######## design 1 ########
===== config.mk =====
export PLATFORM = sky130hd
export DESIGN_NAME = tone_generator
export DESIGN_NICKNAME = d
export VERILOG_FILES = /design/src/rtl/tone_generator.sv
export SDC_FILE = /design/constraint.sdc
export NUM_CORES = 1
export LEC_CHECK = 0
export CAP_MARGIN = 10
export CORE_MARGIN = 4
export CORE_UTILIZATION = 60
export CTS_CLUSTER_SIZE = 25
export DETAILED_ROUTE_END_ITERATION = 16
export PLACE_DENSITY_LB_ADDON = 0.3
export SYNTH_ARGS = -nofsm -noshare
export SYNTH_HDL_FRONTEND = slang
export SYNTH_SLANG_ARGS = --single-unit

===== constraint.sdc =====
create_clock -name clk -period 5.9 [get_ports clk]
set_input_delay 1.18 -clock clk [delete_from_list [all_inputs] [get_ports clk]]
set_output_delay 1.18 -clock clk [all_outputs]
set_load 0.05 [all_outputs]

===== src/rtl/tone_generator.sv =====
// tone_generator: timed square-wave direction tone (IDLE -> BURST -> GAP -> IDLE).
// Optional macro TONE_GEN_PREEMPT_EN lets a new command restart an in-progress tone.
`default_nettype none

module tone_generator #(
    parameter int CLK_HZ       = 50_000_000,
    parameter int BURST_CYCLES = 30_000_000,
    parameter int GAP_CYCLES   = 5_000_000
) (
    input  logic       clk,
    input  logic       rst,
    input  logic       enableToneGen,
    input  logic       cmdValid,
    input  logic [2:0] cmdDir,
    output logic       cmdReady,
    output logic       toneOut,
    output logic       busy,
    output logic [2:0] curDir,
    output logic       donePulse,
    output logic       badCmd
);

    localparam logic [2:0] TD_HOLD    = 3'd0;
    localparam logic [2:0] TD_FORWARD = 3'd1;
    localparam logic [2:0] TD_REVERSE = 3'd2;
    localparam logic [2:0] TD_LEFT    = 3'd3;
    localparam logic [2:0] TD_RIGHT   = 3'd4;
    localparam logic [2:0] TD_STOP    = 3'd5;

    localparam logic [24:0] BURST_LAST = 25'(BURST_CYCLES - 1);
    localparam logic [24:0] GAP_LAST   = 25'(GAP_CYCLES - 1);

    // Both durations must fit the 25-bit counters; CLK_HZ is informational only.
    if (CLK_HZ < 1 || BURST_CYCLES < 1 || BURST_CYCLES > 2**25 ||
        GAP_CYCLES < 1 || GAP_CYCLES > 2**25) begin : g_param_check
        $error("tone_generator: CLK_HZ, BURST_CYCLES or GAP_CYCLES out of range");
    end

    typedef enum logic [1:0] {
        IDLE  = 2'd0,
        BURST = 2'd1,
        GAP   = 2'd2
    } state_t;

    state_t       state;
    state_t       state_next;
    logic         accept;
    logic         cmd_mapped;
    logic [14:0]  cmd_half;
    logic         start_burst;
    logic         end_burst;
    logic         end_gap;
    logic         reject;
    logic [14:0]  half_last;
    logic [14:0]  half_cnt;
    logic [24:0]  burst_cnt;
    logic [24:0]  gap_cnt;

`ifdef TONE_GEN_PREEMPT_EN
    assign cmdReady = enableToneGen;
`else
    assign cmdReady = (state == IDLE) && enableToneGen;
`endif

    assign accept = cmdValid && cmdReady;

    // Half-period in clocks; zero marks a code with no tone.
    always_comb begin
        cmd_half = 15'd0;
        case (cmdDir)
            TD_STOP:    cmd_half = 15'd25000;
            TD_FORWARD: cmd_half = 15'd16667;
            TD_LEFT:    cmd_half = 15'd12500;
            TD_RIGHT:   cmd_half = 15'd10000;
            TD_REVERSE: cmd_half = 15'd8333;
            default:    cmd_half = 15'd0;
        endcase
    end

    assign cmd_mapped = (cmd_half != 15'd0);

    always_ff @(posedge clk or negedge rst) begin
        if (!rst) begin
            state <= IDLE;
        end else begin
            state <= state_next;
        end
    end

    always_comb begin
        state_next  = state;
        start_burst = 1'b0;
        end_burst   = 1'b0;
        end_gap     = 1'b0;
        reject      = accept && !cmd_mapped;
        if (!enableToneGen) begin
            state_next = IDLE;
        end else if (accept && cmd_mapped) begin
            start_burst = 1'b1;
            state_next  = BURST;
        end else begin
            case (state)
                BURST: if (burst_cnt == BURST_LAST) begin
                    end_burst  = 1'b1;
                    state_next = GAP;
                end
                GAP: if (gap_cnt == GAP_LAST) begin
                    end_gap    = 1'b1;
                    state_next = IDLE;
                end
                default: ;
            endcase
        end
    end

    always_ff @(posedge clk or negedge rst) begin
        if (!rst) begin
            toneOut   <= 1'b0;
            busy      <= 1'b0;
            curDir    <= TD_HOLD;
            donePulse <= 1'b0;
            badCmd    <= 1'b0;
            half_last <= 15'd0;
            half_cnt  <= 15'd0;
            burst_cnt <= 25'd0;
            gap_cnt   <= 25'd0;
        end else begin
            donePulse <= end_gap;
            badCmd    <= reject;
            busy      <= (state_next != IDLE);
            if (!enableToneGen) begin
                toneOut   <= 1'b0;
                curDir    <= TD_HOLD;
                half_cnt  <= 15'd0;
                burst_cnt <= 25'd0;
                gap_cnt   <= 25'd0;
            end else if (start_burst) begin
                toneOut   <= 1'b1;
                curDir    <= cmdDir;
                half_last <= cmd_half - 15'd1;
                half_cnt  <= 15'd0;
                burst_cnt <= 25'd0;
                gap_cnt   <= 25'd0;
            end else if (end_burst) begin
                toneOut   <= 1'b0;
                half_cnt  <= 15'd0;
                burst_cnt <= 25'd0;
                gap_cnt   <= 25'd0;
            end else if (end_gap) begin
                curDir  <= TD_HOLD;
                gap_cnt <= 25'd0;
            end else if (state == BURST) begin
                burst_cnt <= burst_cnt + 25'd1;
                if (half_cnt == half_last) begin
                    toneOut  <= ~toneOut;
                    half_cnt <= 15'd0;
                end else begin
                    half_cnt <= half_cnt + 15'd1;
                end
            end else if (state == GAP) begin
                gap_cnt <= gap_cnt + 25'd1;
            end
        end
    end

endmodule

`default_nettype wire


Figure 1. Placed cells, one color a class (design 1).
Drawn at 4 px/µm. Fill, decap, tap and diode cells in gray.
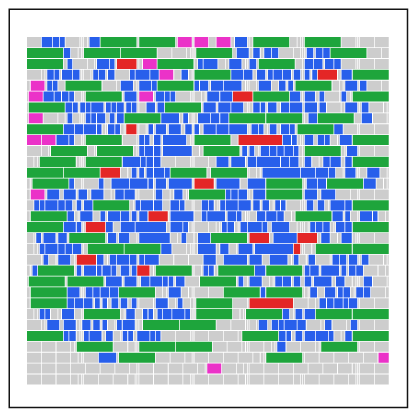
combinational and other logic -> blue  # cells 413
other buffers and delay cells -> magenta  # cells 14
clock drivers and dummy loads -> red  # cells 15
flops -> green  # cells 88

==> run notes <==
The run has ended; figures from its reports follow.

The reg-to-reg setup timing slack came out at 2.80 ns. The combinational group power is 0.000162 W. The power report puts the net switching power at approximately 0.00035 W. Global route summary, busiest routing layer listed as met1. The critical path is of the primary input to output port type. The final cell count without fillers is 632. The main area contributors are sky130_fd_sc_hd__dfrtp_1 (44%), sky130_fd_sc_hd__xor2_1 (4.2%), sky130_fd_sc_hd__xnor2_1 (4.0%).

The wire length on met1 came out at 4.75 mm. The highest layer used for signal routing is met4. The flow ran to the end, and the final reports show no timing, DRC or antenna violations. The total track usage is 21.9%. The area of all placed cells without fillers is 5340 µm². The count of inserted antenna diode cells came out at 0. Setup repair after global routing left no endpoint under its margin.

TritonCTS built the clock tree.
Figure 2. Floorplan with the power grid (design 1).
Drawn at 4 px/µm. Pins as bars on the die edge.
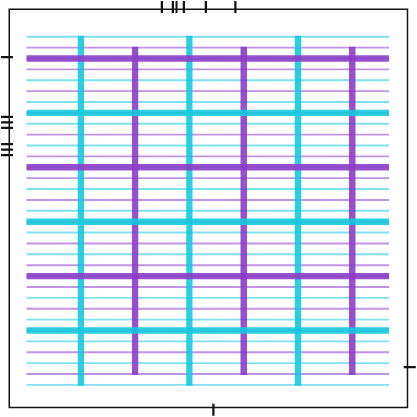
VSS -> cyan
VDD -> purple
met4 straps = 6
met5 straps = 6
met1 rails = 33
signal pins = 15
rows = 32

## cells in the mapped netlist, drive strengths merged, types with 2 or more instances
master  number
nand3       31
nor2        53
nor3         6
nand4       16
and4bb       2
and4         3
and3        10
a21o         3
mux2i        3
or4          7
nor4         8
buf         12
o22ai        3
o21ai       30
or3         23
nor2b        3
and2         4
o311ai       5
o21a         2
xnor2       23
inv         15
clkbuf       6
nand2       52
or2          3
o31ai       10
a21oi       41
xor2        24
dfrtp       88
a31oi        7
a22o         4
nand2b       3
ha           7
## worst max path at each step
stage | startpoint | to | slack (ns) | cells past startpoint
floorplan | cmdDir[0] | burst_cnt[5] | 2.98 | 8
global placement | cmdDir[1] | burst_cnt[24] | 1.80 | 7
detailed placement | cmdDir[1] | burst_cnt[24] | 1.68 | 7
finish | enableToneGen | cmdReady | 1.84 | 3
global route | enableToneGen | cmdReady | 1.77 | 3
CTS | enableToneGen | cmdReady | 1.85 | 3
## final cells by class
cell class                      count  area (µm²)  area share, %
Clock buffer                       10         138           2.58
Clock inverter                      5        81.3           1.52
Inverter                           15        56.3           1.05
Multi-Input combinational cell    398        2600           48.6
Sequential cell                    88        2200           41.2
Tap cell                          102         128           2.39
Timing Repair Buffer               14         138           2.58

######## design 2 ########
Figure 3. Clock network drawn from the DEF (design 2).
Drawn at 6 px/µm.
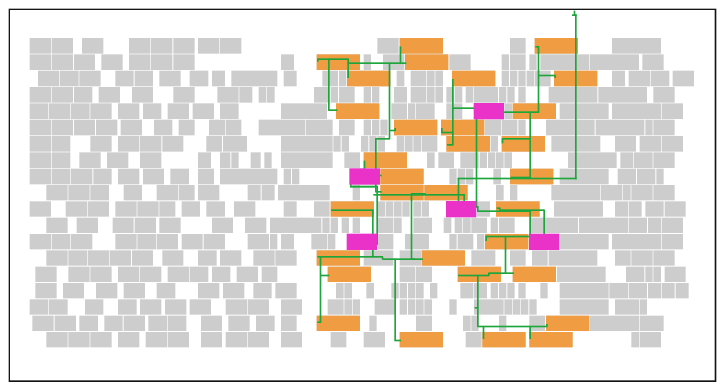
Figure 4. Placed cells, one color a class (design 2).
Drawn at 6 px/µm. Fill, decap, tap and diode cells in gray.
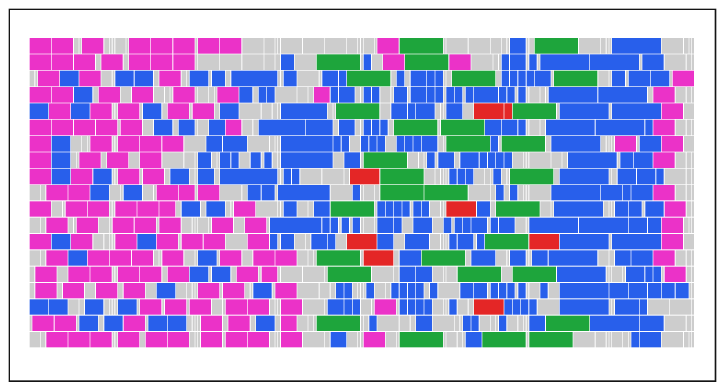
## src/rtl/rv32_pkg.sv

```systemverilog
// rv32: shared integer-core base types.
//   gpr_addr_t : 5-bit general purpose register index (x0..x31)
//   word       : 32-bit data word
//   REG_COUNT  : number of architectural integer registers
package rv32;

    localparam int REG_COUNT = 32;

    typedef logic [4:0]  gpr_addr_t;
    typedef logic [31:0] word;

endpackage

```

## src/rtl/saratoga_pkg.sv

```systemverilog
// saratoga: write-back path types shared by regfile_wb_ctrl and its
// sub-modules.
//   wb_req_t              : one write-back request (valid, addr, data)
//   WB_STARVE_MAX_DEFAULT : default long-latency starvation limit
//   wb_req_active()       : request that actually needs the write port
package saratoga;

    typedef struct packed {
        logic           valid;
        rv32::gpr_addr_t addr;
        rv32::word      data;
    } wb_req_t;

    localparam int unsigned WB_STARVE_MAX_DEFAULT = 4;

    // x0 requests are accepted but never consume the port.
    function automatic logic wb_req_active(input wb_req_t req);
        return req.valid && (req.addr != '0);
    endfunction

endpackage

```

## src/rtl/wb_scoreboard.sv

```systemverilog
// wb_scoreboard: per-register busy bits for outstanding long-latency
// destinations.
//   clk, rst            : clock, synchronous active-high reset
//   set_en, set_addr    : mark a register busy (long-latency issue)
//   clr_en, clr_addr    : mark a register free (long-latency commit)
//   rs1_addr, rs2_addr  : decode source lookups
//   issue_addr          : decode destination lookup
//   rs_busy             : rs1 or rs2 is busy
//   issue_busy          : issue_addr is busy
// Lookups read only the registered bits, so a commit in cycle N is
// visible as "free" from cycle N+1.
module wb_scoreboard
    import saratoga::*;
(
    input  logic            clk,
    input  logic            rst,
    input  logic            set_en,
    input  rv32::gpr_addr_t set_addr,
    input  logic            clr_en,
    input  rv32::gpr_addr_t clr_addr,
    input  rv32::gpr_addr_t rs1_addr,
    input  rv32::gpr_addr_t rs2_addr,
    input  rv32::gpr_addr_t issue_addr,
    output logic            rs_busy,
    output logic            issue_busy
);

    // x0 has no storage: it is tied to 0 in the lookup vector.
    logic [rv32::REG_COUNT-1:1] busy;
    logic [rv32::REG_COUNT-1:0] busy_vec;

    assign busy_vec = {busy, 1'b0};

    always_ff @(posedge clk) begin
        if (rst) begin
            busy <= '0;
        end else begin
            // Clear first, then set: a same-cycle set on the same register
            // wins because the newly issued op is still outstanding.
            if (clr_en && (clr_addr != '0)) begin
                busy[clr_addr] <= 1'b0;
            end
            if (set_en && (set_addr != '0)) begin
                busy[set_addr] <= 1'b1;
            end
        end
    end

    always_comb begin
        rs_busy    = busy_vec[rs1_addr] || busy_vec[rs2_addr];
        issue_busy = busy_vec[issue_addr];
    end

endmodule

```

## src/rtl/regfile_wb_ctrl.sv

```systemverilog
// regfile_wb_ctrl: shares the single regfile write port between the
// execute stage and the long-latency unit, and tracks busy destinations
// for decode hazard detection.
//   STARVE_MAX                  : max consecutive lost long-latency cycles (1..15)
//   clk, rst                    : clock, synchronous active-high reset
//   ex_valid/ex_ready/ex_addr/ex_data : execute write-back request
//   ll_valid/ll_ready/ll_addr/ll_data : long-latency write-back request
//   issue_en, issue_addr        : long-latency dispatch, marks dest busy
//   issue_hazard                : issue_addr already busy (WAW)
//   rs1_addr, rs2_addr          : decode sources
//   rs_hazard                   : a source is busy (RAW)
//   dest_en/dest_addr/dest_data : regfile write port
// Optional feature macro: WB_STARVE_GUARD_EN compiles in the starvation
// counter that forces a long-latency grant after STARVE_MAX lost cycles;
// without it execute has strict priority.
//
// Handshake: a transfer occurs in a cycle where valid && ready. Requesters
// hold valid/addr/data stable until accepted. ready is asserted only for a
// valid request that is accepted this cycle and never depends on that
// requester's data. x0 requests are always accepted and never write.
module regfile_wb_ctrl
    import saratoga::*;
#(
    parameter int unsigned STARVE_MAX = WB_STARVE_MAX_DEFAULT
) (
    input  logic            clk,
    input  logic            rst,
    input  logic            ex_valid,
    output logic            ex_ready,
    input  rv32::gpr_addr_t ex_addr,
    input  rv32::word       ex_data,
    input  logic            ll_valid,
    output logic            ll_ready,
    input  rv32::gpr_addr_t ll_addr,
    input  rv32::word       ll_data,
    input  logic            issue_en,
    input  rv32::gpr_addr_t issue_addr,
    output logic            issue_hazard,
    input  rv32::gpr_addr_t rs1_addr,
    input  rv32::gpr_addr_t rs2_addr,
    output logic            rs_hazard,
    output logic            dest_en,
    output rv32::gpr_addr_t dest_addr,
    output rv32::word       dest_data
);

    wb_req_t ex_req;
    wb_req_t ll_req;
    logic    ex_act;
    logic    ll_act;
    logic    force_ll;
    logic    ll_win;
    logic    rs_busy;
    logic    issue_busy;

    always_comb begin
        ex_req.valid = ex_valid;
        ex_req.addr  = ex_addr;
        ex_req.data  = ex_data;
        ll_req.valid = ll_valid;
        ll_req.addr  = ll_addr;
        ll_req.data  = ll_data;
    end

`ifdef WB_STARVE_GUARD_EN
    localparam logic [3:0] STARVE_LIM = 4'(STARVE_MAX);

    logic [3:0] starve_cnt;

    // Counts consecutive cycles a valid long-latency request was refused.
    always_ff @(posedge clk) begin
        if (rst || !ll_valid || ll_ready) begin
            starve_cnt <= '0;
        end else if (starve_cnt < STARVE_LIM) begin
            starve_cnt <= starve_cnt + 4'd1;
        end
    end

    assign force_ll = (starve_cnt >= STARVE_LIM);
`else
    assign force_ll = 1'b0;
`endif

    always_comb begin
        ex_act    = wb_req_active(ex_req);
        ll_act    = wb_req_active(ll_req);
        ll_win    = ll_act && (!ex_act || force_ll);
        ex_ready  = 1'b0;
        ll_ready  = 1'b0;
        dest_en   = 1'b0;
        dest_addr = '0;
        dest_data = '0;
        if (!rst) begin
            ex_ready = ex_valid && !(ex_act && ll_win);
            ll_ready = ll_valid && (!ll_act || ll_win);
            if (ll_win) begin
                dest_en   = 1'b1;
                dest_addr = ll_req.addr;
                dest_data = ll_req.data;
            end else if (ex_act) begin
                dest_en   = 1'b1;
                dest_addr = ex_req.addr;
                dest_data = ex_req.data;
            end
        end
    end

    wb_scoreboard u_scoreboard (
        .clk        (clk),
        .rst        (rst),
        .set_en     (issue_en),
        .set_addr   (issue_addr),
        .clr_en     (ll_valid && ll_ready),
        .clr_addr   (ll_addr),
        .rs1_addr   (rs1_addr),
        .rs2_addr   (rs2_addr),
        .issue_addr (issue_addr),
        .rs_busy    (rs_busy),
        .issue_busy (issue_busy)
    );

    // Busy bits may still be set during the reset cycle; hide them.
    assign rs_hazard    = !rst && rs_busy;
    assign issue_hazard = !rst && issue_busy;

endmodule

```

## config.mk

```make
export PLATFORM = sky130hd
export DESIGN_NAME = regfile_wb_ctrl
export DESIGN_NICKNAME = d
export VERILOG_FILES = /design/src/rtl/rv32_pkg.sv /design/src/rtl/saratoga_pkg.sv /design/src/rtl/wb_scoreboard.sv /design/src/rtl/regfile_wb_ctrl.sv
export SDC_FILE = /design/constraint.sdc
export NUM_CORES = 1
export LEC_CHECK = 0
export CORE_ASPECT_RATIO = 0.5
export CORE_MARGIN = 3
export CORE_UTILIZATION = 46
export CTS_BUF_LIST = sky130_fd_sc_hd__clkbuf_8
export DETAILED_ROUTE_END_ITERATION = 6
export PLACE_DENSITY_LB_ADDON = 0.08
export SETUP_SLACK_MARGIN = 0.05
export SLEW_MARGIN = 5
export SYNTH_ARGS = -nofsm -noshare
export SYNTH_HDL_FRONTEND = slang
export SYNTH_SLANG_ARGS = --single-unit
```

## constraint.sdc

```tcl
create_clock -name clk -period 5.6 [get_ports clk]
set_clock_uncertainty 0.05 [all_clocks]
set_input_delay 1.12 -clock clk [delete_from_list [all_inputs] [get_ports clk]]
set_output_delay 1.12 -clock clk [all_outputs]
set_load 0.03 [all_outputs]
```

==> run notes <==
The run has ended; figures from its reports follow.

The post-placement cell area came out at 4190 µm². The fraction of final layout cells sized beyond drive strength 1 is 11.6%. The total congestion overflow came out at 0. The combinational power share is 38.2%. The number of instances resized during post-cts repair is 0. Max-cap violations in this run came to 0. The sequential power reported by the tool is 0.000227 W.

The final critical-path setup slack came out at 0.458 ns. Pin placement for this block handled 136 I/O pins. The number of placed instances, taps included is approximately 500. Sorting the synthesized cells by area gives the leading types as sky130_fd_sc_hd__dfxtp_1 (22%), sky130_fd_sc_hd__mux4_2 (18%), sky130_fd_sc_hd__nor2_1 (13%). The CTS tree is done. The average via count per standard cell came out at 6.07.

The tightest hold path in the finished design has a slack of 0.490 ns. The flow ran to the end, and the final reports show no timing, DRC or antenna violations. Setup repair after global routing left no endpoint under its margin. The post-synth count of flops with an enable pin is 0.

The number of nets at the end of the flow is 531. The post-synth register bit count is 31.
## Picture notes: Figure 3
clock drivers -> magenta  # count 5
clock wires -> green  # length 389 µm
flip-flops -> orange  # count 31
routed clock nets = 6

## Picture notes: Figure 4
clock drivers and dummy loads -> red  # cells 8
flops -> green  # cells 31
other buffers and delay cells -> magenta  # cells 138
combinational and other logic -> blue  # cells 261
number of core rows: 19
Post-Layout Inst Area: 4290 µm²
Std-Cell Core Area: 5730 µm²

[worst paths after layout]
kind                            cells after the start             startpoint                    end  slack (ns)
worst max register to register                      2  u_scoreboard.busy[22]  u_scoreboard.busy[22]        4.74
worst max-delay path                                5          issue_addr[0]           issue_hazard        0.46
worst min-delay path                                2  u_scoreboard.busy[11]  u_scoreboard.busy[11]        0.49
worst min register to register                      2  u_scoreboard.busy[11]  u_scoreboard.busy[11]        0.49
[layer usage]
layer,vias up,GRT usage [%],share of wire [%]
met1,1491,35.6,37
met3,20,12.7,14
li1,1460,-,-
met2,200,53.4,47
met4,0,5.67,1.4
met5,-,0,0
[kinds of logic after synthesis]
| family | count (synthesis) | synth area share (%) |
|---|---|---|
| buf+inv | 31 | 5.17 |
| flops | 31 | 21.7 |
| simple gates | 144 | 28.1 |
| mux | 31 | 21.0 |
| compound gates | 83 | 24.0 |
[layout make-up]
cell class	count	area, µm²	share of cell area [%]
Clock buffer	7	96.3	2.24
Timing Repair Buffer	138	1370	31.8
Inverter	3	11.3	0.262
Sequential cell	31	621	14.5
Multi-Input combinational cell	258	2090	48.7
Clock inverter	1	3.75	0.0874
Tap cell	84	105	2.45

######## design 3 ########
Figure 5. Placed cells, one color a class (design 3).
Drawn at 2 px/µm. Fill, decap, tap and diode cells in gray.
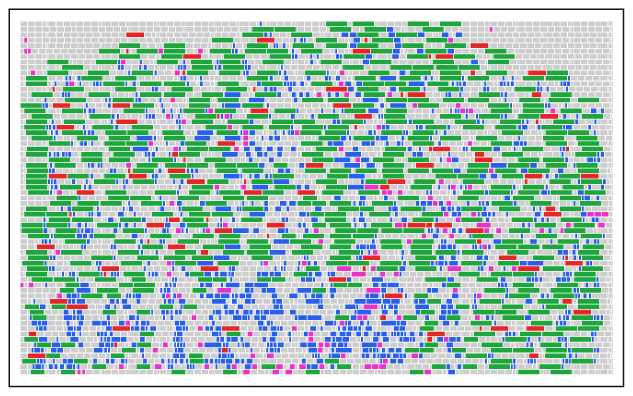
Figure 6. Clock network drawn from the DEF (design 3).
Drawn at 2 px/µm.
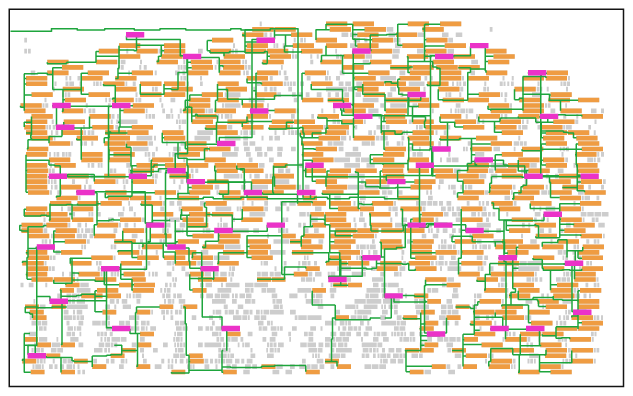
### src/rtl/usb_pkt_deframer.sv
// Frame hunter for the FTDI receive stream: verifies header and payload checksums,
// buffers the payload and replays a verified frame as one contiguous d/d_asserted burst.
module usb_pkt_deframer #(
    parameter int          MAX_LEN = 63,
    parameter int          TIMEOUT = 1023,
    parameter logic [7:0]  SYNC0   = 8'h5E,
    parameter logic [7:0]  SYNC1   = 8'h4D
) (
    input  logic       clk_ftdi,
    input  logic       n_rst,
    input  logic [7:0] rx_byte,
    input  logic       rx_valid,
    output logic       rx_ready,
    output logic [7:0] d,
    output logic       d_asserted,
    output logic       pkt_ok,
    output logic       hdr_err,
    output logic       dat_err,
    output logic       tmo_err
);

    localparam int TW = $clog2(TIMEOUT + 1);
    localparam int AW = $clog2(MAX_LEN);

    typedef enum logic [3:0] {
        HUNT0, HUNT1, ADDR, CTRL, LEN, HCS, DATA, DCS, EMIT, GAP
    } state_e;

    state_e          state_q, state_d;
    logic [7:0]      addr_q, addr_d, ctrl_q, ctrl_d, len_q, len_d, sum_q, sum_d;
    logic [6:0]      idx_q, idx_d, burstCnt_q, burstCnt_d;
    logic [TW-1:0]   tmo_q, tmo_d;
    logic [7:0]      d_q, d_d;
    logic            dAsserted_q, dAsserted_d, pktOk_q, pktOk_d;
    logic            hdrErr_q, hdrErr_d, datErr_q, datErr_d, tmoErr_q, tmoErr_d;
    logic            writeEn;

    logic [7:0]      payloadMem [0:MAX_LEN-1];

    logic            accept, inFrame, tmoHit, hdrBad, dcsBad, dataLast;
    logic [7:0]      hdrSum;
    logic [6:0]      burstLast;
    logic [AW-1:0]   rdIdx;

    assign accept    = rx_valid & rx_ready;
    assign inFrame   = state_q inside {HUNT1, ADDR, CTRL, LEN, HCS, DATA, DCS};
    assign tmoHit    = inFrame && !accept && (tmo_q == TW'(TIMEOUT - 1));
    assign hdrSum    = addr_q + ctrl_q + len_q;
    assign hdrBad    = (rx_byte != hdrSum) || (len_q > 8'(MAX_LEN));
    assign dcsBad    = (rx_byte != sum_q);
    assign dataLast  = ({1'b0, idx_q} == (len_q - 8'd1));
    assign burstLast = len_q[6:0] + 7'd1;
    assign rdIdx     = AW'(burstCnt_d - 7'd2);

    always_ff @(posedge clk_ftdi) begin
        if (!n_rst) begin
            state_q     <= HUNT0;
            addr_q      <= '0;
            ctrl_q      <= '0;
            len_q       <= '0;
            sum_q       <= '0;
            idx_q       <= '0;
            burstCnt_q  <= '0;
            tmo_q       <= '0;
            d_q         <= '0;
            dAsserted_q <= 1'b0;
            pktOk_q     <= 1'b0;
            hdrErr_q    <= 1'b0;
            datErr_q    <= 1'b0;
            tmoErr_q    <= 1'b0;
        end else begin
            state_q     <= state_d;
            addr_q      <= addr_d;
            ctrl_q      <= ctrl_d;
            len_q       <= len_d;
            sum_q       <= sum_d;
            idx_q       <= idx_d;
            burstCnt_q  <= burstCnt_d;
            tmo_q       <= tmo_d;
            d_q         <= d_d;
            dAsserted_q <= dAsserted_d;
            pktOk_q     <= pktOk_d;
            hdrErr_q    <= hdrErr_d;
            datErr_q    <= datErr_d;
            tmoErr_q    <= tmoErr_d;
        end
    end

    always_ff @(posedge clk_ftdi) begin
        if (writeEn)
            payloadMem[idx_q[AW-1:0]] <= rx_byte;
    end

    always_comb begin
        state_d    = state_q;
        addr_d     = addr_q;
        ctrl_d     = ctrl_q;
        len_d      = len_q;
        sum_d      = sum_q;
        idx_d      = idx_q;
        burstCnt_d = burstCnt_q;
        writeEn    = 1'b0;
        tmo_d      = (inFrame && !accept) ? tmo_q + TW'(1) : '0;
        case (state_q)
            HUNT0: if (accept && rx_byte == SYNC0) state_d = HUNT1;
            HUNT1: if (accept) begin
                if (rx_byte == SYNC1)      state_d = ADDR;
                else if (rx_byte != SYNC0) state_d = HUNT0;
            end
            ADDR: if (accept) begin addr_d = rx_byte; state_d = CTRL; end
            CTRL: if (accept) begin ctrl_d = rx_byte; state_d = LEN;  end
            LEN:  if (accept) begin len_d  = rx_byte; state_d = HCS;  end
            HCS: if (accept) begin
                idx_d = '0;
                sum_d = '0;
                if (hdrBad)            state_d = HUNT0;
                else if (len_q == 8'd0) state_d = DCS;
                else                   state_d = DATA;
            end
            DATA: if (accept) begin
                writeEn = 1'b1;
                sum_d   = sum_q + rx_byte;
                idx_d   = idx_q + 7'd1;
                if (dataLast) state_d = DCS;
            end
            DCS: if (accept) begin
                burstCnt_d = '0;
                state_d    = dcsBad ? HUNT0 : EMIT;
            end
            EMIT: begin
                if (burstCnt_q == burstLast) state_d = GAP;
                else                         burstCnt_d = burstCnt_q + 7'd1;
            end
            GAP:     state_d = HUNT0;
            default: state_d = HUNT0;
        endcase
        if (tmoHit) begin
            state_d = HUNT0;
            tmo_d   = '0;
        end
    end

    // Burst outputs are computed from the next state so they line up with EMIT cycles.
    always_comb begin
        rx_ready    = (state_q != EMIT) && (state_q != GAP);
        d_d         = '0;
        dAsserted_d = 1'b0;
        pktOk_d     = 1'b0;
        hdrErr_d    = (state_q == HCS) && accept && hdrBad;
        datErr_d    = (state_q == DCS) && accept && dcsBad;
        tmoErr_d    = tmoHit;
        if (state_d == EMIT) begin
            dAsserted_d = 1'b1;
            pktOk_d     = (burstCnt_d == burstLast);
            case (burstCnt_d)
                7'd0:    d_d = ctrl_q;
                7'd1:    d_d = addr_q;
                default: d_d = payloadMem[rdIdx];
            endcase
        end
    end

    assign d          = d_q;
    assign d_asserted = dAsserted_q;
    assign pkt_ok     = pktOk_q;
    assign hdr_err    = hdrErr_q;
    assign dat_err    = datErr_q;
    assign tmo_err    = tmoErr_q;

endmodule

### config.mk
export PLATFORM = sky130hd
export DESIGN_NAME = usb_pkt_deframer
export DESIGN_NICKNAME = d
export VERILOG_FILES = /design/src/rtl/usb_pkt_deframer.sv
export SDC_FILE = /design/constraint.sdc
export NUM_CORES = 1
export LEC_CHECK = 0
export CELL_PAD_IN_SITES_DETAIL_PLACEMENT = 0
export CELL_PAD_IN_SITES_GLOBAL_PLACEMENT = 1
export CORE_ASPECT_RATIO = 0.6
export CORE_MARGIN = 5
export CORE_UTILIZATION = 47
export CTS_CLUSTER_SIZE = 25
export DETAILED_ROUTE_END_ITERATION = 6
export PLACE_DENSITY_LB_ADDON = 0.1
export SLEW_MARGIN = 0
export SYNTH_ARGS = -nofsm -noshare
export SYNTH_HDL_FRONTEND = slang
export SYNTH_SLANG_ARGS = --single-unit
### constraint.sdc
create_clock -name clk_ftdi -period 4.8 [get_ports clk_ftdi]
set_input_delay 0.72 -clock clk_ftdi [delete_from_list [all_inputs] [get_ports clk_ftdi]]
set_output_delay 0.72 -clock clk_ftdi [all_outputs]
set_load 0.02 [all_outputs]
==> run notes <==
The run has ended; figures from its reports follow.

The master of the slowest instance on the critical path is sky130_fd_sc_hd__ha_1. The multi-input combinational area share is 27.1%. The portion of the clock cycle consumed by the worst path in the final layout came out at a little over nine tenths. The finished design was reported to have a net count of 2048. For this run, the final setup violation count is recorded as 0. After layout, the clock buffer instance count stands at 63.

The clock-pin slew on the worst setup and hold paths is roughly 0.07 ns. Counting only logic cells after layout, the most numerous master is sky130_fd_sc_hd__edfxtp_1. The flow reports an fmax of 216 MHz. The startpoint of the worst-slack reg-to-reg timing path is len_q[0]. The buffering overhead is 4.33%.

In this run the worst setup path begins at len_q[0]. The report lists the cells along the critical path as ha_1, nand3_1, or3_1, a22oi_4, a31oi_1, o22ai_4, inv_4, ha_1, inv_4, buf_4, mux4_2, a2111oi_2, a41oi_1, and4_1, o311a_1. The number of warnings in the stage logs is 32. The tightest slew margin relative to the limit is 10.7%.

The initial antenna violation count came out at 4. The global routing met1 resource utilization came out at 38.6%. The worst hold path terminates at sum_q[3]. The count of inverters not on the clock network in the layout is 21. The largest fanout on the critical path is 11. The area taken by sequential standard cells is reported as approximately 17000 µm². In the detailed route, the total length drawn on met3 is 8.10 mm. The average via count per standard cell is 5.89.

The clock H-tree reported by CTS has 2 levels. The global-route track usage on met2 came out at ~33%. The synthesized design contains between 500 and 600 register bits.

The global-route wire length before repair came out at 105 mm. The run finished with clean final reports. The length of the first detailed-routing pass in iterations is 5. The worst hold path passes through 2 cells. The total number of clock tree sinks came out at 577. The number of remaining DRC errors came out at 0. The wire length on met1 came out at roughly 34 mm.

The CTS tree is done. The summed instance area of the synthesized netlist is ~25000 µm². The share of the synthesized netlist area taken by xor and xnor gates came out at 2.31%. The reg-to-reg setup timing slack is 0.16 ns.

The count of flip-flops and latches came out at 577. Dividing the detail-routed wire length by the instance count gives 26.0 µm. The worst stage delay on the critical path came out at 0.51 ns. The required time at the worst-slack endpoint is 5.28 ns. The met3 demand-to-capacity share in global routing came out at 9.01%. The number of pins exceeding their max-slew limit in the final report came out at 0. In the final design, more cell area goes to registers than to any other class. The area overhead of the layout relative to synthesis came out at 13.8%. The root cell of the clock tree is sky130_fd_sc_hd__clkbuf_16. The dominant delay contributor by cell family on the critical path is AND-OR/OR-AND gates. For this configuration, the core starts out at a cell density of 47.3%. The number of cells in Yosys stat came out at 1926. The number of nets at floorplan came out at 1967.

The weighted congestion at the end of routability-driven global placement came out at 0.886. Per the layout area report, the sequential fraction of cell area is between 50% and 60%. The number of buffers on the longest clock path came out at 3.

The total track usage is 24.4%. The floorplan report gives the top-level pin count as 25.
About Figure 5:
clock drivers and dummy loads -> red  # cells 100
combinational and other logic -> blue  # cells 1228
flops -> green  # cells 577
other buffers and delay cells -> magenta  # cells 146
Std-Cell Core Area: 52400 µm²
Post-Layout Inst Area: 28200 µm²
number of core rows: 65

About Figure 6:
flip-flops -> orange  # count 577
clock wires -> green  # length 6900 µm
clock drivers -> magenta  # count 54
routed clock nets = 55
Final Skew: 0.0248 ns
power attributed to the clock group: 0.00431 W
clock network fraction of total power: 43.6%
clock latency on the worst-skew pair: 0.60 ns

-- power by group --
group	internal (W)	switching [W]	total, W
clock network	0.00238	0.00193	0.00431
registers	0.00544	0.0000000328	0.00544
logic	0.0000242	0.000112	0.000136
-- worst max-delay path by stage --
| stage | end | depth (start not counted) |
|---|---|---|
| final | d[7] | 15 |
| after global routing | d[1] | 15 |
| after CTS | d[3] | 15 |
| after detailed placement | d[3] | 15 |
| after global placement | d[3] | 15 |
| after floorplan | d[3] | 19 |
-- Yosys cell counts, types with 24 or more instances --
cell	instances
sky130_fd_sc_hd__edfxtp_1	504
sky130_fd_sc_hd__nand2_1	346
sky130_fd_sc_hd__nand3_1	178
sky130_fd_sc_hd__nor2_1	116
sky130_fd_sc_hd__dfxtp_1	73
sky130_fd_sc_hd__clkbuf_1	69
sky130_fd_sc_hd__a21oi_1	65
sky130_fd_sc_hd__mux2i_1	55
sky130_fd_sc_hd__o21ai_0	38
sky130_fd_sc_hd__xnor2_1	37
sky130_fd_sc_hd__mux4_2	31
sky130_fd_sc_hd__a31oi_1	30
sky130_fd_sc_hd__nor2b_1	29
sky130_fd_sc_hd__a221oi_1	25
sky130_fd_sc_hd__xor2_1	24

######## design 4 ########
Figure 7. Placed cells, one color a class (design 4).
Drawn at 8 px/µm. Fill, decap, tap and diode cells in gray.
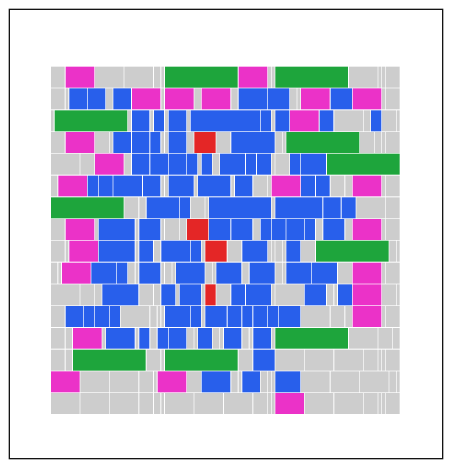
[src/rtl/mod_updown_counter.sv]
// mod_updown_counter: synchronous up/down counter with programmable modulus,
// parallel load, synchronous clear, wrap/saturate mode and a terminal-count
// output for cascading. Every state bit updates on the same clock edge.
module mod_updown_counter #(
  parameter int WIDTH    = 8,
  parameter int MODULUS  = 2**WIDTH,
  parameter bit SATURATE = 1'b0
) (
  input  logic             clk,
  input  logic             reset,
  input  logic             clr,
  input  logic             load,
  input  logic [WIDTH-1:0] din,
  input  logic             en,
  input  logic             up,
  output logic [WIDTH-1:0] q,
  output logic             tc,
  output logic             wrap,
  output logic             err
);

  // Range limits are held one bit wider than the count so that
  // MODULUS = 2**WIDTH is representable in the compares.
  localparam logic [WIDTH:0] ONE_X = {{WIDTH{1'b0}}, 1'b1};
  localparam logic [WIDTH:0] MOD_X = (WIDTH+1)'(MODULUS);
  localparam logic [WIDTH:0] MAX_X = MOD_X - ONE_X;

  logic [WIDTH-1:0] q_r;
  logic [WIDTH-1:0] q_next_s;
  logic             wrap_r;
  logic             wrap_next_s;
  logic             err_r;
  logic             err_next_s;
  logic [WIDTH:0]   q_ext_s;
  logic [WIDTH:0]   din_ext_s;
  logic [WIDTH-1:0] q_inc_s;
  logic [WIDTH-1:0] q_dec_s;
  logic             at_max_s;
  logic             at_zero_s;

  assign q_ext_s   = {1'b0, q_r};
  assign din_ext_s = {1'b0, din};
  assign q_inc_s   = q_r + ONE_X[WIDTH-1:0];
  assign q_dec_s   = q_r - ONE_X[WIDTH-1:0];
  assign at_max_s  = (q_ext_s == MAX_X);
  assign at_zero_s = (q_r == {WIDTH{1'b0}});

  // Next-state selection: clr beats load, load beats count enable.
  always_comb begin
    q_next_s    = q_r;
    wrap_next_s = 1'b0;
    err_next_s  = err_r;
    if (clr) begin
      q_next_s   = {WIDTH{1'b0}};
      err_next_s = 1'b0;
    end else if (load) begin
      if (din_ext_s >= MOD_X) begin
        // Out-of-range load clamps to the top of the range and is remembered.
        q_next_s   = MAX_X[WIDTH-1:0];
        err_next_s = 1'b1;
      end else begin
        q_next_s = din;
      end
    end else if (en) begin
      if (up) begin
        if (!at_max_s) begin
          q_next_s = q_inc_s;
        end else if (SATURATE) begin
          q_next_s = q_r;
        end else begin
          q_next_s    = {WIDTH{1'b0}};
          wrap_next_s = 1'b1;
        end
      end else begin
        if (!at_zero_s) begin
          q_next_s = q_dec_s;
        end else if (SATURATE) begin
          q_next_s = q_r;
        end else begin
          q_next_s    = MAX_X[WIDTH-1:0];
          wrap_next_s = 1'b1;
        end
      end
    end else begin
      q_next_s = q_r;
    end
  end

  // State register; reset discards any in-flight update immediately.
  always_ff @(posedge clk or posedge reset) begin
    if (reset) begin
      q_r    <= {WIDTH{1'b0}};
      wrap_r <= 1'b0;
      err_r  <= 1'b0;
    end else begin
      q_r    <= q_next_s;
      wrap_r <= wrap_next_s;
      err_r  <= err_next_s;
    end
  end

  assign q    = q_r;
  assign wrap = wrap_r;
  assign err  = err_r;

  // Terminal count stays combinational so a cascaded stage sees it in the
  // same cycle it samples its enable.
  assign tc = en & (up ? at_max_s : at_zero_s);

endmodule
[config.mk]
export PLATFORM = sky130hd
export DESIGN_NAME = mod_updown_counter
export DESIGN_NICKNAME = d
export VERILOG_FILES = /design/src/rtl/mod_updown_counter.sv
export SDC_FILE = /design/constraint.sdc
export NUM_CORES = 1
export LEC_CHECK = 0
export CORE_AREA = 5 5 49 51
export CTS_BUF_LIST = sky130_fd_sc_hd__clkbuf_4
export DETAILED_ROUTE_END_ITERATION = 16
export DIE_AREA = 0 0 54 56
export PLACE_DENSITY = 0.84
export SLEW_MARGIN = 20
export SYNTH_ARGS = -nofsm -noshare
export SYNTH_HDL_FRONTEND = slang
export SYNTH_SLANG_ARGS = --single-unit
[constraint.sdc]
create_clock -name clk -period 4.61 [get_ports clk]
set_input_delay 0.922 -clock clk [delete_from_list [all_inputs] [get_ports clk]]
set_output_delay 0.922 -clock clk [all_outputs]
set_load 0.02 [all_outputs]
==> run notes <==
The run has ended; figures from its reports follow.

The run finished with clean final reports. The peak-usage layer in the global routing report is met2. Signal routing reaches up to met4. The launch point of the worst register-to-register path is recorded as q[0]. The multi-input combinational area share is a little over half.

The reg-to-reg setup timing slack is 2.78 ns. The final setup TNS came out at 0 ns. The wire length on met1 is around 1.2 mm. The worst hold margin came out at 0.513 ns.

The post-route antenna net violation count came out at 0. The row count is 16. The number of nets at the end of the flow is 153.

The combinational power share came out at 36.8%. The number of nets at floorplan came out at 133. The buffer-and-inverter tally for the worst setup path came out at 2. Measured along the x axis, the die boundary spans 54 µm. The layout has 24 buffers outside the clock class.

Ranking logic cells in the layout by count gives the top entries sky130_fd_sc_hd__clkdlybuf4s50_1 (24), sky130_fd_sc_hd__dfrtp_1 (10), sky130_fd_sc_hd__nor2_1 (9). The switching power as a share of total power is between 30 and 40%. The number of remaining DRC errors came out at 0. The sequential-to-total area share from yosys stat came out at 25.5%.

The kind of capture point of the worst setup path is an output port. The total power draw came out at between 0.0002 and 0.0003 W.
About Figure 7:
other buffers and delay cells -> magenta  # cells 24
flops -> green  # cells 10
combinational and other logic -> blue  # cells 97
clock drivers and dummy loads -> red  # cells 4
Std-Cell Core Area: 1900 µm²
fraction of standard cell area that is sequential: 20.3%
Post-Layout Inst Area: 1230 µm²
core occupancy in the finished layout: 64.7%

==> power by group through the flow <==
| stage | combinational (W) | clock (W) | sequential, W |
|---|---|---|---|
| floorplan | 0.0000704 | 0 | 0.000111 |
| CTS | 0.000103 | 0.0000662 | 0.000112 |
| detailed placement | 0.000102 | 0 | 0.000113 |
| finish | 0.000103 | 0.0000646 | 0.000112 |
| global placement | 0.000101 | 0 | 0.000113 |
| global route | 0.000111 | 0.0000705 | 0.000114 |
==> sequential cells by signal (all words and copies together) (netlist names) <==
register  count
err           1
wrap          1
q             8
==> cells in the mapped netlist (all sizes together), types with 2 or more instances <==
cell type,n
a31oi,2
nor2b,7
nand2,7
o22ai,2
nand3,4
nand4,5
nand2b,2
o221ai,2
nor3b,5
buf,4
xor2,3
dfrtp,10
o21ai,4
a21oi,7
mux2i,2
ha,3
xnor2,2
nor3,4
clkbuf,5
nor2,10
a21o,3
inv,5
==> worst min-delay path by stage <==
stage | cells past startpoint | from | to | slack, ns
after floorplan | 1 | err | err | 0.61
after global placement | 1 | err | err | 0.49
after detailed placement | 1 | err | err | 0.49
after CTS | 1 | err | err | 0.51
after global routing | 1 | err | err | 0.55
final | 1 | err | err | 0.51

######## design 5 ########
Figure 8. Floorplan with the power grid (design 5).
Drawn at 3 px/µm. Pins as bars on the die edge.
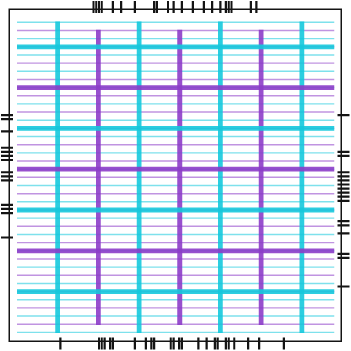
[src/rtl/pool_pkg.sv]
// Shared definitions for the max-pooling window unit: number formats, FSM
// states, the order-preserving compare key and the argmax index width.
package pool_pkg;

   localparam int NUM_FMT_FIXED = 0;
   localparam int NUM_FMT_HALF  = 1;
   localparam int KEY_MAX_W     = 64;

   typedef enum logic {
      ST_FIRST,
      ST_ACCUM
   } pool_state_e;

   function automatic int idx_width(input int window);
      return (window <= 2) ? 1 : $clog2(window);
   endfunction

   // Maps a w-bit element to an unsigned key whose ordering matches the
   // numeric ordering of the format; upper bits beyond w are always zero.
   function automatic logic [KEY_MAX_W-1:0] cmp_key(input logic [KEY_MAX_W-1:0] value,
                                                    input int w, input int fmt);
      logic [KEY_MAX_W-1:0] msb;
      logic [KEY_MAX_W-1:0] mask;
      msb  = KEY_MAX_W'(1) << (w - 1);
      mask = (msb << 1) - KEY_MAX_W'(1);
      if (fmt == NUM_FMT_HALF) begin
         if ((value & msb) != '0) return ~value & mask;
         return value | msb;
      end
      return (value ^ msb) & mask;
   endfunction

endpackage

[src/rtl/pool_lane.sv]
// One lane of the pooling window: running maximum, its beat index, and the
// compare that folds the current beat into the result.
module pool_lane
   import pool_pkg::*;
#(
   parameter int DATA_W  = 16,
   parameter int IDX_W   = 2,
   parameter int NUM_FMT = 1
) (
   input  logic              clk,
   input  logic              rst,
   input  logic              beat,
   input  logic              first,
   input  logic [IDX_W-1:0]  cnt,
   input  logic [DATA_W-1:0] in_val,
   output logic [DATA_W-1:0] res_data,
   output logic [IDX_W-1:0]  res_idx
);

   logic [DATA_W-1:0]    acc_q, acc_d;
   logic [IDX_W-1:0]     idx_q, idx_d;
   logic [KEY_MAX_W-1:0] key_in, key_acc;
   logic                 gt;

   // res_* already includes the current beat so the closing beat's own
   // comparison reaches the output register in the same cycle.
   always_comb begin
      key_in   = cmp_key(KEY_MAX_W'(in_val), DATA_W, NUM_FMT);
      key_acc  = cmp_key(KEY_MAX_W'(acc_q), DATA_W, NUM_FMT);
      gt       = key_in > key_acc;
      res_data = acc_q;
      res_idx  = idx_q;
      if (first) begin
         res_data = in_val;
         res_idx  = '0;
      end else if (gt) begin
         res_data = in_val;
         res_idx  = cnt;
      end
      acc_d = beat ? res_data : acc_q;
      idx_d = beat ? res_idx  : idx_q;
   end

   always_ff @(posedge clk or posedge rst) begin
      if (rst) begin
         acc_q <= '0;
         idx_q <= '0;
      end else begin
         acc_q <= acc_d;
         idx_q <= idx_d;
      end
   end

endmodule

[src/rtl/max_pool_window.sv]
// Streaming max-pool reduction: WINDOW beats per window, LANES channels in
// parallel, emitting per-lane maximum, argmax beat index and a short flag.
module max_pool_window
   import pool_pkg::*;
#(
   parameter int DATA_W  = 16,
   parameter int WINDOW  = 4,
   parameter int LANES   = 2,
   parameter int NUM_FMT = 1,
   parameter int IDX_W   = idx_width(WINDOW)
) (
   input  logic                    clk,
   input  logic                    rst,
   input  logic                    in_valid,
   output logic                    in_ready,
   input  logic [LANES*DATA_W-1:0] in_data,
   input  logic                    in_last,
   output logic                    out_valid,
   input  logic                    out_ready,
   output logic [LANES*DATA_W-1:0] out_data,
   output logic [LANES*IDX_W-1:0]  out_index,
   output logic                    out_short
);

   pool_state_e                    state_q, state_d;
   logic [IDX_W-1:0]               cnt_q, cnt_d;
   logic                           out_valid_q, out_valid_d;
   logic                           out_short_q, out_short_d;
   logic [LANES-1:0][DATA_W-1:0]   out_data_q, out_data_d;
   logic [LANES-1:0][IDX_W-1:0]    out_index_q, out_index_d;
   logic [LANES-1:0][DATA_W-1:0]   in_lanes, lane_max;
   logic [LANES-1:0][IDX_W-1:0]    lane_idx;
   logic                           accept, first, win_full, close;

   assign in_lanes = in_data;

   always_comb begin
      in_ready = !out_valid_q || out_ready;
      accept   = in_valid && in_ready;
      first    = (state_q == ST_FIRST);
      win_full = !first && (cnt_q == IDX_W'(WINDOW - 1));
      close    = accept && (in_last || win_full);

      state_d     = state_q;
      cnt_d       = cnt_q;
      out_valid_d = out_valid_q;
      out_short_d = out_short_q;
      out_data_d  = out_data_q;
      out_index_d = out_index_q;

      if (accept) begin
         if (close) begin
            state_d = ST_FIRST;
            cnt_d   = '0;
         end else begin
            state_d = ST_ACCUM;
            cnt_d   = cnt_q + IDX_W'(1);
         end
      end

      // A new result overwrites a just-consumed one; otherwise hold until taken.
      if (close) begin
         out_valid_d = 1'b1;
         out_data_d  = lane_max;
         out_index_d = lane_idx;
         out_short_d = !win_full;
      end else if (out_ready) begin
         out_valid_d = 1'b0;
      end
   end

   always_ff @(posedge clk or posedge rst) begin
      if (rst) begin
         state_q     <= ST_FIRST;
         cnt_q       <= '0;
         out_valid_q <= 1'b0;
         out_short_q <= 1'b0;
         out_data_q  <= '0;
         out_index_q <= '0;
      end else begin
         state_q     <= state_d;
         cnt_q       <= cnt_d;
         out_valid_q <= out_valid_d;
         out_short_q <= out_short_d;
         out_data_q  <= out_data_d;
         out_index_q <= out_index_d;
      end
   end

   for (genvar g = 0; g < LANES; g++) begin : g_lane
      pool_lane #(
         .DATA_W  (DATA_W),
         .IDX_W   (IDX_W),
         .NUM_FMT (NUM_FMT)
      ) u_lane (
         .clk      (clk),
         .rst      (rst),
         .beat     (accept),
         .first    (first),
         .cnt      (cnt_q),
         .in_val   (in_lanes[g]),
         .res_data (lane_max[g]),
         .res_idx  (lane_idx[g])
      );
   end

   assign out_valid = out_valid_q;
   assign out_short = out_short_q;
   assign out_data  = out_data_q;
   assign out_index = out_index_q;

endmodule

[config.mk]
export PLATFORM = sky130hd
export DESIGN_NAME = max_pool_window
export DESIGN_NICKNAME = d
export VERILOG_FILES = /design/src/rtl/pool_pkg.sv /design/src/rtl/pool_lane.sv /design/src/rtl/max_pool_window.sv
export SDC_FILE = /design/constraint.sdc
export NUM_CORES = 1
export LEC_CHECK = 0
export CAP_MARGIN = 30
export CORE_MARGIN = 2
export CORE_UTILIZATION = 45
export CTS_BUF_LIST = sky130_fd_sc_hd__clkbuf_4 sky130_fd_sc_hd__clkbuf_8
export CTS_CLUSTER_DIAMETER = 50
export DETAILED_ROUTE_END_ITERATION = 12
export MAX_ROUTING_LAYER = met4
export PLACE_DENSITY = 0.77
export SYNTH_ARGS = -nofsm -noshare
export SYNTH_HDL_FRONTEND = slang
export SYNTH_SLANG_ARGS = --single-unit
[constraint.sdc]
create_clock -name clk -period 7 [get_ports clk]
set_input_delay 1.05 -clock clk [delete_from_list [all_inputs] [get_ports clk]]
set_output_delay 1.05 -clock clk [all_outputs]
set_load 0.02 [all_outputs]
==> run notes <==
The run has ended; figures from its reports follow.

The number of synthesis warnings is 0. The total number of clock tree sinks is 77. Hold analysis lists the worst path endpoint as out_index[1]. Per the CTS log, the root buffer master is sky130_fd_sc_hd__clkbuf_8. The total power draw is 0.00274 W. The average wire length per cell after detail routing came out at 17.4 µm. The length of the first detailed-routing pass in iterations is 7. Once placement finished, the instance area stood at ~5900 µm². STA classifies the critical path endpoint as a flop. The static leakage is 2.58 nW. Per the synthesis report, the single largest cell type by area occupies a little under two fifths of cell area. The portion of the clock cycle consumed by the worst path in the final layout came out at 67.6%. The average cell area after synthesis came out at 9.95 µm².

The number of pins exceeding their max-slew limit in the final report is 0. In the post-route report, total wirelength is listed as 12.4 mm. Yosys reports that the most numerous cell types are sky130_fd_sc_hd__dfrtp_1 (77), sky130_fd_sc_hd__nand2_1 (45), sky130_fd_sc_hd__o21ai_0 (36). The buffering overhead came out at 13.5%. The capture point of the critical path was reported as g_lane[0].u_lane.acc_q[2].

The vertical die dimension reported for this design is about 110 µm. The flow ran to the end, and the final reports show no timing, DRC or antenna violations. STA classifies the critical path startpoint as a primary input. The hold path depth is 2. The number of top-level design ports came out at between 70 and 80. Per the slew report, the remaining headroom to the max-slew limit stands at a little over a third. The final setup TNS is 0 ns.

Subtracting the final worst setup slack from the clock period gives around 4.7 ns. The clock network power reported by the tool is 0.000450 W. The final worst clock skew came out at 0.0149 ns. The initial antenna violation count came out at 0. The area overhead of the layout relative to synthesis is 22.1%. The count of cell types in the netlist is 49. The number of nets at floorplan is 580. Global routing used about 22% of the available tracks across all layers. Cells with a size suffix above 1 make up 16.8% of the layout.

The utilization after layout came out at 56.7%. The final cell count without fillers is just over 700. Per the synth stats, the flop cell with the highest instance count is sky130_fd_sc_hd__dfrtp_1. Per the skew report, the later register of the worst-skew pair sees a clock latency of 0.36 ns.

The clock network burns between 10% and 20% of the power. Per the cell usage report, the commonest logic cell in the layout is sky130_fd_sc_hd__dfrtp_1. The row count is 38.

Ranked by power, first place goes to combinational logic. The clock passes through at most 2 buffers. The combinational power share came out at 52.0%. The hold violation count in the final report came out at 0. The cell count of the worst reg-to-reg path came out at 7. Summed over all combinational cells, the power is 0.00142 W. The internal cell power came out at ~0.0016 W. On the final layout, the worst hold slack is 0.492 ns. The clock-pin slew on the worst setup and hold paths is 0.08 ns.

The power density over the cells is 442 nW/µm². The count of final setup violators came out at 0. The tally of clock buffers in the finished layout is 10.
About Figure 8:
VSS -> cyan
VDD -> purple
signal pins = 76
met5 straps = 7
rows = 38

## routing by layer
layer,GRT usage (%),vias to the layer above,wire length [µm]
li1,-,1982,-
met1,30.8,2027,5860
met2,33.4,124,5730
met3,3.00,23,531
met4,8.39,0,284
met5,-,-,0
## critical path, stage by stage
cell and delay [ns]:
sky130_fd_sc_hd__clkdlybuf4s50_1 0.91, sky130_fd_sc_hd__xor2_1 0.37, sky130_fd_sc_hd__ha_1 0.36, sky130_fd_sc_hd__nand4_1 0.20, sky130_fd_sc_hd__or4_1 0.63, sky130_fd_sc_hd__o31ai_4 0.26, sky130_fd_sc_hd__a21oi_2 0.77, sky130_fd_sc_hd__mux2_2 0.42
## logic make-up (layout without fill, tap and decap cells)
| group | count (synthesis) | count (layout) | synth area share, % |
|---|---|---|---|
| AOI/OAI and AO/OA | 129 | 129 | 19.3 |
| and+or+nand+nor | 126 | 126 | 11.9 |
| DFF | 77 | 77 | 38.0 |
| xor gates and xnor gates | 60 | 60 | 10.4 |
| buffers and inverters | 47 | 109 | 4.04 |
| muxes | 38 | 38 | 8.29 |
| adders and majority gates | 33 | 33 | 8.14 |

######## design 6 ########
## src/rtl/uart_tx_serializer.sv

```systemverilog
// UART transmit serializer: pops one word per frame from a FWFT FIFO
// and shifts it out as start, data (LSB first), optional parity, stop.
module uart_tx_serializer #(
  parameter int FIFO_WIDTH   = 8,
  parameter int CLKS_PER_BIT = 16,
  parameter int STOP_BITS    = 1,
  parameter int PARITY_EN    = 0,
  parameter int PARITY_ODD   = 0
) (
  input  logic                  clk,
  input  logic                  rst,
  input  logic                  tx_en,
  input  logic                  fifo_empty,
  input  logic [FIFO_WIDTH-1:0] fifo_rd_data,
  output logic                  fifo_rd_en,
  output logic                  tx,
  output logic                  busy,
  output logic                  tx_done
);

  localparam int BAUD_W = $clog2(CLKS_PER_BIT);
  localparam int BIT_W  = (FIFO_WIDTH > 2) ? $clog2(FIFO_WIDTH) : 1;

  localparam logic [BAUD_W-1:0] BAUD_LAST = BAUD_W'(CLKS_PER_BIT - 1);
  localparam logic [BIT_W-1:0]  DATA_LAST = BIT_W'(FIFO_WIDTH - 1);
  localparam logic [BIT_W-1:0]  STOP_LAST = BIT_W'(STOP_BITS - 1);

  typedef enum logic [2:0] {
    S_IDLE,
    S_START,
    S_DATA,
    S_PARITY,
    S_STOP
  } state_e;

  state_e                  state_q, state_d;
  logic [BAUD_W-1:0]       baud_q, baud_d;
  logic [BIT_W-1:0]        bit_q, bit_d;
  logic [FIFO_WIDTH-1:0]   shift_q, shift_d;
  logic                    parity_q, parity_d;
  logic                    tx_q, tx_d;
  logic                    busy_q, busy_d;
  logic                    done_q, done_d;
  logic                    pop;
  logic                    can_load;
  logic                    baud_end;

  // Reset blocks the pop so an aborted cycle never consumes a word.
  assign can_load = tx_en & ~fifo_empty & ~rst;
  assign baud_end = (baud_q == BAUD_LAST);

  always_ff @(posedge clk) begin
    if (rst) begin
      state_q  <= S_IDLE;
      baud_q   <= '0;
      bit_q    <= '0;
      shift_q  <= '0;
      parity_q <= 1'b0;
      tx_q     <= 1'b1;
      busy_q   <= 1'b0;
      done_q   <= 1'b0;
    end else begin
      state_q  <= state_d;
      baud_q   <= baud_d;
      bit_q    <= bit_d;
      shift_q  <= shift_d;
      parity_q <= parity_d;
      tx_q     <= tx_d;
      busy_q   <= busy_d;
      done_q   <= done_d;
    end
  end

  always_comb begin
    state_d  = state_q;
    baud_d   = baud_q;
    bit_d    = bit_q;
    shift_d  = shift_q;
    parity_d = parity_q;
    pop      = 1'b0;
    if (state_q != S_IDLE) begin
      baud_d = baud_end ? '0 : baud_q + 1'b1;
    end
    unique case (state_q)
      S_IDLE: begin
        pop = can_load;
      end
      S_START: begin
        if (baud_end) begin
          state_d = S_DATA;
          bit_d   = '0;
        end
      end
      S_DATA: begin
        if (baud_end) begin
          shift_d = shift_q >> 1;
          if (bit_q == DATA_LAST) begin
            bit_d   = '0;
            state_d = (PARITY_EN != 0) ? S_PARITY : S_STOP;
          end else begin
            bit_d = bit_q + 1'b1;
          end
        end
      end
      S_PARITY: begin
        if (baud_end) begin
          state_d = S_STOP;
          bit_d   = '0;
        end
      end
      S_STOP: begin
        if (baud_end) begin
          if (bit_q == STOP_LAST) begin
            state_d = S_IDLE;
            bit_d   = '0;
            pop     = can_load;
          end else begin
            bit_d = bit_q + 1'b1;
          end
        end
      end
      default: begin
        state_d = S_IDLE;
      end
    endcase
    // A pop always restarts the frame with a fresh baud phase.
    if (pop) begin
      state_d  = S_START;
      baud_d   = '0;
      bit_d    = '0;
      shift_d  = fifo_rd_data;
      parity_d = (^fifo_rd_data) ^ (PARITY_ODD != 0);
    end
  end

  // Outputs are decoded from next state so the registered line
  // shows the start bit on the cycle right after the pop.
  always_comb begin
    tx_d   = 1'b1;
    busy_d = (state_d != S_IDLE);
    done_d = 1'b0;
    unique case (state_d)
      S_IDLE:   tx_d = 1'b1;
      S_START:  tx_d = 1'b0;
      S_DATA:   tx_d = shift_d[0];
      S_PARITY: tx_d = parity_d;
      S_STOP: begin
        tx_d   = 1'b1;
        done_d = (baud_d == BAUD_LAST) && (bit_d == STOP_LAST);
      end
      default:  tx_d = 1'b1;
    endcase
  end

  assign fifo_rd_en = pop;
  assign tx         = tx_q;
  assign busy       = busy_q;
  assign tx_done    = done_q;

endmodule

```

## config.mk

```make
export PLATFORM = sky130hd
export DESIGN_NAME = uart_tx_serializer
export DESIGN_NICKNAME = d
export VERILOG_FILES = /design/src/rtl/uart_tx_serializer.sv
export SDC_FILE = /design/constraint.sdc
export NUM_CORES = 1
export LEC_CHECK = 0
export ABC_AREA = 1
export CAP_MARGIN = 25
export CORE_MARGIN = 5
export CORE_UTILIZATION = 59
export DETAILED_ROUTE_END_ITERATION = 10
export PLACE_DENSITY = 0.83
export SLEW_MARGIN = 20
export SYNTH_ARGS = -nofsm -noshare
export SYNTH_HDL_FRONTEND = slang
export SYNTH_SLANG_ARGS = --single-unit
```

## constraint.sdc

```tcl
create_clock -name clk -period 2.57 [get_ports clk]
set_clock_uncertainty 0.05 [all_clocks]
set_input_delay 0.514 -clock clk [delete_from_list [all_inputs] [get_ports clk]]
set_output_delay 0.514 -clock clk [all_outputs]
set_load 0.02 [all_outputs]
```

Figure 9. Floorplan with the power grid (design 6).
Drawn at 6 px/µm. Pins as bars on the die edge.
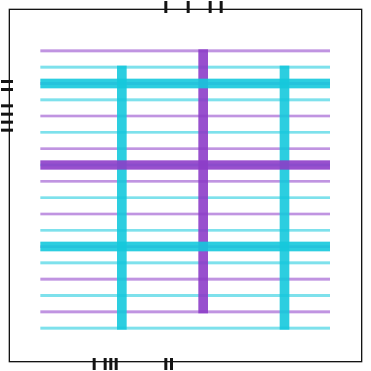
VDD -> purple
VSS -> cyan
rows = 17
met4 straps = 3
met5 straps = 3
met1 rails = 18
signal pins = 16

==> run notes <==
The run has ended; figures from its reports follow.

By instance count after routing, the leading logic cell types are sky130_fd_sc_hd__nand2_1 (74), sky130_fd_sc_hd__dfxtp_1 (22), sky130_fd_sc_hd__inv_1 (21). The final power report lists total power as 0.000673 W. The via total after detailed routing is 1388. The number of warnings in the stage logs came out at 27. The portion of the clock cycle consumed by the worst path in the final layout came out at between 90% and 100%. The area of all placed cells without fillers is 1610 µm². Hold timing on the final database bottoms out at a slack of 0.449 ns.

The highest clock frequency the design can meet is 417 MHz. The buffer-and-inverter tally for the worst setup path came out at 2. The worst stage delay on the critical path came out at 0.41 ns. Setup repair after global routing left no endpoint under its margin. The die outline height is between 50 and 60 µm. The reg-to-reg setup timing slack came out at about 0.74 ns.

sky130_fd_sc_hd__dfxtp_1 takes more of the synthesized area than any other cell. The final cell count without fillers came out at 259. The count of maximum capacitance violations came out at 0. The flow ran to the end, and the final reports show no timing, DRC or antenna violations. In the floorplan report the effective utilization is 62.1%. The number of nets at the end of the flow is between 200 and 250. The commonest cells after synthesis are sky130_fd_sc_hd__nand2_1 (74), sky130_fd_sc_hd__dfxtp_1 (22), sky130_fd_sc_hd__inv_1 (21).

The slowest stage of the critical path belongs to the cell sky130_fd_sc_hd__dfxtp_1. The initial antenna violation count is 0. The total number of clock tree sinks came out at 22. The number of setup buffers added after CTS is 0. The root buffer cell chosen for the clock tree is sky130_fd_sc_hd__clkbuf_4. Among logic cells in the layout, the one with the most instances is sky130_fd_sc_hd__nand2_1.

The required time at the worst-slack endpoint is 2.01 ns. The count of cell types in the netlist came out at 26. The number of synthesis warnings came out at 0. The number of hold buffers added after cts came out at 0.
Figure 10. Placed cells, one color a class (design 6).
Drawn at 8 px/µm. Fill, decap, tap and diode cells in gray.
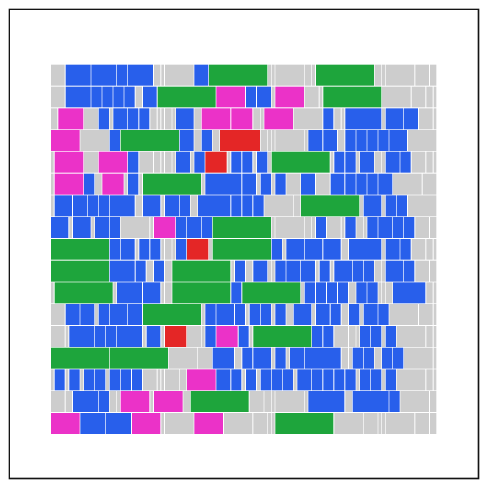
flops -> green  # cells 22
other buffers and delay cells -> magenta  # cells 19
combinational and other logic -> blue  # cells 186
clock drivers and dummy loads -> red  # cells 4

final cells by class:
cell class | instances | area, µm²
timing repair buffer | 19 | 179
multi-input combinational | 162 | 821
fill | 188 | 627
inverter | 24 | 95.1
sequential | 22 | 440
clock buffer | 4 | 36.3
tap | 28 | 35.0
path summary, 6_finish.rpt:
kind | from | endpoint
setup reg to reg | baud_q[0] | tx
hold reg to reg | shift_q[2] | shift_q[1]
setup / recovery | baud_q[0] | fifo_rd_en
hold / removal | shift_q[2] | shift_q[1]
kinds of logic after synthesis:
logic type,after synthesis
adder cells (fa/ha/maj),4
AND/OR/NAND/NOR,128
flip-flops,22
AND-OR/OR-AND,19
buffers and inverters,29
XOR/XNOR,11
metal layers:
metal	GRT usage, %	wire length (µm)
met1	23.7	1350
met2	37.3	1660
met3	3.29	119
met4	9.27	93
met5	0	0
registers in the layout, summed over array words and instances, names as in the netlist:
| signal | cells |
|---|---|
| bit_q | 3 |
| shift_q | 8 |
| tx | 1 |
| state_q | 3 |
| busy | 1 |
| baud_q | 4 |
| parity_q | 1 |
| tx_done | 1 |
where the power goes:
part	internal, W	switching (W)	total (W)
registers	0.000353	0.00000910	0.000362
logic	0.0000541	0.0000668	0.000121
clock network	0.0000865	0.000104	0.000190

######## design 7 ########
Figure 11. Track usage over the die (design 7).
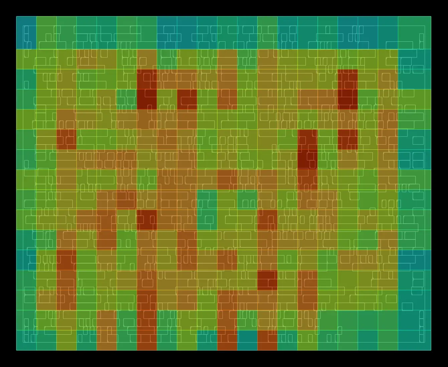
Figure 12. Sequential cells colored by netlist name (design 7).
Drawn at 3 px/µm.
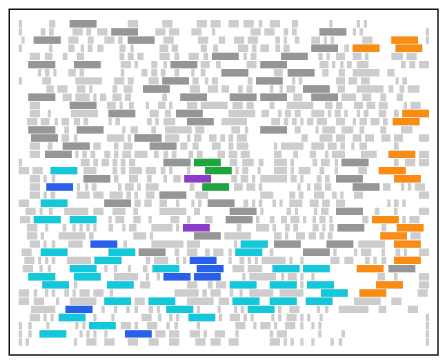
`config.mk`:
```
export PLATFORM = sky130hd
export DESIGN_NAME = result_reader
export DESIGN_NICKNAME = d
export VERILOG_FILES = /design/src/rtl/acc_pkg.sv /design/src/rtl/word_serializer.sv /design/src/rtl/result_reader.sv
export SDC_FILE = /design/constraint.sdc
export NUM_CORES = 1
export LEC_CHECK = 0
export CAP_MARGIN = 40
export CELL_PAD_IN_SITES_DETAIL_PLACEMENT = 1
export CELL_PAD_IN_SITES_GLOBAL_PLACEMENT = 1
export CORE_ASPECT_RATIO = 0.8
export CORE_MARGIN = 2
export CORE_UTILIZATION = 42
export DETAILED_ROUTE_END_ITERATION = 8
export PLACE_DENSITY_LB_ADDON = 0.1
export SLEW_MARGIN = 20
export SYNTH_ARGS = -nofsm -noshare
export SYNTH_HDL_FRONTEND = slang
export SYNTH_SLANG_ARGS = --single-unit
export TNS_END_PERCENT = 30
```
`constraint.sdc`:
```
create_clock -name clk -period 3.6 [get_ports clk]
set_input_delay 0.36 -clock clk [delete_from_list [all_inputs] [get_ports clk]]
set_output_delay 0.36 -clock clk [all_outputs]
set_load 0.01 [all_outputs]
```
`src/rtl/acc_pkg.sv`:
```
// Shared accelerator constants, result-reader state encoding and byte-lane helper.
package acc_pkg;

    localparam int unsigned IMG_W          = 352;
    localparam int unsigned IMG_H          = 288;
    localparam int unsigned BYTES_PER_WORD = 4;
    localparam int unsigned WORDS_PER_IMG  = IMG_W * IMG_H / BYTES_PER_WORD;
    localparam int unsigned RESULT_BASE    = 25344;
    localparam int unsigned ADDR_W         = 16;
    localparam int unsigned DATA_W         = 32;
    localparam int unsigned PIX_W          = 8;

    typedef enum logic [2:0] {
        IDLE,
        START,
        WAIT_FIN,
        RD_REQ,
        RD_WAIT,
        SEND,
        DONE
    } state_t;

    // Little-endian byte lane select: idx 0 is bits [7:0].
    function automatic logic [PIX_W-1:0] byte_sel(input logic [DATA_W-1:0] w,
                                                  input logic [1:0]        idx);
        return w[{idx, 3'b000} +: PIX_W];
    endfunction

endpackage

```
`src/rtl/word_serializer.sv`:
```
// Turns one loaded 32-bit word into four bytes on a valid/ready stream, LSB first.
module word_serializer
    import acc_pkg::*;
(
    input  logic              clk,
    input  logic              rst_n,
    input  logic              load,
    input  logic [DATA_W-1:0] word,
    output logic [PIX_W-1:0]  pix_data,
    output logic              pix_valid,
    input  logic              pix_ready,
    output logic              word_done_c
);

    logic [DATA_W-1:0] hold;
    logic [1:0]        idx;
    logic              xfer_c;

    assign xfer_c      = pix_valid && pix_ready;
    assign word_done_c = xfer_c && (idx == 2'd3);

    // pix_data only moves on a load or an accepted byte, so it is stable under stall.
    always_ff @(posedge clk or negedge rst_n) begin
        if (!rst_n) begin
            hold      <= '0;
            idx       <= '0;
            pix_data  <= '0;
            pix_valid <= 1'b0;
        end else if (load) begin
            hold      <= word;
            idx       <= '0;
            pix_data  <= word[PIX_W-1:0];
            pix_valid <= 1'b1;
        end else if (xfer_c) begin
            idx <= idx + 2'd1;
            if (idx == 2'd3) begin
                pix_valid <= 1'b0;
            end else begin
                pix_data <= byte_sel(hold, idx + 2'd1);
            end
        end
    end

endmodule

```
`src/rtl/result_reader.sv`:
```
// Launches one accelerator job, then streams the result image out of memory as bytes
// while accumulating a 32-bit checksum of every byte delivered.
module result_reader
    import acc_pkg::*;
#(
    parameter int unsigned BASE_ADDR = RESULT_BASE,
    parameter int unsigned NUM_WORDS = WORDS_PER_IMG
) (
    input  logic              clk,
    input  logic              reset,
    input  logic              go,
    output logic              start,
    input  logic              finish,
    output logic [ADDR_W-1:0] addr,
    output logic              en,
    output logic              we,
    output logic [DATA_W-1:0] dataW,
    input  logic [DATA_W-1:0] dataR,
    output logic [PIX_W-1:0]  pix_data,
    output logic              pix_valid,
    input  logic              pix_ready,
    output logic              busy,
    output logic              done,
    output logic [DATA_W-1:0] checksum
);

    localparam logic [ADDR_W-1:0] BASE_A    = ADDR_W'(BASE_ADDR);
    localparam logic [ADDR_W-1:0] LAST_WORD = ADDR_W'(NUM_WORDS - 1);

    // The whole image must sit inside the 16-bit word address space.
    if (NUM_WORDS == 0 || (64'(BASE_ADDR) + 64'(NUM_WORDS)) > (64'(1) << ADDR_W)) begin : g_bad_params
        $error("result_reader: BASE_ADDR/NUM_WORDS exceed the 16-bit address space");
    end

    state_t            state, state_nxt;
    logic [ADDR_W-1:0] word_cnt, cnt_nxt, addr_nxt;
    logic [DATA_W-1:0] csum_nxt;
    logic              start_nxt, en_nxt, busy_nxt, done_nxt;
    logic              load_c, word_done_c, xfer_c;

    assign we     = 1'b0;
    assign dataW  = '0;
    assign xfer_c = pix_valid && pix_ready;

    word_serializer u_ser (
        .clk        (clk),
        .rst_n      (reset),
        .load       (load_c),
        .word       (dataR),
        .pix_data   (pix_data),
        .pix_valid  (pix_valid),
        .pix_ready  (pix_ready),
        .word_done_c(word_done_c)
    );

    always_ff @(posedge clk or negedge reset) begin
        if (!reset) state <= IDLE;
        else        state <= state_nxt;
    end

    // Next state plus next values of every registered output.
    always_comb begin
        state_nxt = state;
        cnt_nxt   = word_cnt;
        addr_nxt  = addr;
        csum_nxt  = checksum;
        load_c    = 1'b0;
        if (xfer_c) csum_nxt = checksum + DATA_W'(pix_data);
        case (state)
            IDLE: begin
                if (go) begin
                    state_nxt = START;
                    cnt_nxt   = '0;
                    csum_nxt  = '0;
                end
            end
            START:    state_nxt = WAIT_FIN;
            WAIT_FIN: begin
                if (finish) begin
                    state_nxt = RD_REQ;
                    addr_nxt  = BASE_A + word_cnt;
                end
            end
            RD_REQ:   state_nxt = RD_WAIT;
            RD_WAIT: begin
                load_c    = 1'b1;
                state_nxt = SEND;
            end
            SEND: begin
                if (word_done_c) begin
                    if (word_cnt == LAST_WORD) begin
                        state_nxt = DONE;
                    end else begin
                        cnt_nxt   = word_cnt + ADDR_W'(1);
                        addr_nxt  = BASE_A + word_cnt + ADDR_W'(1);
                        state_nxt = RD_REQ;
                    end
                end
            end
            DONE:     state_nxt = IDLE;
            default:  state_nxt = IDLE;
        endcase
        start_nxt = (state_nxt == START) || (state_nxt == WAIT_FIN);
        en_nxt    = (state_nxt == RD_REQ);
        busy_nxt  = (state_nxt != IDLE);
        done_nxt  = (state_nxt == DONE);
    end

    always_ff @(posedge clk or negedge reset) begin
        if (!reset) begin
            word_cnt <= '0;
            addr     <= '0;
            checksum <= '0;
            start    <= 1'b0;
            en       <= 1'b0;
            busy     <= 1'b0;
            done     <= 1'b0;
        end else begin
            word_cnt <= cnt_nxt;
            addr     <= addr_nxt;
            checksum <= csum_nxt;
            start    <= start_nxt;
            en       <= en_nxt;
            busy     <= busy_nxt;
            done     <= done_nxt;
        end
    end

endmodule

```
==> run notes <==
The run has ended; figures from its reports follow.

The flow ran to the end, and the final reports show no timing, DRC or antenna violations. The clock-pin slew on the worst setup and hold paths is 0.05 ns. For this design, the sink count on the clock tree is 114.

The floorplan step defined a die boundary enclosing 16300 µm². The final worst clock skew is 0.0137 ns. In this run the VDD rail shows a maximum IR drop of 0.380 mV.

The pre-CTS setup check shows a worst slack of slightly below 0.7 ns. STA classifies the critical path startpoint as a flop. For this design the total switching power over the nets is 0.00215 W. The root cell of the clock tree is sky130_fd_sc_hd__clkbuf_16. The die outline height came out at 115 µm.

The synthesized design spends more area on one cell type than any other, namely sky130_fd_sc_hd__dfrtp_1. Along the critical path, the tally of buffer and inverter instances is 2. The combinational power share is 38.6%. The total clock buffers created by CTS came out at 17.

The number of tap cells inserted came out at 189. The most used flip-flop cell after synthesis is sky130_fd_sc_hd__dfrtp_1. The analysis attributes to cell leakage a power of roughly 3.5 nW.

The dominant kind of cell is combinational gates. The number of warnings in the stage logs came out at 29. The share of the synthesized netlist area taken by xor and xnor gates came out at 4.62%.

The total congestion overflow came out at 0. On the worst path, the slowest cell contributes a delay of about 0.65 ns. The routed design has approximately 17 mm of wire. The layout multi-input combinational cell count came out at approximately 520.

The final-layout fill cell count is about 1700. By instance count after routing, the leading logic cell types are sky130_fd_sc_hd__nand2_1 (145), sky130_fd_sc_hd__dfrtp_1 (114), sky130_fd_sc_hd__clkdlybuf4s50_1 (96). Among logic cells in the layout, the one with the most instances is sky130_fd_sc_hd__nand2_1.

The later-pin clock latency in the skew report came out at 0.43 ns. Dividing the detail-routed via count by the number of cells gives around 5.4. The final critical-path setup slack is 0.707 ns.

The starting utilization of the core area came out at 42.9%. In this run the biggest area consumer among cell types represents 44.3% of the synthesized area. The largest net degree at the start of global routing came out at 58.

The number of remaining DRC errors is 0. Per the placement report, the placed cell count is between 900 and 1000. The final antenna diode tally reported by the flow is 0.
## Picture notes: Figure 11
most heavily used metal layer in global routing: met2
aggregate global-route resource usage: 22.7%
core occupancy in the finished layout: 53.3%
fraction of met2 tracks used by global routing: 36.6%
WL per Instance: 17.5 µm

## Picture notes: Figure 12
u_ser.pix_data -> blue  # sequential cells 8
state -> green  # sequential cells 3
u_ser.idx -> purple  # sequential cells 2
addr -> orange  # sequential cells 16
u_ser.hold -> cyan  # sequential cells 32
not colored = 53
fraction of standard cell area that is sequential: 35.6%
power attributed to sequential cells: 0.00199 W
total area of sequential cells: 2850 µm²

## layer usage
metal | up-vias | GRT usage [%] | wire length (µm) | share of wire, %
met3 | 19 | 5.79 | 714 | 4.2
met1 | 2637 | 30.6 | 7980 | 47
met2 | 115 | 36.6 | 8190 | 48
met5 | - | 0 | 0 | 0
met4 | 0 | 6.53 | 213 | 1.2
li1 | 2509 | - | - | -
## worst paths after layout
kind | from | to | slack (ns) | cells past startpoint
worst max-delay path | state[1] | addr[1] | 0.71 | 7
worst min-delay path | reset | u_ser.hold[18] | 0.35 | 2
worst max register to register | state[1] | addr[1] | 0.71 | 7
worst min register to register | u_ser.hold[25] | u_ser.hold[25] | 0.47 | 2
max in group asynchronous | reset | checksum[24] | 2.33 | 4
min in group clk | dataR[26] | u_ser.hold[26] | 0.46 | 3
## power groups by stage
stage,clock network [W],registers [W],logic (W)
6_report,0.00163,0.00199,0.00228
5_1_grt,0.00171,0.00204,0.00254
4_1_cts,0.00166,0.00200,0.00230
3_5_place_dp,0,0.00200,0.00225
3_3_place_gp,0,0.00199,0.00216
2_1_floorplan,0,0.00195,0.00148

######## design 8 ########
## src/rtl/conv_pkg.sv

```systemverilog
// Shared constants and state encoding for the convolution datapath and its result reader.
package conv_pkg;

  localparam int DATA_WIDTH_DEF = 16;
  localparam int ADDR_WIDTH_DEF = 6;
  localparam int SIZE_WIDTH_DEF = 5;

  typedef enum logic [1:0] {
    ST_IDLE  = 2'd0,
    ST_READ  = 2'd1,
    ST_DRAIN = 2'd2,
    ST_FIN   = 2'd3
  } rd_state_t;

endpackage

```

## src/rtl/fifo2_sv.sv

```systemverilog
// Two-entry first-word-fall-through buffer; head entry is always presented on data_o.
module fifo2_sv #(
  parameter int WIDTH = 17
) (
  input  logic             clk,
  input  logic             rst,
  input  logic             push_i,
  input  logic [WIDTH-1:0] data_i,
  input  logic             pop_i,
  output logic [WIDTH-1:0] data_o,
  output logic             valid_o,
  output logic [1:0]       count_o
);

  logic [WIDTH-1:0] head_q, head_d;
  logic [WIDTH-1:0] tail_q, tail_d;
  logic [1:0]       count_q, count_d;
  logic             pop_ok;
  logic             push_ok;

  always_ff @(posedge clk or posedge rst) begin
    if (rst) begin
      head_q  <= '0;
      tail_q  <= '0;
      count_q <= '0;
    end else begin
      head_q  <= head_d;
      tail_q  <= tail_d;
      count_q <= count_d;
    end
  end

  always_comb begin
    head_d  = head_q;
    tail_d  = tail_q;
    count_d = count_q;
    pop_ok  = pop_i && (count_q != 2'd0);
    // a push into a full buffer is only legal when the head leaves in the same cycle
    push_ok = push_i && ((count_q != 2'd2) || pop_ok);
    case ({push_ok, pop_ok})
      2'b10: begin
        if (count_q == 2'd0) head_d = data_i;
        else                 tail_d = data_i;
        count_d = count_q + 2'd1;
      end
      2'b01: begin
        head_d  = tail_q;
        count_d = count_q - 2'd1;
      end
      2'b11: begin
        if (count_q == 2'd1) begin
          head_d = data_i;
        end else begin
          head_d = tail_q;
          tail_d = data_i;
        end
      end
      default: ;
    endcase
  end

  assign data_o  = head_q;
  assign valid_o = (count_q != 2'd0);
  assign count_o = count_q;

endmodule

```

## src/rtl/conv_result_reader.sv

```systemverilog
// Drains N = sizeX+sizeY-1 convolution results from the Z RAM onto a valid/ready stream.
//   state    | meaning
//   ST_IDLE  | waiting for start_i
//   ST_READ  | issuing RAM reads under the 2-slot credit limit
//   ST_DRAIN | all reads issued, emptying the buffer
//   ST_FIN   | one-cycle done pulse
module conv_result_reader
  import conv_pkg::*;
#(
  parameter int DATA_WIDTH = DATA_WIDTH_DEF,
  parameter int ADDR_WIDTH = ADDR_WIDTH_DEF,
  parameter int SIZE_WIDTH = SIZE_WIDTH_DEF
) (
  input  logic                  clk,
  input  logic                  rst,
  input  logic                  start_i,
  input  logic [SIZE_WIDTH-1:0] sizeX,
  input  logic [SIZE_WIDTH-1:0] sizeY,
  output logic [ADDR_WIDTH-1:0] memZ_addr,
  input  logic [DATA_WIDTH-1:0] dataZ_i,
  output logic [DATA_WIDTH-1:0] m_data_o,
  output logic                  m_valid_o,
  input  logic                  m_ready_i,
  output logic                  m_last_o,
  output logic                  busy,
  output logic                  done
);

  rd_state_t             state_q, state_d;
  logic [ADDR_WIDTH-1:0] n_q, n_d;
  logic [ADDR_WIDTH-1:0] rd_ptr_q, rd_ptr_d;
  logic                  inflight_q, inflight_d;
  logic                  inflight_last_q, inflight_last_d;

  logic [ADDR_WIDTH-1:0] n_calc;
  logic [2:0]            used;
  logic                  issue;
  logic                  last_issue;
  logic                  xfer;
  logic [DATA_WIDTH:0]   head;
  logic                  head_valid;
  logic [1:0]            fifo_count;

  assign n_calc = ((sizeX == '0) || (sizeY == '0)) ? '0 :
                  ADDR_WIDTH'(sizeX) + ADDR_WIDTH'(sizeY) - ADDR_WIDTH'(1);

  // the slot freed by this cycle's transfer is reusable, which keeps one word per clock
  assign used       = {1'b0, fifo_count} + {2'b00, inflight_q} - {2'b00, xfer};
  assign issue      = (state_q == ST_READ) && (used < 3'd2);
  assign last_issue = issue && (rd_ptr_q == n_q - ADDR_WIDTH'(1));
  assign xfer       = m_valid_o && m_ready_i;

  always_ff @(posedge clk or posedge rst) begin
    if (rst) begin
      state_q         <= ST_IDLE;
      n_q             <= '0;
      rd_ptr_q        <= '0;
      inflight_q      <= 1'b0;
      inflight_last_q <= 1'b0;
    end else begin
      state_q         <= state_d;
      n_q             <= n_d;
      rd_ptr_q        <= rd_ptr_d;
      inflight_q      <= inflight_d;
      inflight_last_q <= inflight_last_d;
    end
  end

  always_comb begin
    state_d         = state_q;
    n_d             = n_q;
    rd_ptr_d        = rd_ptr_q;
    inflight_d      = issue;
    inflight_last_d = last_issue;
    case (state_q)
      ST_IDLE: begin
        if (start_i) begin
          n_d      = n_calc;
          rd_ptr_d = '0;
          state_d  = (n_calc == '0) ? ST_FIN : ST_READ;
        end
      end
      ST_READ: begin
        // the pointer parks on N-1 so the address bus never leaves the result range
        if (issue) begin
          if (last_issue) state_d  = ST_DRAIN;
          else            rd_ptr_d = rd_ptr_q + ADDR_WIDTH'(1);
        end
      end
      ST_DRAIN: begin
        if (xfer && head[DATA_WIDTH]) state_d = ST_FIN;
      end
      ST_FIN: begin
        rd_ptr_d = '0;
        state_d  = ST_IDLE;
      end
      default: state_d = ST_IDLE;
    endcase
  end

  always_comb begin
    m_valid_o = head_valid && ((state_q == ST_READ) || (state_q == ST_DRAIN));
    m_data_o  = head[DATA_WIDTH-1:0];
    m_last_o  = head[DATA_WIDTH] && m_valid_o;
    busy      = (state_q == ST_READ) || (state_q == ST_DRAIN);
    done      = (state_q == ST_FIN);
    memZ_addr = rd_ptr_q;
  end

  fifo2_sv #(
    .WIDTH(DATA_WIDTH + 1)
  ) u_fifo (
    .clk    (clk),
    .rst    (rst),
    .push_i (inflight_q),
    .data_i ({inflight_last_q, dataZ_i}),
    .pop_i  (xfer),
    .data_o (head),
    .valid_o(head_valid),
    .count_o(fifo_count)
  );

endmodule

```

## config.mk

```make
export PLATFORM = sky130hd
export DESIGN_NAME = conv_result_reader
export DESIGN_NICKNAME = d
export VERILOG_FILES = /design/src/rtl/conv_pkg.sv /design/src/rtl/fifo2_sv.sv /design/src/rtl/conv_result_reader.sv
export SDC_FILE = /design/constraint.sdc
export NUM_CORES = 1
export LEC_CHECK = 0
export ABC_AREA = 1
export CAP_MARGIN = 10
export CORE_UTILIZATION = 30
export CTS_CLUSTER_DIAMETER = 150
export DETAILED_ROUTE_END_ITERATION = 12
export HOLD_SLACK_MARGIN = 0.1
export PLACE_DENSITY = 0.56
export SETUP_SLACK_MARGIN = 0.1
export SLEW_MARGIN = 40
export SYNTH_ARGS = -nofsm -noshare
export SYNTH_HDL_FRONTEND = slang
export SYNTH_SLANG_ARGS = --single-unit
```

## constraint.sdc

```tcl
create_clock -name clk -period 4.8 [get_ports clk]
set_clock_uncertainty 0.1 [all_clocks]
set_input_delay 0.72 -clock clk [delete_from_list [all_inputs] [get_ports clk]]
set_output_delay 0.72 -clock clk [all_outputs]
set_load 0.01 [all_outputs]
```

Figure 13. Track usage over the die (design 8).
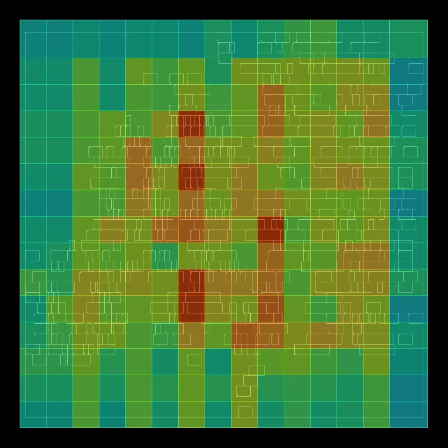
core occupancy in the finished layout: 37.3%
most heavily used metal layer in global routing: met2

==> run notes <==
The run has ended; figures from its reports follow.

The standard cell core area is 10500 µm². For reference, the critical path cell chain is inv_1, ha_1, inv_2, nor2_2, nand2_4, inv_4, ha_1, nor2_1, fa_1, inv_1, nand2_1, nor3_4, nand2_1, nor2_2, nand3_2, o211ai_2, o21ai_0. The largest fanout on the critical path is 19. Per the detailed placement report, the placed cell area equals 3820 µm².

The kind of capture point of the worst setup path is a flop. Power comes to ~0.0023 W. Total power normalized to cell area comes to 584 nW/µm².

For this run, the leading register cell type out of synthesis is sky130_fd_sc_hd__dfrtp_1. The synthesized design devotes to its leading area cell type 39.7% of total area. The worst register-to-register path has a depth of 17.

The flow ran to the end, and the final reports show no timing, DRC or antenna violations. Across all stage logs, warnings added up to 32. The number of setup buffers added after CTS came out at 0. Across all layers, the routed design uses about 2600 vias. After global routing the overflow that remains totals 0. The number of buffers on the longest clock path is 2.

The worst hold path begins at u_fifo.tail_q[16]. Routability-driven placement finished with a final weighted congestion of 0.745. The maximum VDD drop is ~0.17 mV.

The average via count per standard cell came out at 4.51. The combinational power share came out at a little under three fifths. After detailed routing, the average wire length per cell comes to 11.5 µm. The most critical setup path has its endpoint at memZ_addr[3]. The count of cell types in the netlist is 35. On met1, the global router reports a usage of 15.9%. Per the timing report, the most critical flop-to-flop path originates at state_q[0]. The number of cells produced by synthesis is 394.

The master of the slowest instance on the critical path is sky130_fd_sc_hd__fa_1. Routed signal wires occupy layers up through met4. The time the final worst path needs with I/O delays and setup came out at between 3 and 4 ns. Averaged over all synthesized cells, the footprint is 8.32 µm². The area enclosed by the die boundary is 11400 µm². The largest net degree at the start of global routing came out at 53. The worst hold margin is 0.409 ns. The number of top-level design ports came out at 56. The count of maximum capacitance violations came out at 0.
[cells by family (layout without fill, tap and decap cells)]
group	count (synthesis)	in the layout	synth area share, %
and+or+nand+nor	181	181	24.5
buffers and inverters	77	114	11.6
DFF	52	52	39.7
AOI/OAI and AO/OA	42	42	7.86
adders and majority gates	22	22	8.85
muxes	16	16	6.41
xor gates and xnor gates	4	4	1.07
[flip-flops by register name (all words and copies together), names as in the netlist]
name / cells
u_fifo.data_o: 17
memZ_addr: 6
state_q: 2
inflight_last_q: 1
n_q: 6
inflight_q: 1
u_fifo.count_o: 2
u_fifo.tail_q: 17
[final cells by class]
class                      count  area [µm²]  share of cell area [%]
clock buffer                   6        72.6                    1.86
timing repair buffer          56         558                    14.3
clock inverter                 2        16.3                   0.416
tap                          136         170                    4.35
sequential                    52        1300                    33.3
inverter                      50         190                    4.87
multi-input combinational    265        1600                    40.9
[worst max-delay path, delay by kind of cell, from the launching register on]
kind	cells	cell delay (ns)
compound gates	2	0.36
fa+ha+maj	3	1.01
buf+inv	4	0.42
simple gates	8	0.91
flops	1	0.42

######## design 9 ########
===== config.mk =====
export PLATFORM = sky130hd
export DESIGN_NAME = irq_gateway_arb
export DESIGN_NICKNAME = d
export VERILOG_FILES = /design/src/rtl/irq_gateway_arb_pkg.sv /design/src/rtl/irq_gateway.sv /design/src/rtl/irq_gateway_arb.sv
export SDC_FILE = /design/constraint.sdc
export NUM_CORES = 1
export LEC_CHECK = 0
export CORE_ASPECT_RATIO = 1.5
export CORE_MARGIN = 2
export CORE_UTILIZATION = 45
export CTS_BUF_LIST = sky130_fd_sc_hd__clkbuf_16
export DETAILED_ROUTE_END_ITERATION = 16
export HOLD_SLACK_MARGIN = 0.15
export PLACE_DENSITY = 0.66
export SYNTH_ARGS = -nofsm -noshare
export SYNTH_HDL_FRONTEND = slang
export SYNTH_SLANG_ARGS = --single-unit
export TNS_END_PERCENT = 100

===== constraint.sdc =====
create_clock -name clock -period 7.3 [get_ports clock]
set_input_delay 1.46 -clock clock [delete_from_list [all_inputs] [get_ports clock]]
set_output_delay 1.46 -clock clock [all_outputs]
set_load 0.1 [all_outputs]

===== src/rtl/irq_gateway_arb_pkg.sv =====
// Shared types and constants for the interrupt gateway arbiter:
// gateway state encoding, reserved IDs/addresses and default sizing.
package irq_gateway_arb_pkg;

  localparam int DEFAULT_NSRC   = 6;
  localparam int DEFAULT_PRIO_W = 2;

  localparam logic [2:0] ID_NONE     = 3'd0;
  localparam logic [2:0] THRESH_ADDR = 3'd7;

  typedef enum logic [1:0] {
    GW_IDLE     = 2'd0,
    GW_PENDING  = 2'd1,
    GW_INFLIGHT = 2'd2
  } gw_state_e;

endpackage


===== src/rtl/irq_gateway.sv =====
// Per-source gateway: latches a level request into PENDING, holds it INFLIGHT
// from claim until the matching completion arrives.
module irq_gateway
  import irq_gateway_arb_pkg::*;
(
  input  logic      clock,
  input  logic      reset,
  input  logic      src,
  input  logic      enable,
  input  logic      dis_wr,
  input  logic      claim_win,
  input  logic      cmpl_hit,
  output gw_state_e state
);

  gw_state_e state_d;
  gw_state_e state_q;

  // Next-state logic; a claim win takes precedence over a disable in the same clock
  // because the arbiter has already reported this source as claimed.
  always_comb begin
    state_d = state_q;
    case (state_q)
      GW_IDLE: begin
        if (src && enable) state_d = GW_PENDING;
        else               state_d = GW_IDLE;
      end
      GW_PENDING: begin
        if (claim_win)   state_d = GW_INFLIGHT;
        else if (dis_wr) state_d = GW_IDLE;
        else             state_d = GW_PENDING;
      end
      GW_INFLIGHT: begin
        if (cmpl_hit) state_d = GW_IDLE;
        else          state_d = GW_INFLIGHT;
      end
      default: state_d = GW_IDLE;
    endcase
  end

  // State register with synchronous active-low reset.
  always_ff @(posedge clock) begin
    if (!reset) state_q <= GW_IDLE;
    else        state_q <= state_d;
  end

  assign state = state_q;

endmodule


===== src/rtl/irq_gateway_arb.sv =====
// Level-interrupt gateway bank with per-source enable/priority, a global
// threshold, combinational priority arbitration and a registered claim port.
module irq_gateway_arb
  import irq_gateway_arb_pkg::*;
#(
  parameter int NSRC   = DEFAULT_NSRC,
  parameter int PRIO_W = DEFAULT_PRIO_W
) (
  input  logic              clock,
  input  logic              reset,
  input  logic [NSRC-1:0]   src,
  input  logic              cfg_we,
  input  logic [2:0]        cfg_addr,
  input  logic [PRIO_W:0]   cfg_wdata,
  output logic              irq,
  input  logic              claim_req,
  output logic              claim_vld,
  output logic [2:0]        claim_id,
  input  logic              cmpl_vld,
  input  logic [2:0]        cmpl_id
);

  logic [NSRC-1:0]   enable_d, enable_q;
  logic [PRIO_W-1:0] prio_d [NSRC];
  logic [PRIO_W-1:0] prio_q [NSRC];
  logic [PRIO_W-1:0] thresh_d, thresh_q;

  logic              irq_d, irq_q;
  logic              claim_vld_d, claim_vld_q;
  logic [2:0]        claim_id_d, claim_id_q;

  gw_state_e         gw_state [NSRC];
  logic [NSRC-1:0]   eligible;
  logic [NSRC-1:0]   dis_wr;
  logic [NSRC-1:0]   claim_win;
  logic [NSRC-1:0]   cmpl_hit;

  logic              win_found;
  logic [PRIO_W-1:0] win_prio;
  logic [2:0]        win_id;

  // Config decode; address 7 always means threshold, even when NSRC is 7.
  always_comb begin
    enable_d = enable_q;
    prio_d   = prio_q;
    thresh_d = thresh_q;
    dis_wr   = '0;
    if (cfg_we) begin
      if (cfg_addr == THRESH_ADDR) begin
        thresh_d = cfg_wdata[PRIO_W-1:0];
      end else begin
        for (int i = 0; i < NSRC; i++) begin
          if (cfg_addr == 3'(i + 1)) begin
            enable_d[i] = cfg_wdata[PRIO_W];
            prio_d[i]   = cfg_wdata[PRIO_W-1:0];
            dis_wr[i]   = ~cfg_wdata[PRIO_W];
          end else begin
            dis_wr[i]   = 1'b0;
          end
        end
      end
    end else begin
      thresh_d = thresh_q;
    end
  end

  // Eligibility and winner search; strict '>' keeps the lowest ID on ties.
  always_comb begin
    win_found = 1'b0;
    win_prio  = '0;
    win_id    = ID_NONE;
    for (int i = 0; i < NSRC; i++) begin
      eligible[i] = (gw_state[i] == GW_PENDING) && enable_q[i] && (prio_q[i] > thresh_q);
      if (eligible[i] && (!win_found || (prio_q[i] > win_prio))) begin
        win_found = 1'b1;
        win_prio  = prio_q[i];
        win_id    = 3'(i + 1);
      end else begin
        win_found = win_found;
      end
    end
  end

  // Claim/completion steering and registered response next-state.
  always_comb begin
    for (int i = 0; i < NSRC; i++) begin
      claim_win[i] = claim_req && win_found && (win_id == 3'(i + 1));
      cmpl_hit[i]  = cmpl_vld && (cmpl_id == 3'(i + 1));
    end
    irq_d       = win_found;
    claim_vld_d = claim_req;
    if (claim_req) claim_id_d = win_id;
    else           claim_id_d = claim_id_q;
  end

  // Config and response registers.
  always_ff @(posedge clock) begin
    if (!reset) begin
      enable_q    <= '0;
      for (int i = 0; i < NSRC; i++) prio_q[i] <= '0;
      thresh_q    <= '0;
      irq_q       <= 1'b0;
      claim_vld_q <= 1'b0;
      claim_id_q  <= ID_NONE;
    end else begin
      enable_q    <= enable_d;
      prio_q      <= prio_d;
      thresh_q    <= thresh_d;
      irq_q       <= irq_d;
      claim_vld_q <= claim_vld_d;
      claim_id_q  <= claim_id_d;
    end
  end

  for (genvar g = 0; g < NSRC; g++) begin : g_gw
    irq_gateway u_gw (
      .clock     (clock),
      .reset     (reset),
      .src       (src[g]),
      .enable    (enable_q[g]),
      .dis_wr    (dis_wr[g]),
      .claim_win (claim_win[g]),
      .cmpl_hit  (cmpl_hit[g]),
      .state     (gw_state[g])
    );
  end

  assign irq       = irq_q;
  assign claim_vld = claim_vld_q;
  assign claim_id  = claim_id_q;

endmodule


Figure 14. Track usage over the die (design 9).
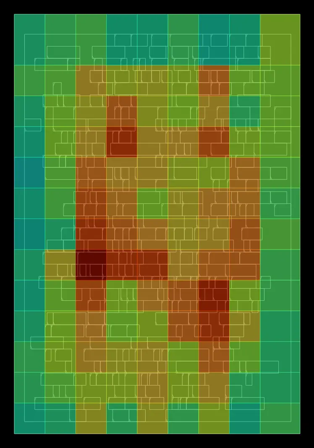
grt met1 use: 21.9%
core occupancy in the finished layout: 59.6%

Figure 15. Sequential cells colored by netlist name (design 9).
Drawn at 4 px/µm.
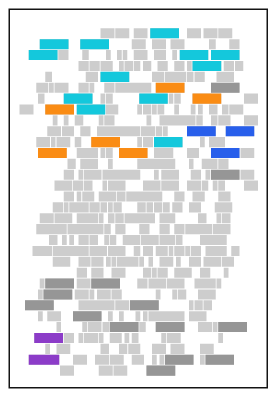
claim_id -> blue  # sequential cells 3
g_gw.u_gw.state -> cyan  # sequential cells 12
thresh_q -> purple  # sequential cells 2
enable_q -> orange  # sequential cells 6
not colored = 14

==> run notes <==
The run has ended; figures from its reports follow.

The logs give a warning total of 26. Port buffering added 24 buffers. Per the post-run analysis, buffers plus inverters along the critical path come to 3. Per the detail_route log, the uppermost layer with routed signals is met4. Of all cell types, the one taking the most synthesized area is sky130_fd_sc_hd__dfxtp_1. In the Yosys report the total cell count is 272. In this run, synthesis inferred 0 flip-flops with an integrated enable. The end-of-flow timing check tallies setup violations at 0. The first global-routing pass estimated 9.38 mm of wire. The largest fanout on the critical path is 6. The worst-margin pin slew came out at a little under 1 ns. The starting utilization of the core area is 46.9%. The number of synthesis warnings came out at 0. The share of the final layout cell area in sequential cells came out at a little under a quarter. After synthesis, the most frequently instantiated cells are sky130_fd_sc_hd__dfxtp_1 (37), sky130_fd_sc_hd__nor2_1 (37), sky130_fd_sc_hd__ha_1 (22).

Of all flip-flops after synthesis, the portion carrying an async set or reset was 0%. TritonCTS built the clock tree. The region available for standard cell placement spans 5200 µm². The count of cell types in the netlist came out at between 50 and 60.

Of the total synthesized cell area, the portion taken by AND, OR, NAND and NOR gates is 24.3%. The run finished with clean final reports. In this run the cell area measured after placement is around 2800 µm².

The largest part of the power goes to clock. The first-iteration detailed-routing DRC count came out at roughly 110. The length of the first detailed-routing pass in iterations is 6. The total congestion overflow came out at 0.

The row count is 32. Per the OpenROAD floorplan log, the area of the die is 6040 µm². The multi-input combinational area share is 54.2%.

After the last flow step, the layout net total stands at 355. The CTS log lists the clock sinks for this run as 37. On met3, the global router reports a usage of 3.24%.

Hold is met by 0.444 ns. Per the detail_route report, routed wire per instance is 15.3 µm. For reference, the most critical setup path is categorized as flop to flop.

The layout multi-input combinational cell count came out at approximately 210. The number of nets at floorplan is 314. The number of remaining DRC errors is 0. Adding up every negative setup slack in the final design gives 0 ns. Per the synthesis report, the AND-OR/OR-AND share of the synthesized area is 22.0%. In the final design, more cell area goes to combinational gates than to any other class.

The fraction of final layout cells sized beyond drive strength 1 came out at 18.5%.
cell usage in the layout, fill, tap and decap left out, types with 6 or more instances in the layout:
cell / count
sky130_fd_sc_hd__nand2_1: 16
sky130_fd_sc_hd__nor2b_1: 10
sky130_fd_sc_hd__o21ai_0: 6
sky130_fd_sc_hd__buf_4: 15
sky130_fd_sc_hd__mux2i_1: 18
sky130_fd_sc_hd__a21oi_1: 10
sky130_fd_sc_hd__clkdlybuf4s50_1: 24
sky130_fd_sc_hd__nor2_1: 37
sky130_fd_sc_hd__dfxtp_1: 36
sky130_fd_sc_hd__inv_1: 19
sky130_fd_sc_hd__o21a_1: 6
sky130_fd_sc_hd__ha_1: 19
repair_timing:
item	in CTS	in global routing
buffers inserted	0	7
endpoints found under the setup margin	0	14
resized	0	16
path summary, 6_finish.rpt:
path / startpoint / cells after the start / end / slack, ns
max: prio_q[11] / 37 / g_gw[2].u_gw.state[1] / 0.32
min: g_gw[1].u_gw.state[1] / 1 / g_gw[1].u_gw.state[0] / 0.44
max reg2reg: prio_q[11] / 37 / g_gw[2].u_gw.state[1] / 0.32
min reg2reg: g_gw[1].u_gw.state[1] / 1 / g_gw[1].u_gw.state[0] / 0.44

######## design 10 ########
$ cat config.mk
export PLATFORM = sky130hd
export DESIGN_NAME = bcd_countdown_timer
export DESIGN_NICKNAME = d
export VERILOG_FILES = /design/src/rtl/timer_pkg.sv /design/src/rtl/bcd_countdown_timer_digit.sv /design/src/rtl/bcd_countdown_timer.sv
export SDC_FILE = /design/constraint.sdc
export NUM_CORES = 1
export LEC_CHECK = 0
export CAP_MARGIN = 0
export CORE_UTILIZATION = 40
export CTS_CLUSTER_DIAMETER = 200
export DETAILED_ROUTE_END_ITERATION = 6
export DONT_BUFFER_PORTS = 1
export PLACE_DENSITY = 0.5
export SLEW_MARGIN = 20
export SYNTH_ARGS = -nofsm -noshare
export SYNTH_HDL_FRONTEND = slang
export SYNTH_HIERARCHICAL = 1
export SYNTH_SLANG_ARGS = --single-unit
export TNS_END_PERCENT = 10
$ cat constraint.sdc
create_clock -name clock -period 4.54 [get_ports clock]
set_input_delay 0.908 -clock clock [delete_from_list [all_inputs] [get_ports clock]]
set_output_delay 0.908 -clock clock [all_outputs]
set_load 0.03 [all_outputs]
$ cat src/rtl/timer_pkg.sv
// Shared BCD timer types, digit limits and the load-time saturation helper.
package timer_pkg;

  typedef logic [3:0] bcd_t;

  localparam bcd_t SEC_ONES_MAX = 4'd9;
  localparam bcd_t SEC_TENS_MAX = 4'd5;
  localparam bcd_t MIN_MAX      = 4'd9;

  function automatic bcd_t bcd_sat(input bcd_t d, input bcd_t max);
    return (d > max) ? max : d;
  endfunction

endpackage

$ cat src/rtl/bcd_countdown_timer_digit.sv
// One BCD down-counting digit: parallel load, or decrement when the ripple
// borrow reaches it, wrapping 0 -> MAX.
module bcd_down_digit
  import timer_pkg::*;
#(
  parameter bcd_t MAX = 4'd9
) (
  input  logic clock,
  input  logic clrn,
  input  logic load,
  input  bcd_t load_val,
  input  logic dec,
  input  logic borrow_in,
  output logic borrow_out,
  output logic is_zero,
  output bcd_t q
);

  bcd_t q_q, q_d;

  assign is_zero    = (q_q == 4'd0);
  assign borrow_out = borrow_in & is_zero;
  assign q          = q_q;

  always_comb begin
    q_d = q_q;
    if (load)                  q_d = load_val;
    else if (dec && borrow_in) q_d = is_zero ? MAX : q_q - 4'd1;
  end

  always_ff @(posedge clock or negedge clrn) begin
    if (!clrn) q_q <= 4'd0;
    else       q_q <= q_d;
  end

endmodule

$ cat src/rtl/bcd_countdown_timer.sv
// mm:ss BCD countdown timer with serial preset entry, preset shadow for
// auto-reload, and a one-cycle done pulse on expiry.
module bcd_countdown_timer
  import timer_pkg::*;
#(
  parameter int MIN_DIGITS = 1
) (
  input  logic                    clock,
  input  logic                    clrn,
  input  logic [3:0]              data,
  input  logic                    loadn,
  input  logic                    enable,
  input  logic                    tick,
  input  logic                    auto_reload,
  output logic [3:0]              sec_ones,
  output logic [3:0]              sec_tens,
  output logic [4*MIN_DIGITS-1:0] mins,
  output logic                    zero,
  output logic                    done,
  output logic                    running
);

  localparam int NDIG = 2 + MIN_DIGITS;

  // digit 0 = seconds ones, 1 = seconds tens, 2.. = minutes (LS first)
  bcd_t [NDIG-1:0] dig, shift_val, load_val, shadow_q, shadow_d;
  logic [NDIG:0]   borrow;
  logic [NDIG-1:0] dzero;
  logic            done_q, done_d;
  logic            count, at_one, expire, reload, dig_load, dec;

  assign borrow[0] = 1'b1;
  assign zero      = &dzero;
  // 00:01 : ones digit is exactly 1 and everything above it is zero
  assign at_one    = ~dzero[0] & (dig[0][3:1] == 3'd0) & (&dzero[NDIG-1:1]);
  assign count     = loadn & enable & tick & ~zero;
  assign expire    = count & at_one;
  assign reload    = expire & auto_reload & (shadow_q != '0);
  assign dig_load  = ~loadn | reload;
  assign dec       = count & ~reload;
  assign load_val  = loadn ? shadow_q : shift_val;
  assign running   = enable & loadn & ~zero;
  assign done      = done_q;

  always_comb begin
    shift_val    = dig;
    shift_val[0] = bcd_sat(data, SEC_ONES_MAX);
    shift_val[1] = bcd_sat(dig[0], SEC_TENS_MAX);
    for (int k = 2; k < NDIG; k++) shift_val[k] = dig[k-1];
  end

  always_comb begin
    shadow_d = shadow_q;
    if (!loadn) shadow_d = shift_val;
  end

  // load clears done implicitly: count requires loadn high
  always_comb begin
    done_d = expire;
  end

  always_ff @(posedge clock or negedge clrn) begin
    if (!clrn) begin
      shadow_q <= '0;
      done_q   <= 1'b0;
    end else begin
      shadow_q <= shadow_d;
      done_q   <= done_d;
    end
  end

  for (genvar k = 0; k < NDIG; k++) begin : g_dig
    localparam bcd_t MX = (k == 0) ? SEC_ONES_MAX :
                          (k == 1) ? SEC_TENS_MAX : MIN_MAX;
    bcd_down_digit #(.MAX(MX)) u_dig (
      .clock      (clock),
      .clrn       (clrn),
      .load       (dig_load),
      .load_val   (load_val[k]),
      .dec        (dec),
      .borrow_in  (borrow[k]),
      .borrow_out (borrow[k+1]),
      .is_zero    (dzero[k]),
      .q          (dig[k])
    );
  end

  assign sec_ones = dig[0];
  assign sec_tens = dig[1];
  for (genvar k = 0; k < MIN_DIGITS; k++) begin : g_mins
    assign mins[4*k +: 4] = dig[k+2];
  end

endmodule

Figure 16. Track usage over the die (design 10).
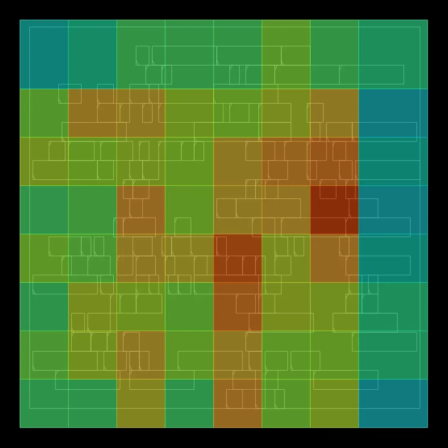
core occupancy in the finished layout: 44.2%
WL per Instance: 16.1 µm

==> run notes <==
The run has ended; figures from its reports follow.

Recorded from the global router log, the overflow total was 0. For this configuration, the core starts out at a cell density of 41.6%. Overall routing resource usage recorded by global route was 19.1%.

For the worst setup path, the data arrival time is slightly below 2 ns. Counting the buffers created by CTS gives 3. The number of setup buffers added after CTS came out at 0.

The number of warnings in the stage logs came out at 26. The initial antenna violation count came to 0. The first-iteration detailed-routing DRC count came out at 20.

The global routing met1 resource utilization is between 20 and 30%. The global-route track usage on met2 is 28.2%. The number of top-level design ports came out at 25. The sum of net half-perimeters after detailed placement is approximately 2.1 mm. The global-route wire length before repair is 4.71 mm. STA classifies the critical path endpoint as an output port. The root buffer cell chosen for the clock tree is sky130_fd_sc_hd__clkbuf_4. Measured in cells, the most critical reg-to-reg path has a length of 7. The script parses the final routing iteration and logs DRC violations as 0. The maximum VDD drop is 0.130 mV. The via total after detailed routing came out at 943. The time the final worst path needs with I/O delays and setup came out at roughly 2.9 ns. Per the cell usage report, the commonest logic cells after layout are sky130_fd_sc_hd__dfrtp_1 (25), sky130_fd_sc_hd__nand2_1 (14), sky130_fd_sc_hd__nor2_1 (10). The count of buffers inserted at the top-level ports is 0. The later-pin clock latency in the skew report is 0.31 ns. The required time at the worst-slack endpoint is 3.63 ns. The post-route antenna net violation count came out at 0. Dividing total power by cell area gives a power density of roughly 350 nW/µm².

The number of cells produced by synthesis came out at between 100 and 150. The final-layout fill cell count is approximately 310. The launch point of the worst register-to-register path is recorded as g_dig[0].u_dig/q[2]. Setup repair after global routing left no endpoint under its margin.

The area overhead of the layout relative to synthesis came out at 6.26%. The count of maximum capacitance violations is 0. The number of instances resized during post-cts repair is 0. The final setup TNS is 0 ns. The overall die width is between 50 and 60 µm. The number of antenna diodes in the final layout is 0. Pins over their slew limit in the final report were tallied at 0.

In the routed layout, each cell is associated on average with a via count of about 5.5. The final critical-path setup slack came out at 1.69 ns. Walking the worst path, the cells encountered are nor4_1, nand3_1, and3_1. Looking at the critical path, the highest net fanout was 10.

In this run the tightest slew margin relative to its limit is about two thirds. The number of buffers on the longest clock path came out at 2. The critical path is of the flop to output port type.

The average cell area after synthesis is 10.1 µm². The fraction of final layout cells sized beyond drive strength 1 came out at 8.53%. The area enclosed by the die boundary is 3380 µm².

The count of final setup violators came out at 0. Static timing analysis puts the maximum clock frequency at ~350 MHz. STA on the placed design reports a worst setup slack of ~1.9 ns. The reg-to-reg setup timing slack is 1.92 ns. The clock-pin slew on the worst setup and hold paths came out at 0.13 ns.

The worst stage delay on the critical path is 0.59 ns. The number of synthesis warnings is 6. The met3 demand-to-capacity share in global routing is ~4.0%. The hold violation count in the final report is 0. The final worst clock skew came out at 0.00245 ns. The weighted congestion at the end of routability-driven global placement came out at 0.793. The worst-margin pin slew came out at 0.505 ns. The flow ran to the end, and the final reports show no timing, DRC or antenna violations. Per STA, the startpoint of the critical path is g_dig[0].u_dig/q[2]. The master of the slowest instance on the critical path is sky130_fd_sc_hd__dfrtp_1.

The die outline height is 58.1 µm. The capture point of the worst register-to-register path is recorded as g_dig[2].u_dig/q[3]. The CTS tree is done. The worst hold path belongs to the class primary input to async pin. The summed instance area of the synthesized netlist is 1260 µm². Looking at the clock tree report, the H-tree level count equals 1. The most frequent logic cell in the layout is sky130_fd_sc_hd__dfrtp_1.
Figure 17. Placed cells, one color a class (design 10).
Drawn at 8 px/µm. Fill, decap, tap and diode cells in gray.
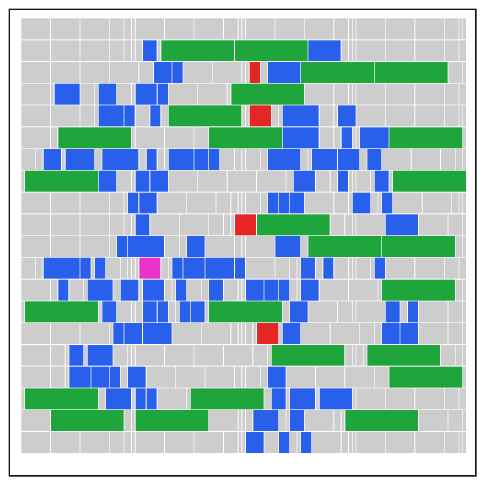
other buffers and delay cells -> magenta  # cells 1
combinational and other logic -> blue  # cells 99
clock drivers and dummy loads -> red  # cells 4
flops -> green  # cells 25
Std-Cell Core Area: 3030 µm²
Post-Layout Inst Area: 1340 µm²

==> layout make-up <==
cell class              instances  area (µm²)  area share [%]
multi-input cells              95         609            45.5
inverters                       4        15.0            1.12
well taps                      44        55.1            4.11
repair buffers                  1        7.51           0.561
flip-flops and latches         25         626            46.7
clock buffers                   4        26.3            1.96
==> per-layer routing <==
metal,vias to the layer above,share of wire [%]
met5,-,0
met1,465,48
li1,461,-
met3,2,4.3
met2,15,47
met4,0,0.68
==> stage by stage <==
step	power, W	instances	hold slack [ns]	area [µm²]	util [%]
final	0.000466	173	0.271	1340	44.2
after global routing	0.000493	173	0.237	1340	44.2
after CTS	0.000475	173	0.250	1340	44.2
after detailed placement	0.000374	169	0.511	1310	43.3
after global placement	0.000373	169	0.520	1310	43.3
after floorplan	0.000355	127	0.482	1270	-
==> power by group <==
group,switching (W),internal [W]
Sequential,0.0000613,0.000246
Clock,0.0000625,0.0000343
Combinational,0.0000305,0.0000306
==> registers in the layout (all words and copies together) (netlist names) <==
signal and count:
shadow_q 12, g_dig.u_dig/q 12, done 1
==> worst max-delay path, delay by kind of cell (launching register included) <==
kind | cells | cell delay (ns)
DFF | 1 | 0.59
and+or+nand+nor | 3 | 1.04

######## design 11 ########
<file path="src/rtl/clk_int_div_meas.sv">
// Measures period, high time and divider setting of a clock derived from clk_i,
// sampled as data; one result per start handshake, held until consumed.
module clk_int_div_meas #(
  parameter int unsigned CNT_WIDTH   = 32,
  parameter int unsigned SYNC_STAGES = 2,
  parameter int unsigned AVG_LOG2    = 0
) (
  input  logic                 clk_i,
  input  logic                 rst_i,
  input  logic                 clk_div_i,
  input  logic                 start_valid_i,
  output logic                 start_ready_o,
  input  logic [CNT_WIDTH-1:0] timeout_i,
  output logic                 res_valid_o,
  input  logic                 res_ready_i,
  output logic [CNT_WIDTH-1:0] period_o,
  output logic [CNT_WIDTH-1:0] high_o,
  output logic [CNT_WIDTH-1:0] div_o,
  output logic                 timeout_o,
  output logic                 busy_o
);

  localparam int unsigned AW   = CNT_WIDTH + AVG_LOG2;
  localparam int unsigned IW   = (AVG_LOG2 > 0) ? AVG_LOG2 : 1;
  localparam int unsigned NPER = 2 ** AVG_LOG2;

  typedef enum logic [1:0] {IDLE, SYNC, MEAS, RESP} state_t;

  state_t               state;
  logic                 lvl, lvl_q, rise;
  logic [CNT_WIDTH-1:0] per_cnt, hi_cnt, tmo_cnt, timeout_q;
  logic [CNT_WIDTH-1:0] per_inc, hi_inc, per_res, hi_res;
  logic [AW-1:0]        acc_per, acc_hi, acc_per_nx, acc_hi_nx, avg_per, avg_hi;
  logic [IW-1:0]        idx;
  logic                 last, tmo_hit;

  generate
    if (SYNC_STAGES == 0) begin : g_direct
      assign lvl = clk_div_i;
    end else begin : g_sync
      logic [SYNC_STAGES-1:0] sync_q;
      always_ff @(posedge clk_i) begin
        if (rst_i) sync_q <= '0;
        else       sync_q <= (sync_q << 1) | SYNC_STAGES'(clk_div_i);
      end
      assign lvl = sync_q[SYNC_STAGES-1];
    end
  endgenerate

  assign rise = lvl & ~lvl_q;

  always_comb begin
    per_inc    = (&per_cnt) ? per_cnt : per_cnt + 1'b1;
    hi_inc     = (lvl && !(&hi_cnt)) ? hi_cnt + 1'b1 : hi_cnt;
    acc_per_nx = acc_per + AW'(per_cnt);
    acc_hi_nx  = acc_hi + AW'(hi_cnt);
    avg_per    = acc_per_nx >> AVG_LOG2;
    avg_hi     = acc_hi_nx >> AVG_LOG2;
    // Anything left above CNT_WIDTH after the shift saturates the result.
    per_res    = (|(avg_per >> CNT_WIDTH)) ? '1 : avg_per[CNT_WIDTH-1:0];
    hi_res     = (|(avg_hi >> CNT_WIDTH)) ? '1 : avg_hi[CNT_WIDTH-1:0];
    last       = (idx == IW'(NPER - 1));
    tmo_hit    = (timeout_q != '0) && (tmo_cnt >= timeout_q - 1'b1);
  end

  always_ff @(posedge clk_i) begin
    if (rst_i) begin
      state         <= IDLE;
      lvl_q         <= 1'b0;
      per_cnt       <= '0;
      hi_cnt        <= '0;
      tmo_cnt       <= '0;
      timeout_q     <= '0;
      acc_per       <= '0;
      acc_hi        <= '0;
      idx           <= '0;
      start_ready_o <= 1'b1;
      res_valid_o   <= 1'b0;
      busy_o        <= 1'b0;
      timeout_o     <= 1'b0;
      period_o      <= '0;
      high_o        <= '0;
      div_o         <= '0;
    end else begin
      lvl_q <= lvl;
      case (state)
        IDLE: begin
          if (start_valid_i) begin
            state         <= SYNC;
            timeout_q     <= timeout_i;
            tmo_cnt       <= '0;
            acc_per       <= '0;
            acc_hi        <= '0;
            idx           <= '0;
            start_ready_o <= 1'b0;
            busy_o        <= 1'b1;
            timeout_o     <= 1'b0;
          end
        end
        SYNC, MEAS: begin
          if (rise) begin
            per_cnt <= CNT_WIDTH'(1);
            hi_cnt  <= CNT_WIDTH'(lvl);
            tmo_cnt <= '0;
            if (state == SYNC) begin
              state <= MEAS;
            end else begin
              acc_per <= acc_per_nx;
              acc_hi  <= acc_hi_nx;
              idx     <= idx + 1'b1;
              if (last) begin
                state       <= RESP;
                res_valid_o <= 1'b1;
                busy_o      <= 1'b0;
                period_o    <= per_res;
                high_o      <= hi_res;
                div_o       <= (per_res == '0) ? '0 : per_res - 1'b1;
              end
            end
          end else if (tmo_hit) begin
            state       <= RESP;
            res_valid_o <= 1'b1;
            busy_o      <= 1'b0;
            timeout_o   <= 1'b1;
            period_o    <= '0;
            high_o      <= '0;
            div_o       <= '0;
          end else begin
            tmo_cnt <= tmo_cnt + 1'b1;
            per_cnt <= per_inc;
            hi_cnt  <= hi_inc;
          end
        end
        RESP: begin
          if (res_ready_i) begin
            state         <= IDLE;
            res_valid_o   <= 1'b0;
            start_ready_o <= 1'b1;
          end
        end
        default: state <= IDLE;
      endcase
    end
  end

endmodule

</file>
<file path="config.mk">
export PLATFORM = sky130hd
export DESIGN_NAME = clk_int_div_meas
export DESIGN_NICKNAME = d
export VERILOG_FILES = /design/src/rtl/clk_int_div_meas.sv
export SDC_FILE = /design/constraint.sdc
export NUM_CORES = 1
export LEC_CHECK = 0
export CORE_ASPECT_RATIO = 0.6
export CORE_MARGIN = 1
export CORE_UTILIZATION = 40
export CTS_CLUSTER_DIAMETER = 30
export DETAILED_ROUTE_END_ITERATION = 7
export GPL_TIMING_DRIVEN = 0
export HOLD_SLACK_MARGIN = 0.08
export PLACE_DENSITY = 0.55
export SETUP_SLACK_MARGIN = 0.4
export SLEW_MARGIN = 20
export SYNTH_ARGS = -nofsm -noshare
export SYNTH_HDL_FRONTEND = slang
export SYNTH_SLANG_ARGS = --single-unit
</file>
<file path="constraint.sdc">
create_clock -name clk_i -period 11.7 [get_ports clk_i]
set_input_delay 2.34 -clock clk_i [delete_from_list [all_inputs] [get_ports clk_i]]
set_output_delay 2.34 -clock clk_i [all_outputs]
set_load 0.005 [all_outputs]
</file>
==> run notes <==
The run has ended; figures from its reports follow.

For this run, the final setup violation count is recorded as 0. For this block, the initial DRC count from the detailed router was between 1000 and 1500. The via count of the first global-routing pass is approximately 15000. The wire length on met1 is 30.1 mm. Global routing consumed, on the met1 layer, between 40% and 50% of the routing resources. The combinational group power came out at ~0.00090 W. The area enclosed by the die boundary came out at 43500 µm². The master of the slowest instance on the critical path is sky130_fd_sc_hd__o311ai_0. Pin placement for this block handled 137 I/O pins. The number of warnings in the stage logs came out at 32.

The largest net degree at the start of global routing is 15. The worst stage delay on the critical path came out at 0.99 ns. The worst-margin pin slew is 1.09 ns. The number of levels the H-tree was split into came out at 2. The synthesized design contains 0 enable-type register cells. Per the post-route antenna check, the number of violating nets is 0.

The average via count per standard cell came out at 5.76. The highest clock frequency the design can meet is 148 MHz. The worst hold path class is flop to flop. The number of pins exceeding their max-slew limit in the final report came out at 0.

Hold-check failures listed in the final report amount to 0. The placement report lists the number of port buffers as approximately 140. The first global-routing pass estimated 88.7 mm of wire.

The internal cell power is 0.00252 W. Summing all placed instances gives a cell area of 19100 µm². The yosys stat chip area is 17000 µm². The area share of fa/ha/maj cells after synthesis is 8.02%. The number of buffers on the longest clock path is 3. Routed signal wires occupy layers up through met4.

The post-synthesis cell type with the largest instance count is sky130_fd_sc_hd__dfxtp_1. The run finished with clean final reports. Per the synth stats, the proportion of register bits with asynchronous set or reset is 0%. The sequential share of power came out at 28.9%. The post-detailed-routing wire length is about 57 mm.
## final cells by class
type,count,area [µm²]
inverter,42,158
fill,4104,20700
tap,570,713
multi-input combinational,1647,10500
sequential,298,5970
buffer,108,418
timing repair buffer,136,1360
clock buffer,74,1670
clock inverter,33,450
## placed cells by master (no fill, tap or decap), drive strengths merged, types with 50 or more instances in the layout
cell	instances
inv	50
dfxtp	298
a22oi	111
a21o	57
o21ai	91
nand3	69
a21oi	172
clkdlybuf4s50	135
xnor2	74
clkbuf	175
ha	106
nor2	215
nand2	222
## final timing paths
kind / startpoint / slack (ns) / to / cells after the start
max: timeout_q[2] / 4.93 / hi_cnt[12] / 18
min: div_o[16] / 0.44 / div_o[16] / 2
min reg2reg: div_o[16] / 0.44 / div_o[16] / 2
max reg2reg: timeout_q[2] / 4.93 / hi_cnt[12] / 18
## registers in the layout, summed over array words and instances (netlist names), 2 cells and up
name	cells
timeout_q	32
tmo_cnt	32
high_o	32
hi_cnt	32
per_cnt	32
g_sync.sync_q	2
period_o	32
acc_per	32
acc_hi	32
div_o	32
state	2
Figure 18. Floorplan with the power grid (design 11).
Drawn at 2 px/µm. Pins as bars on the die edge.
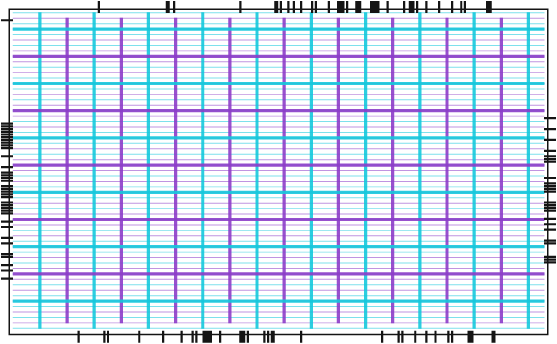
VSS -> cyan
VDD -> purple
met1 rails = 59
signal pins = 137
met4 straps = 19
met5 straps = 11
floorplan die width: 268 µm
Die Span Y: 162 µm

Figure 19. Placed cells, one color a class (design 11).
Drawn at 2 px/µm. Fill, decap, tap and diode cells in gray.
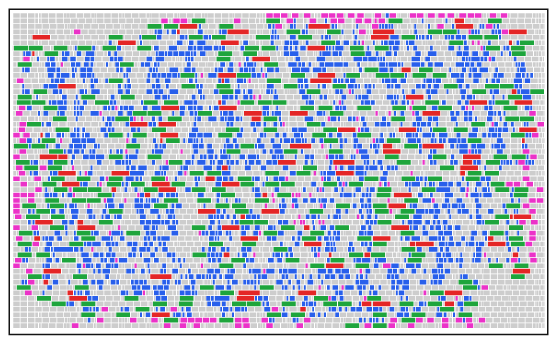
flops -> green  # cells 298
clock drivers and dummy loads -> red  # cells 107
combinational and other logic -> blue  # cells 1689
other buffers and delay cells -> magenta  # cells 244
core occupancy in the finished layout: 50.7%
fraction of standard cell area that is sequential: 28.1%



==> gallery <==
Placed cells, one color a class.
shot_01.png
Drawn at 4 px/µm. Fill, decap, tap and diode cells in gray.
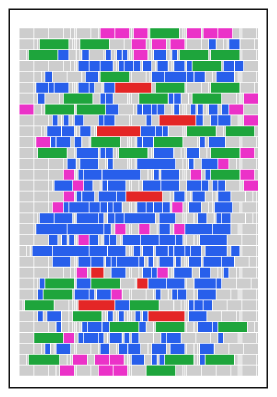
shot_02.png
Drawn at 4 px/µm. Fill, decap, tap and diode cells in gray.
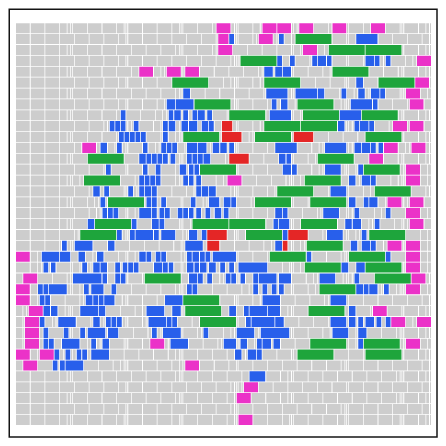
shot_03.png
Drawn at 4 px/µm. Fill, decap, tap and diode cells in gray.
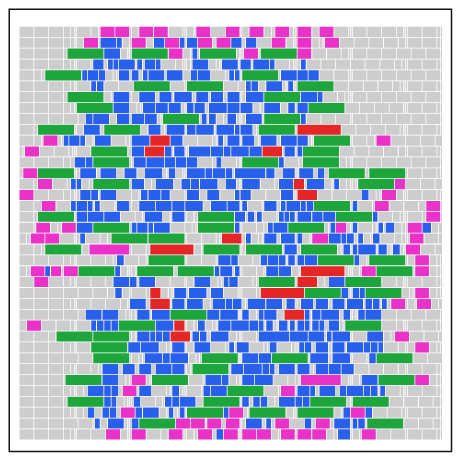
shot_04.png
Drawn at 3 px/µm. Fill, decap, tap and diode cells in gray.
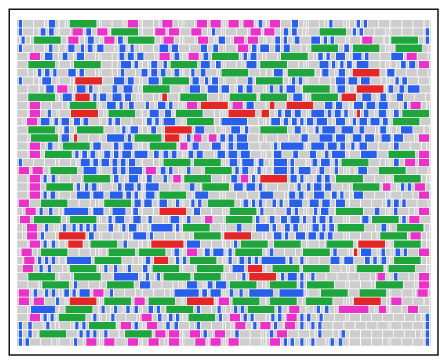
shot_03.png: design 5
shot_01.png: design 9
shot_02.png: design 8
shot_04.png: design 7
- most sequential cells: shot_04.png
- fewest sequential cells: shot_01.png


==> gallery <==
Floorplan with the power grid.
panel A
Drawn at 4 px/µm. Pins as bars on the die edge.
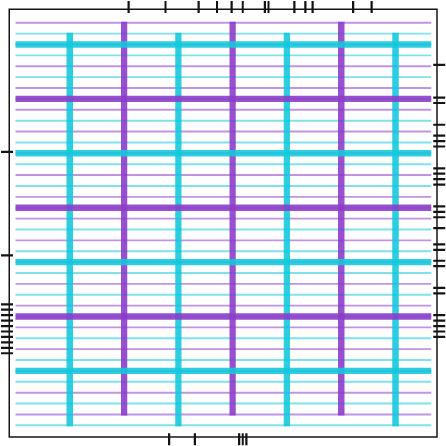
panel B
Drawn at 4 px/µm. Pins as bars on the die edge.
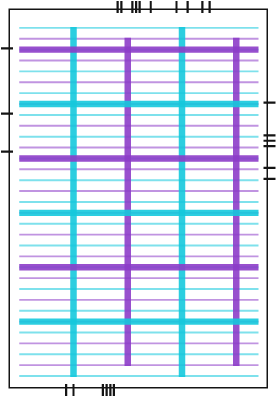
panel C
Drawn at 6 px/µm. Pins as bars on the die edge.
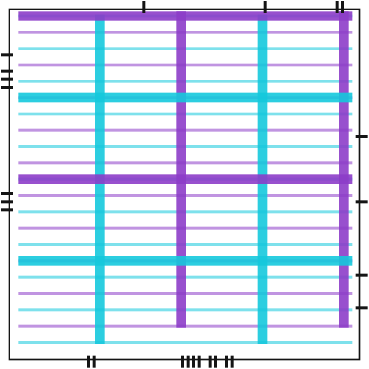
panel D
Drawn at 6 px/µm. Pins as bars on the die edge.
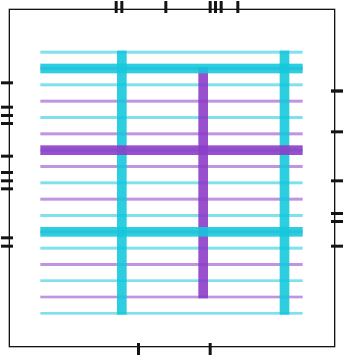
panel E
Drawn at 1.5 px/µm. Pins as bars on the die edge.
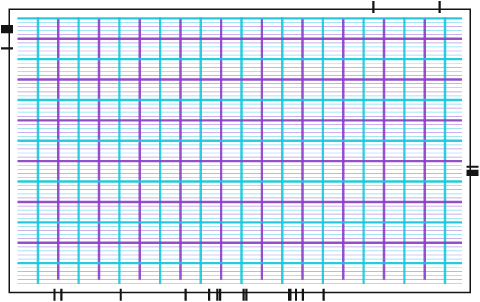
panel F
Drawn at 3 px/µm. Pins as bars on the die edge.
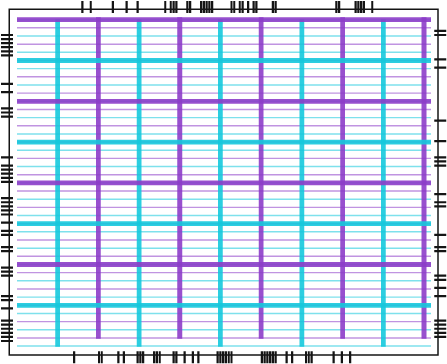
- panel C = design 10
- panel D = design 4
- panel F = design 7
- panel E = design 3
- panel A = design 8
- panel B = design 9
The one with the most pins is panel F.
The one with the largest die is panel E.

Key to panel A:
VDD -> purple
VSS -> cyan
rows = 37
met1 rails = 38
met5 straps = 7
met4 straps = 7

No activity file was given, so power comes from the tool's default toggle rates.
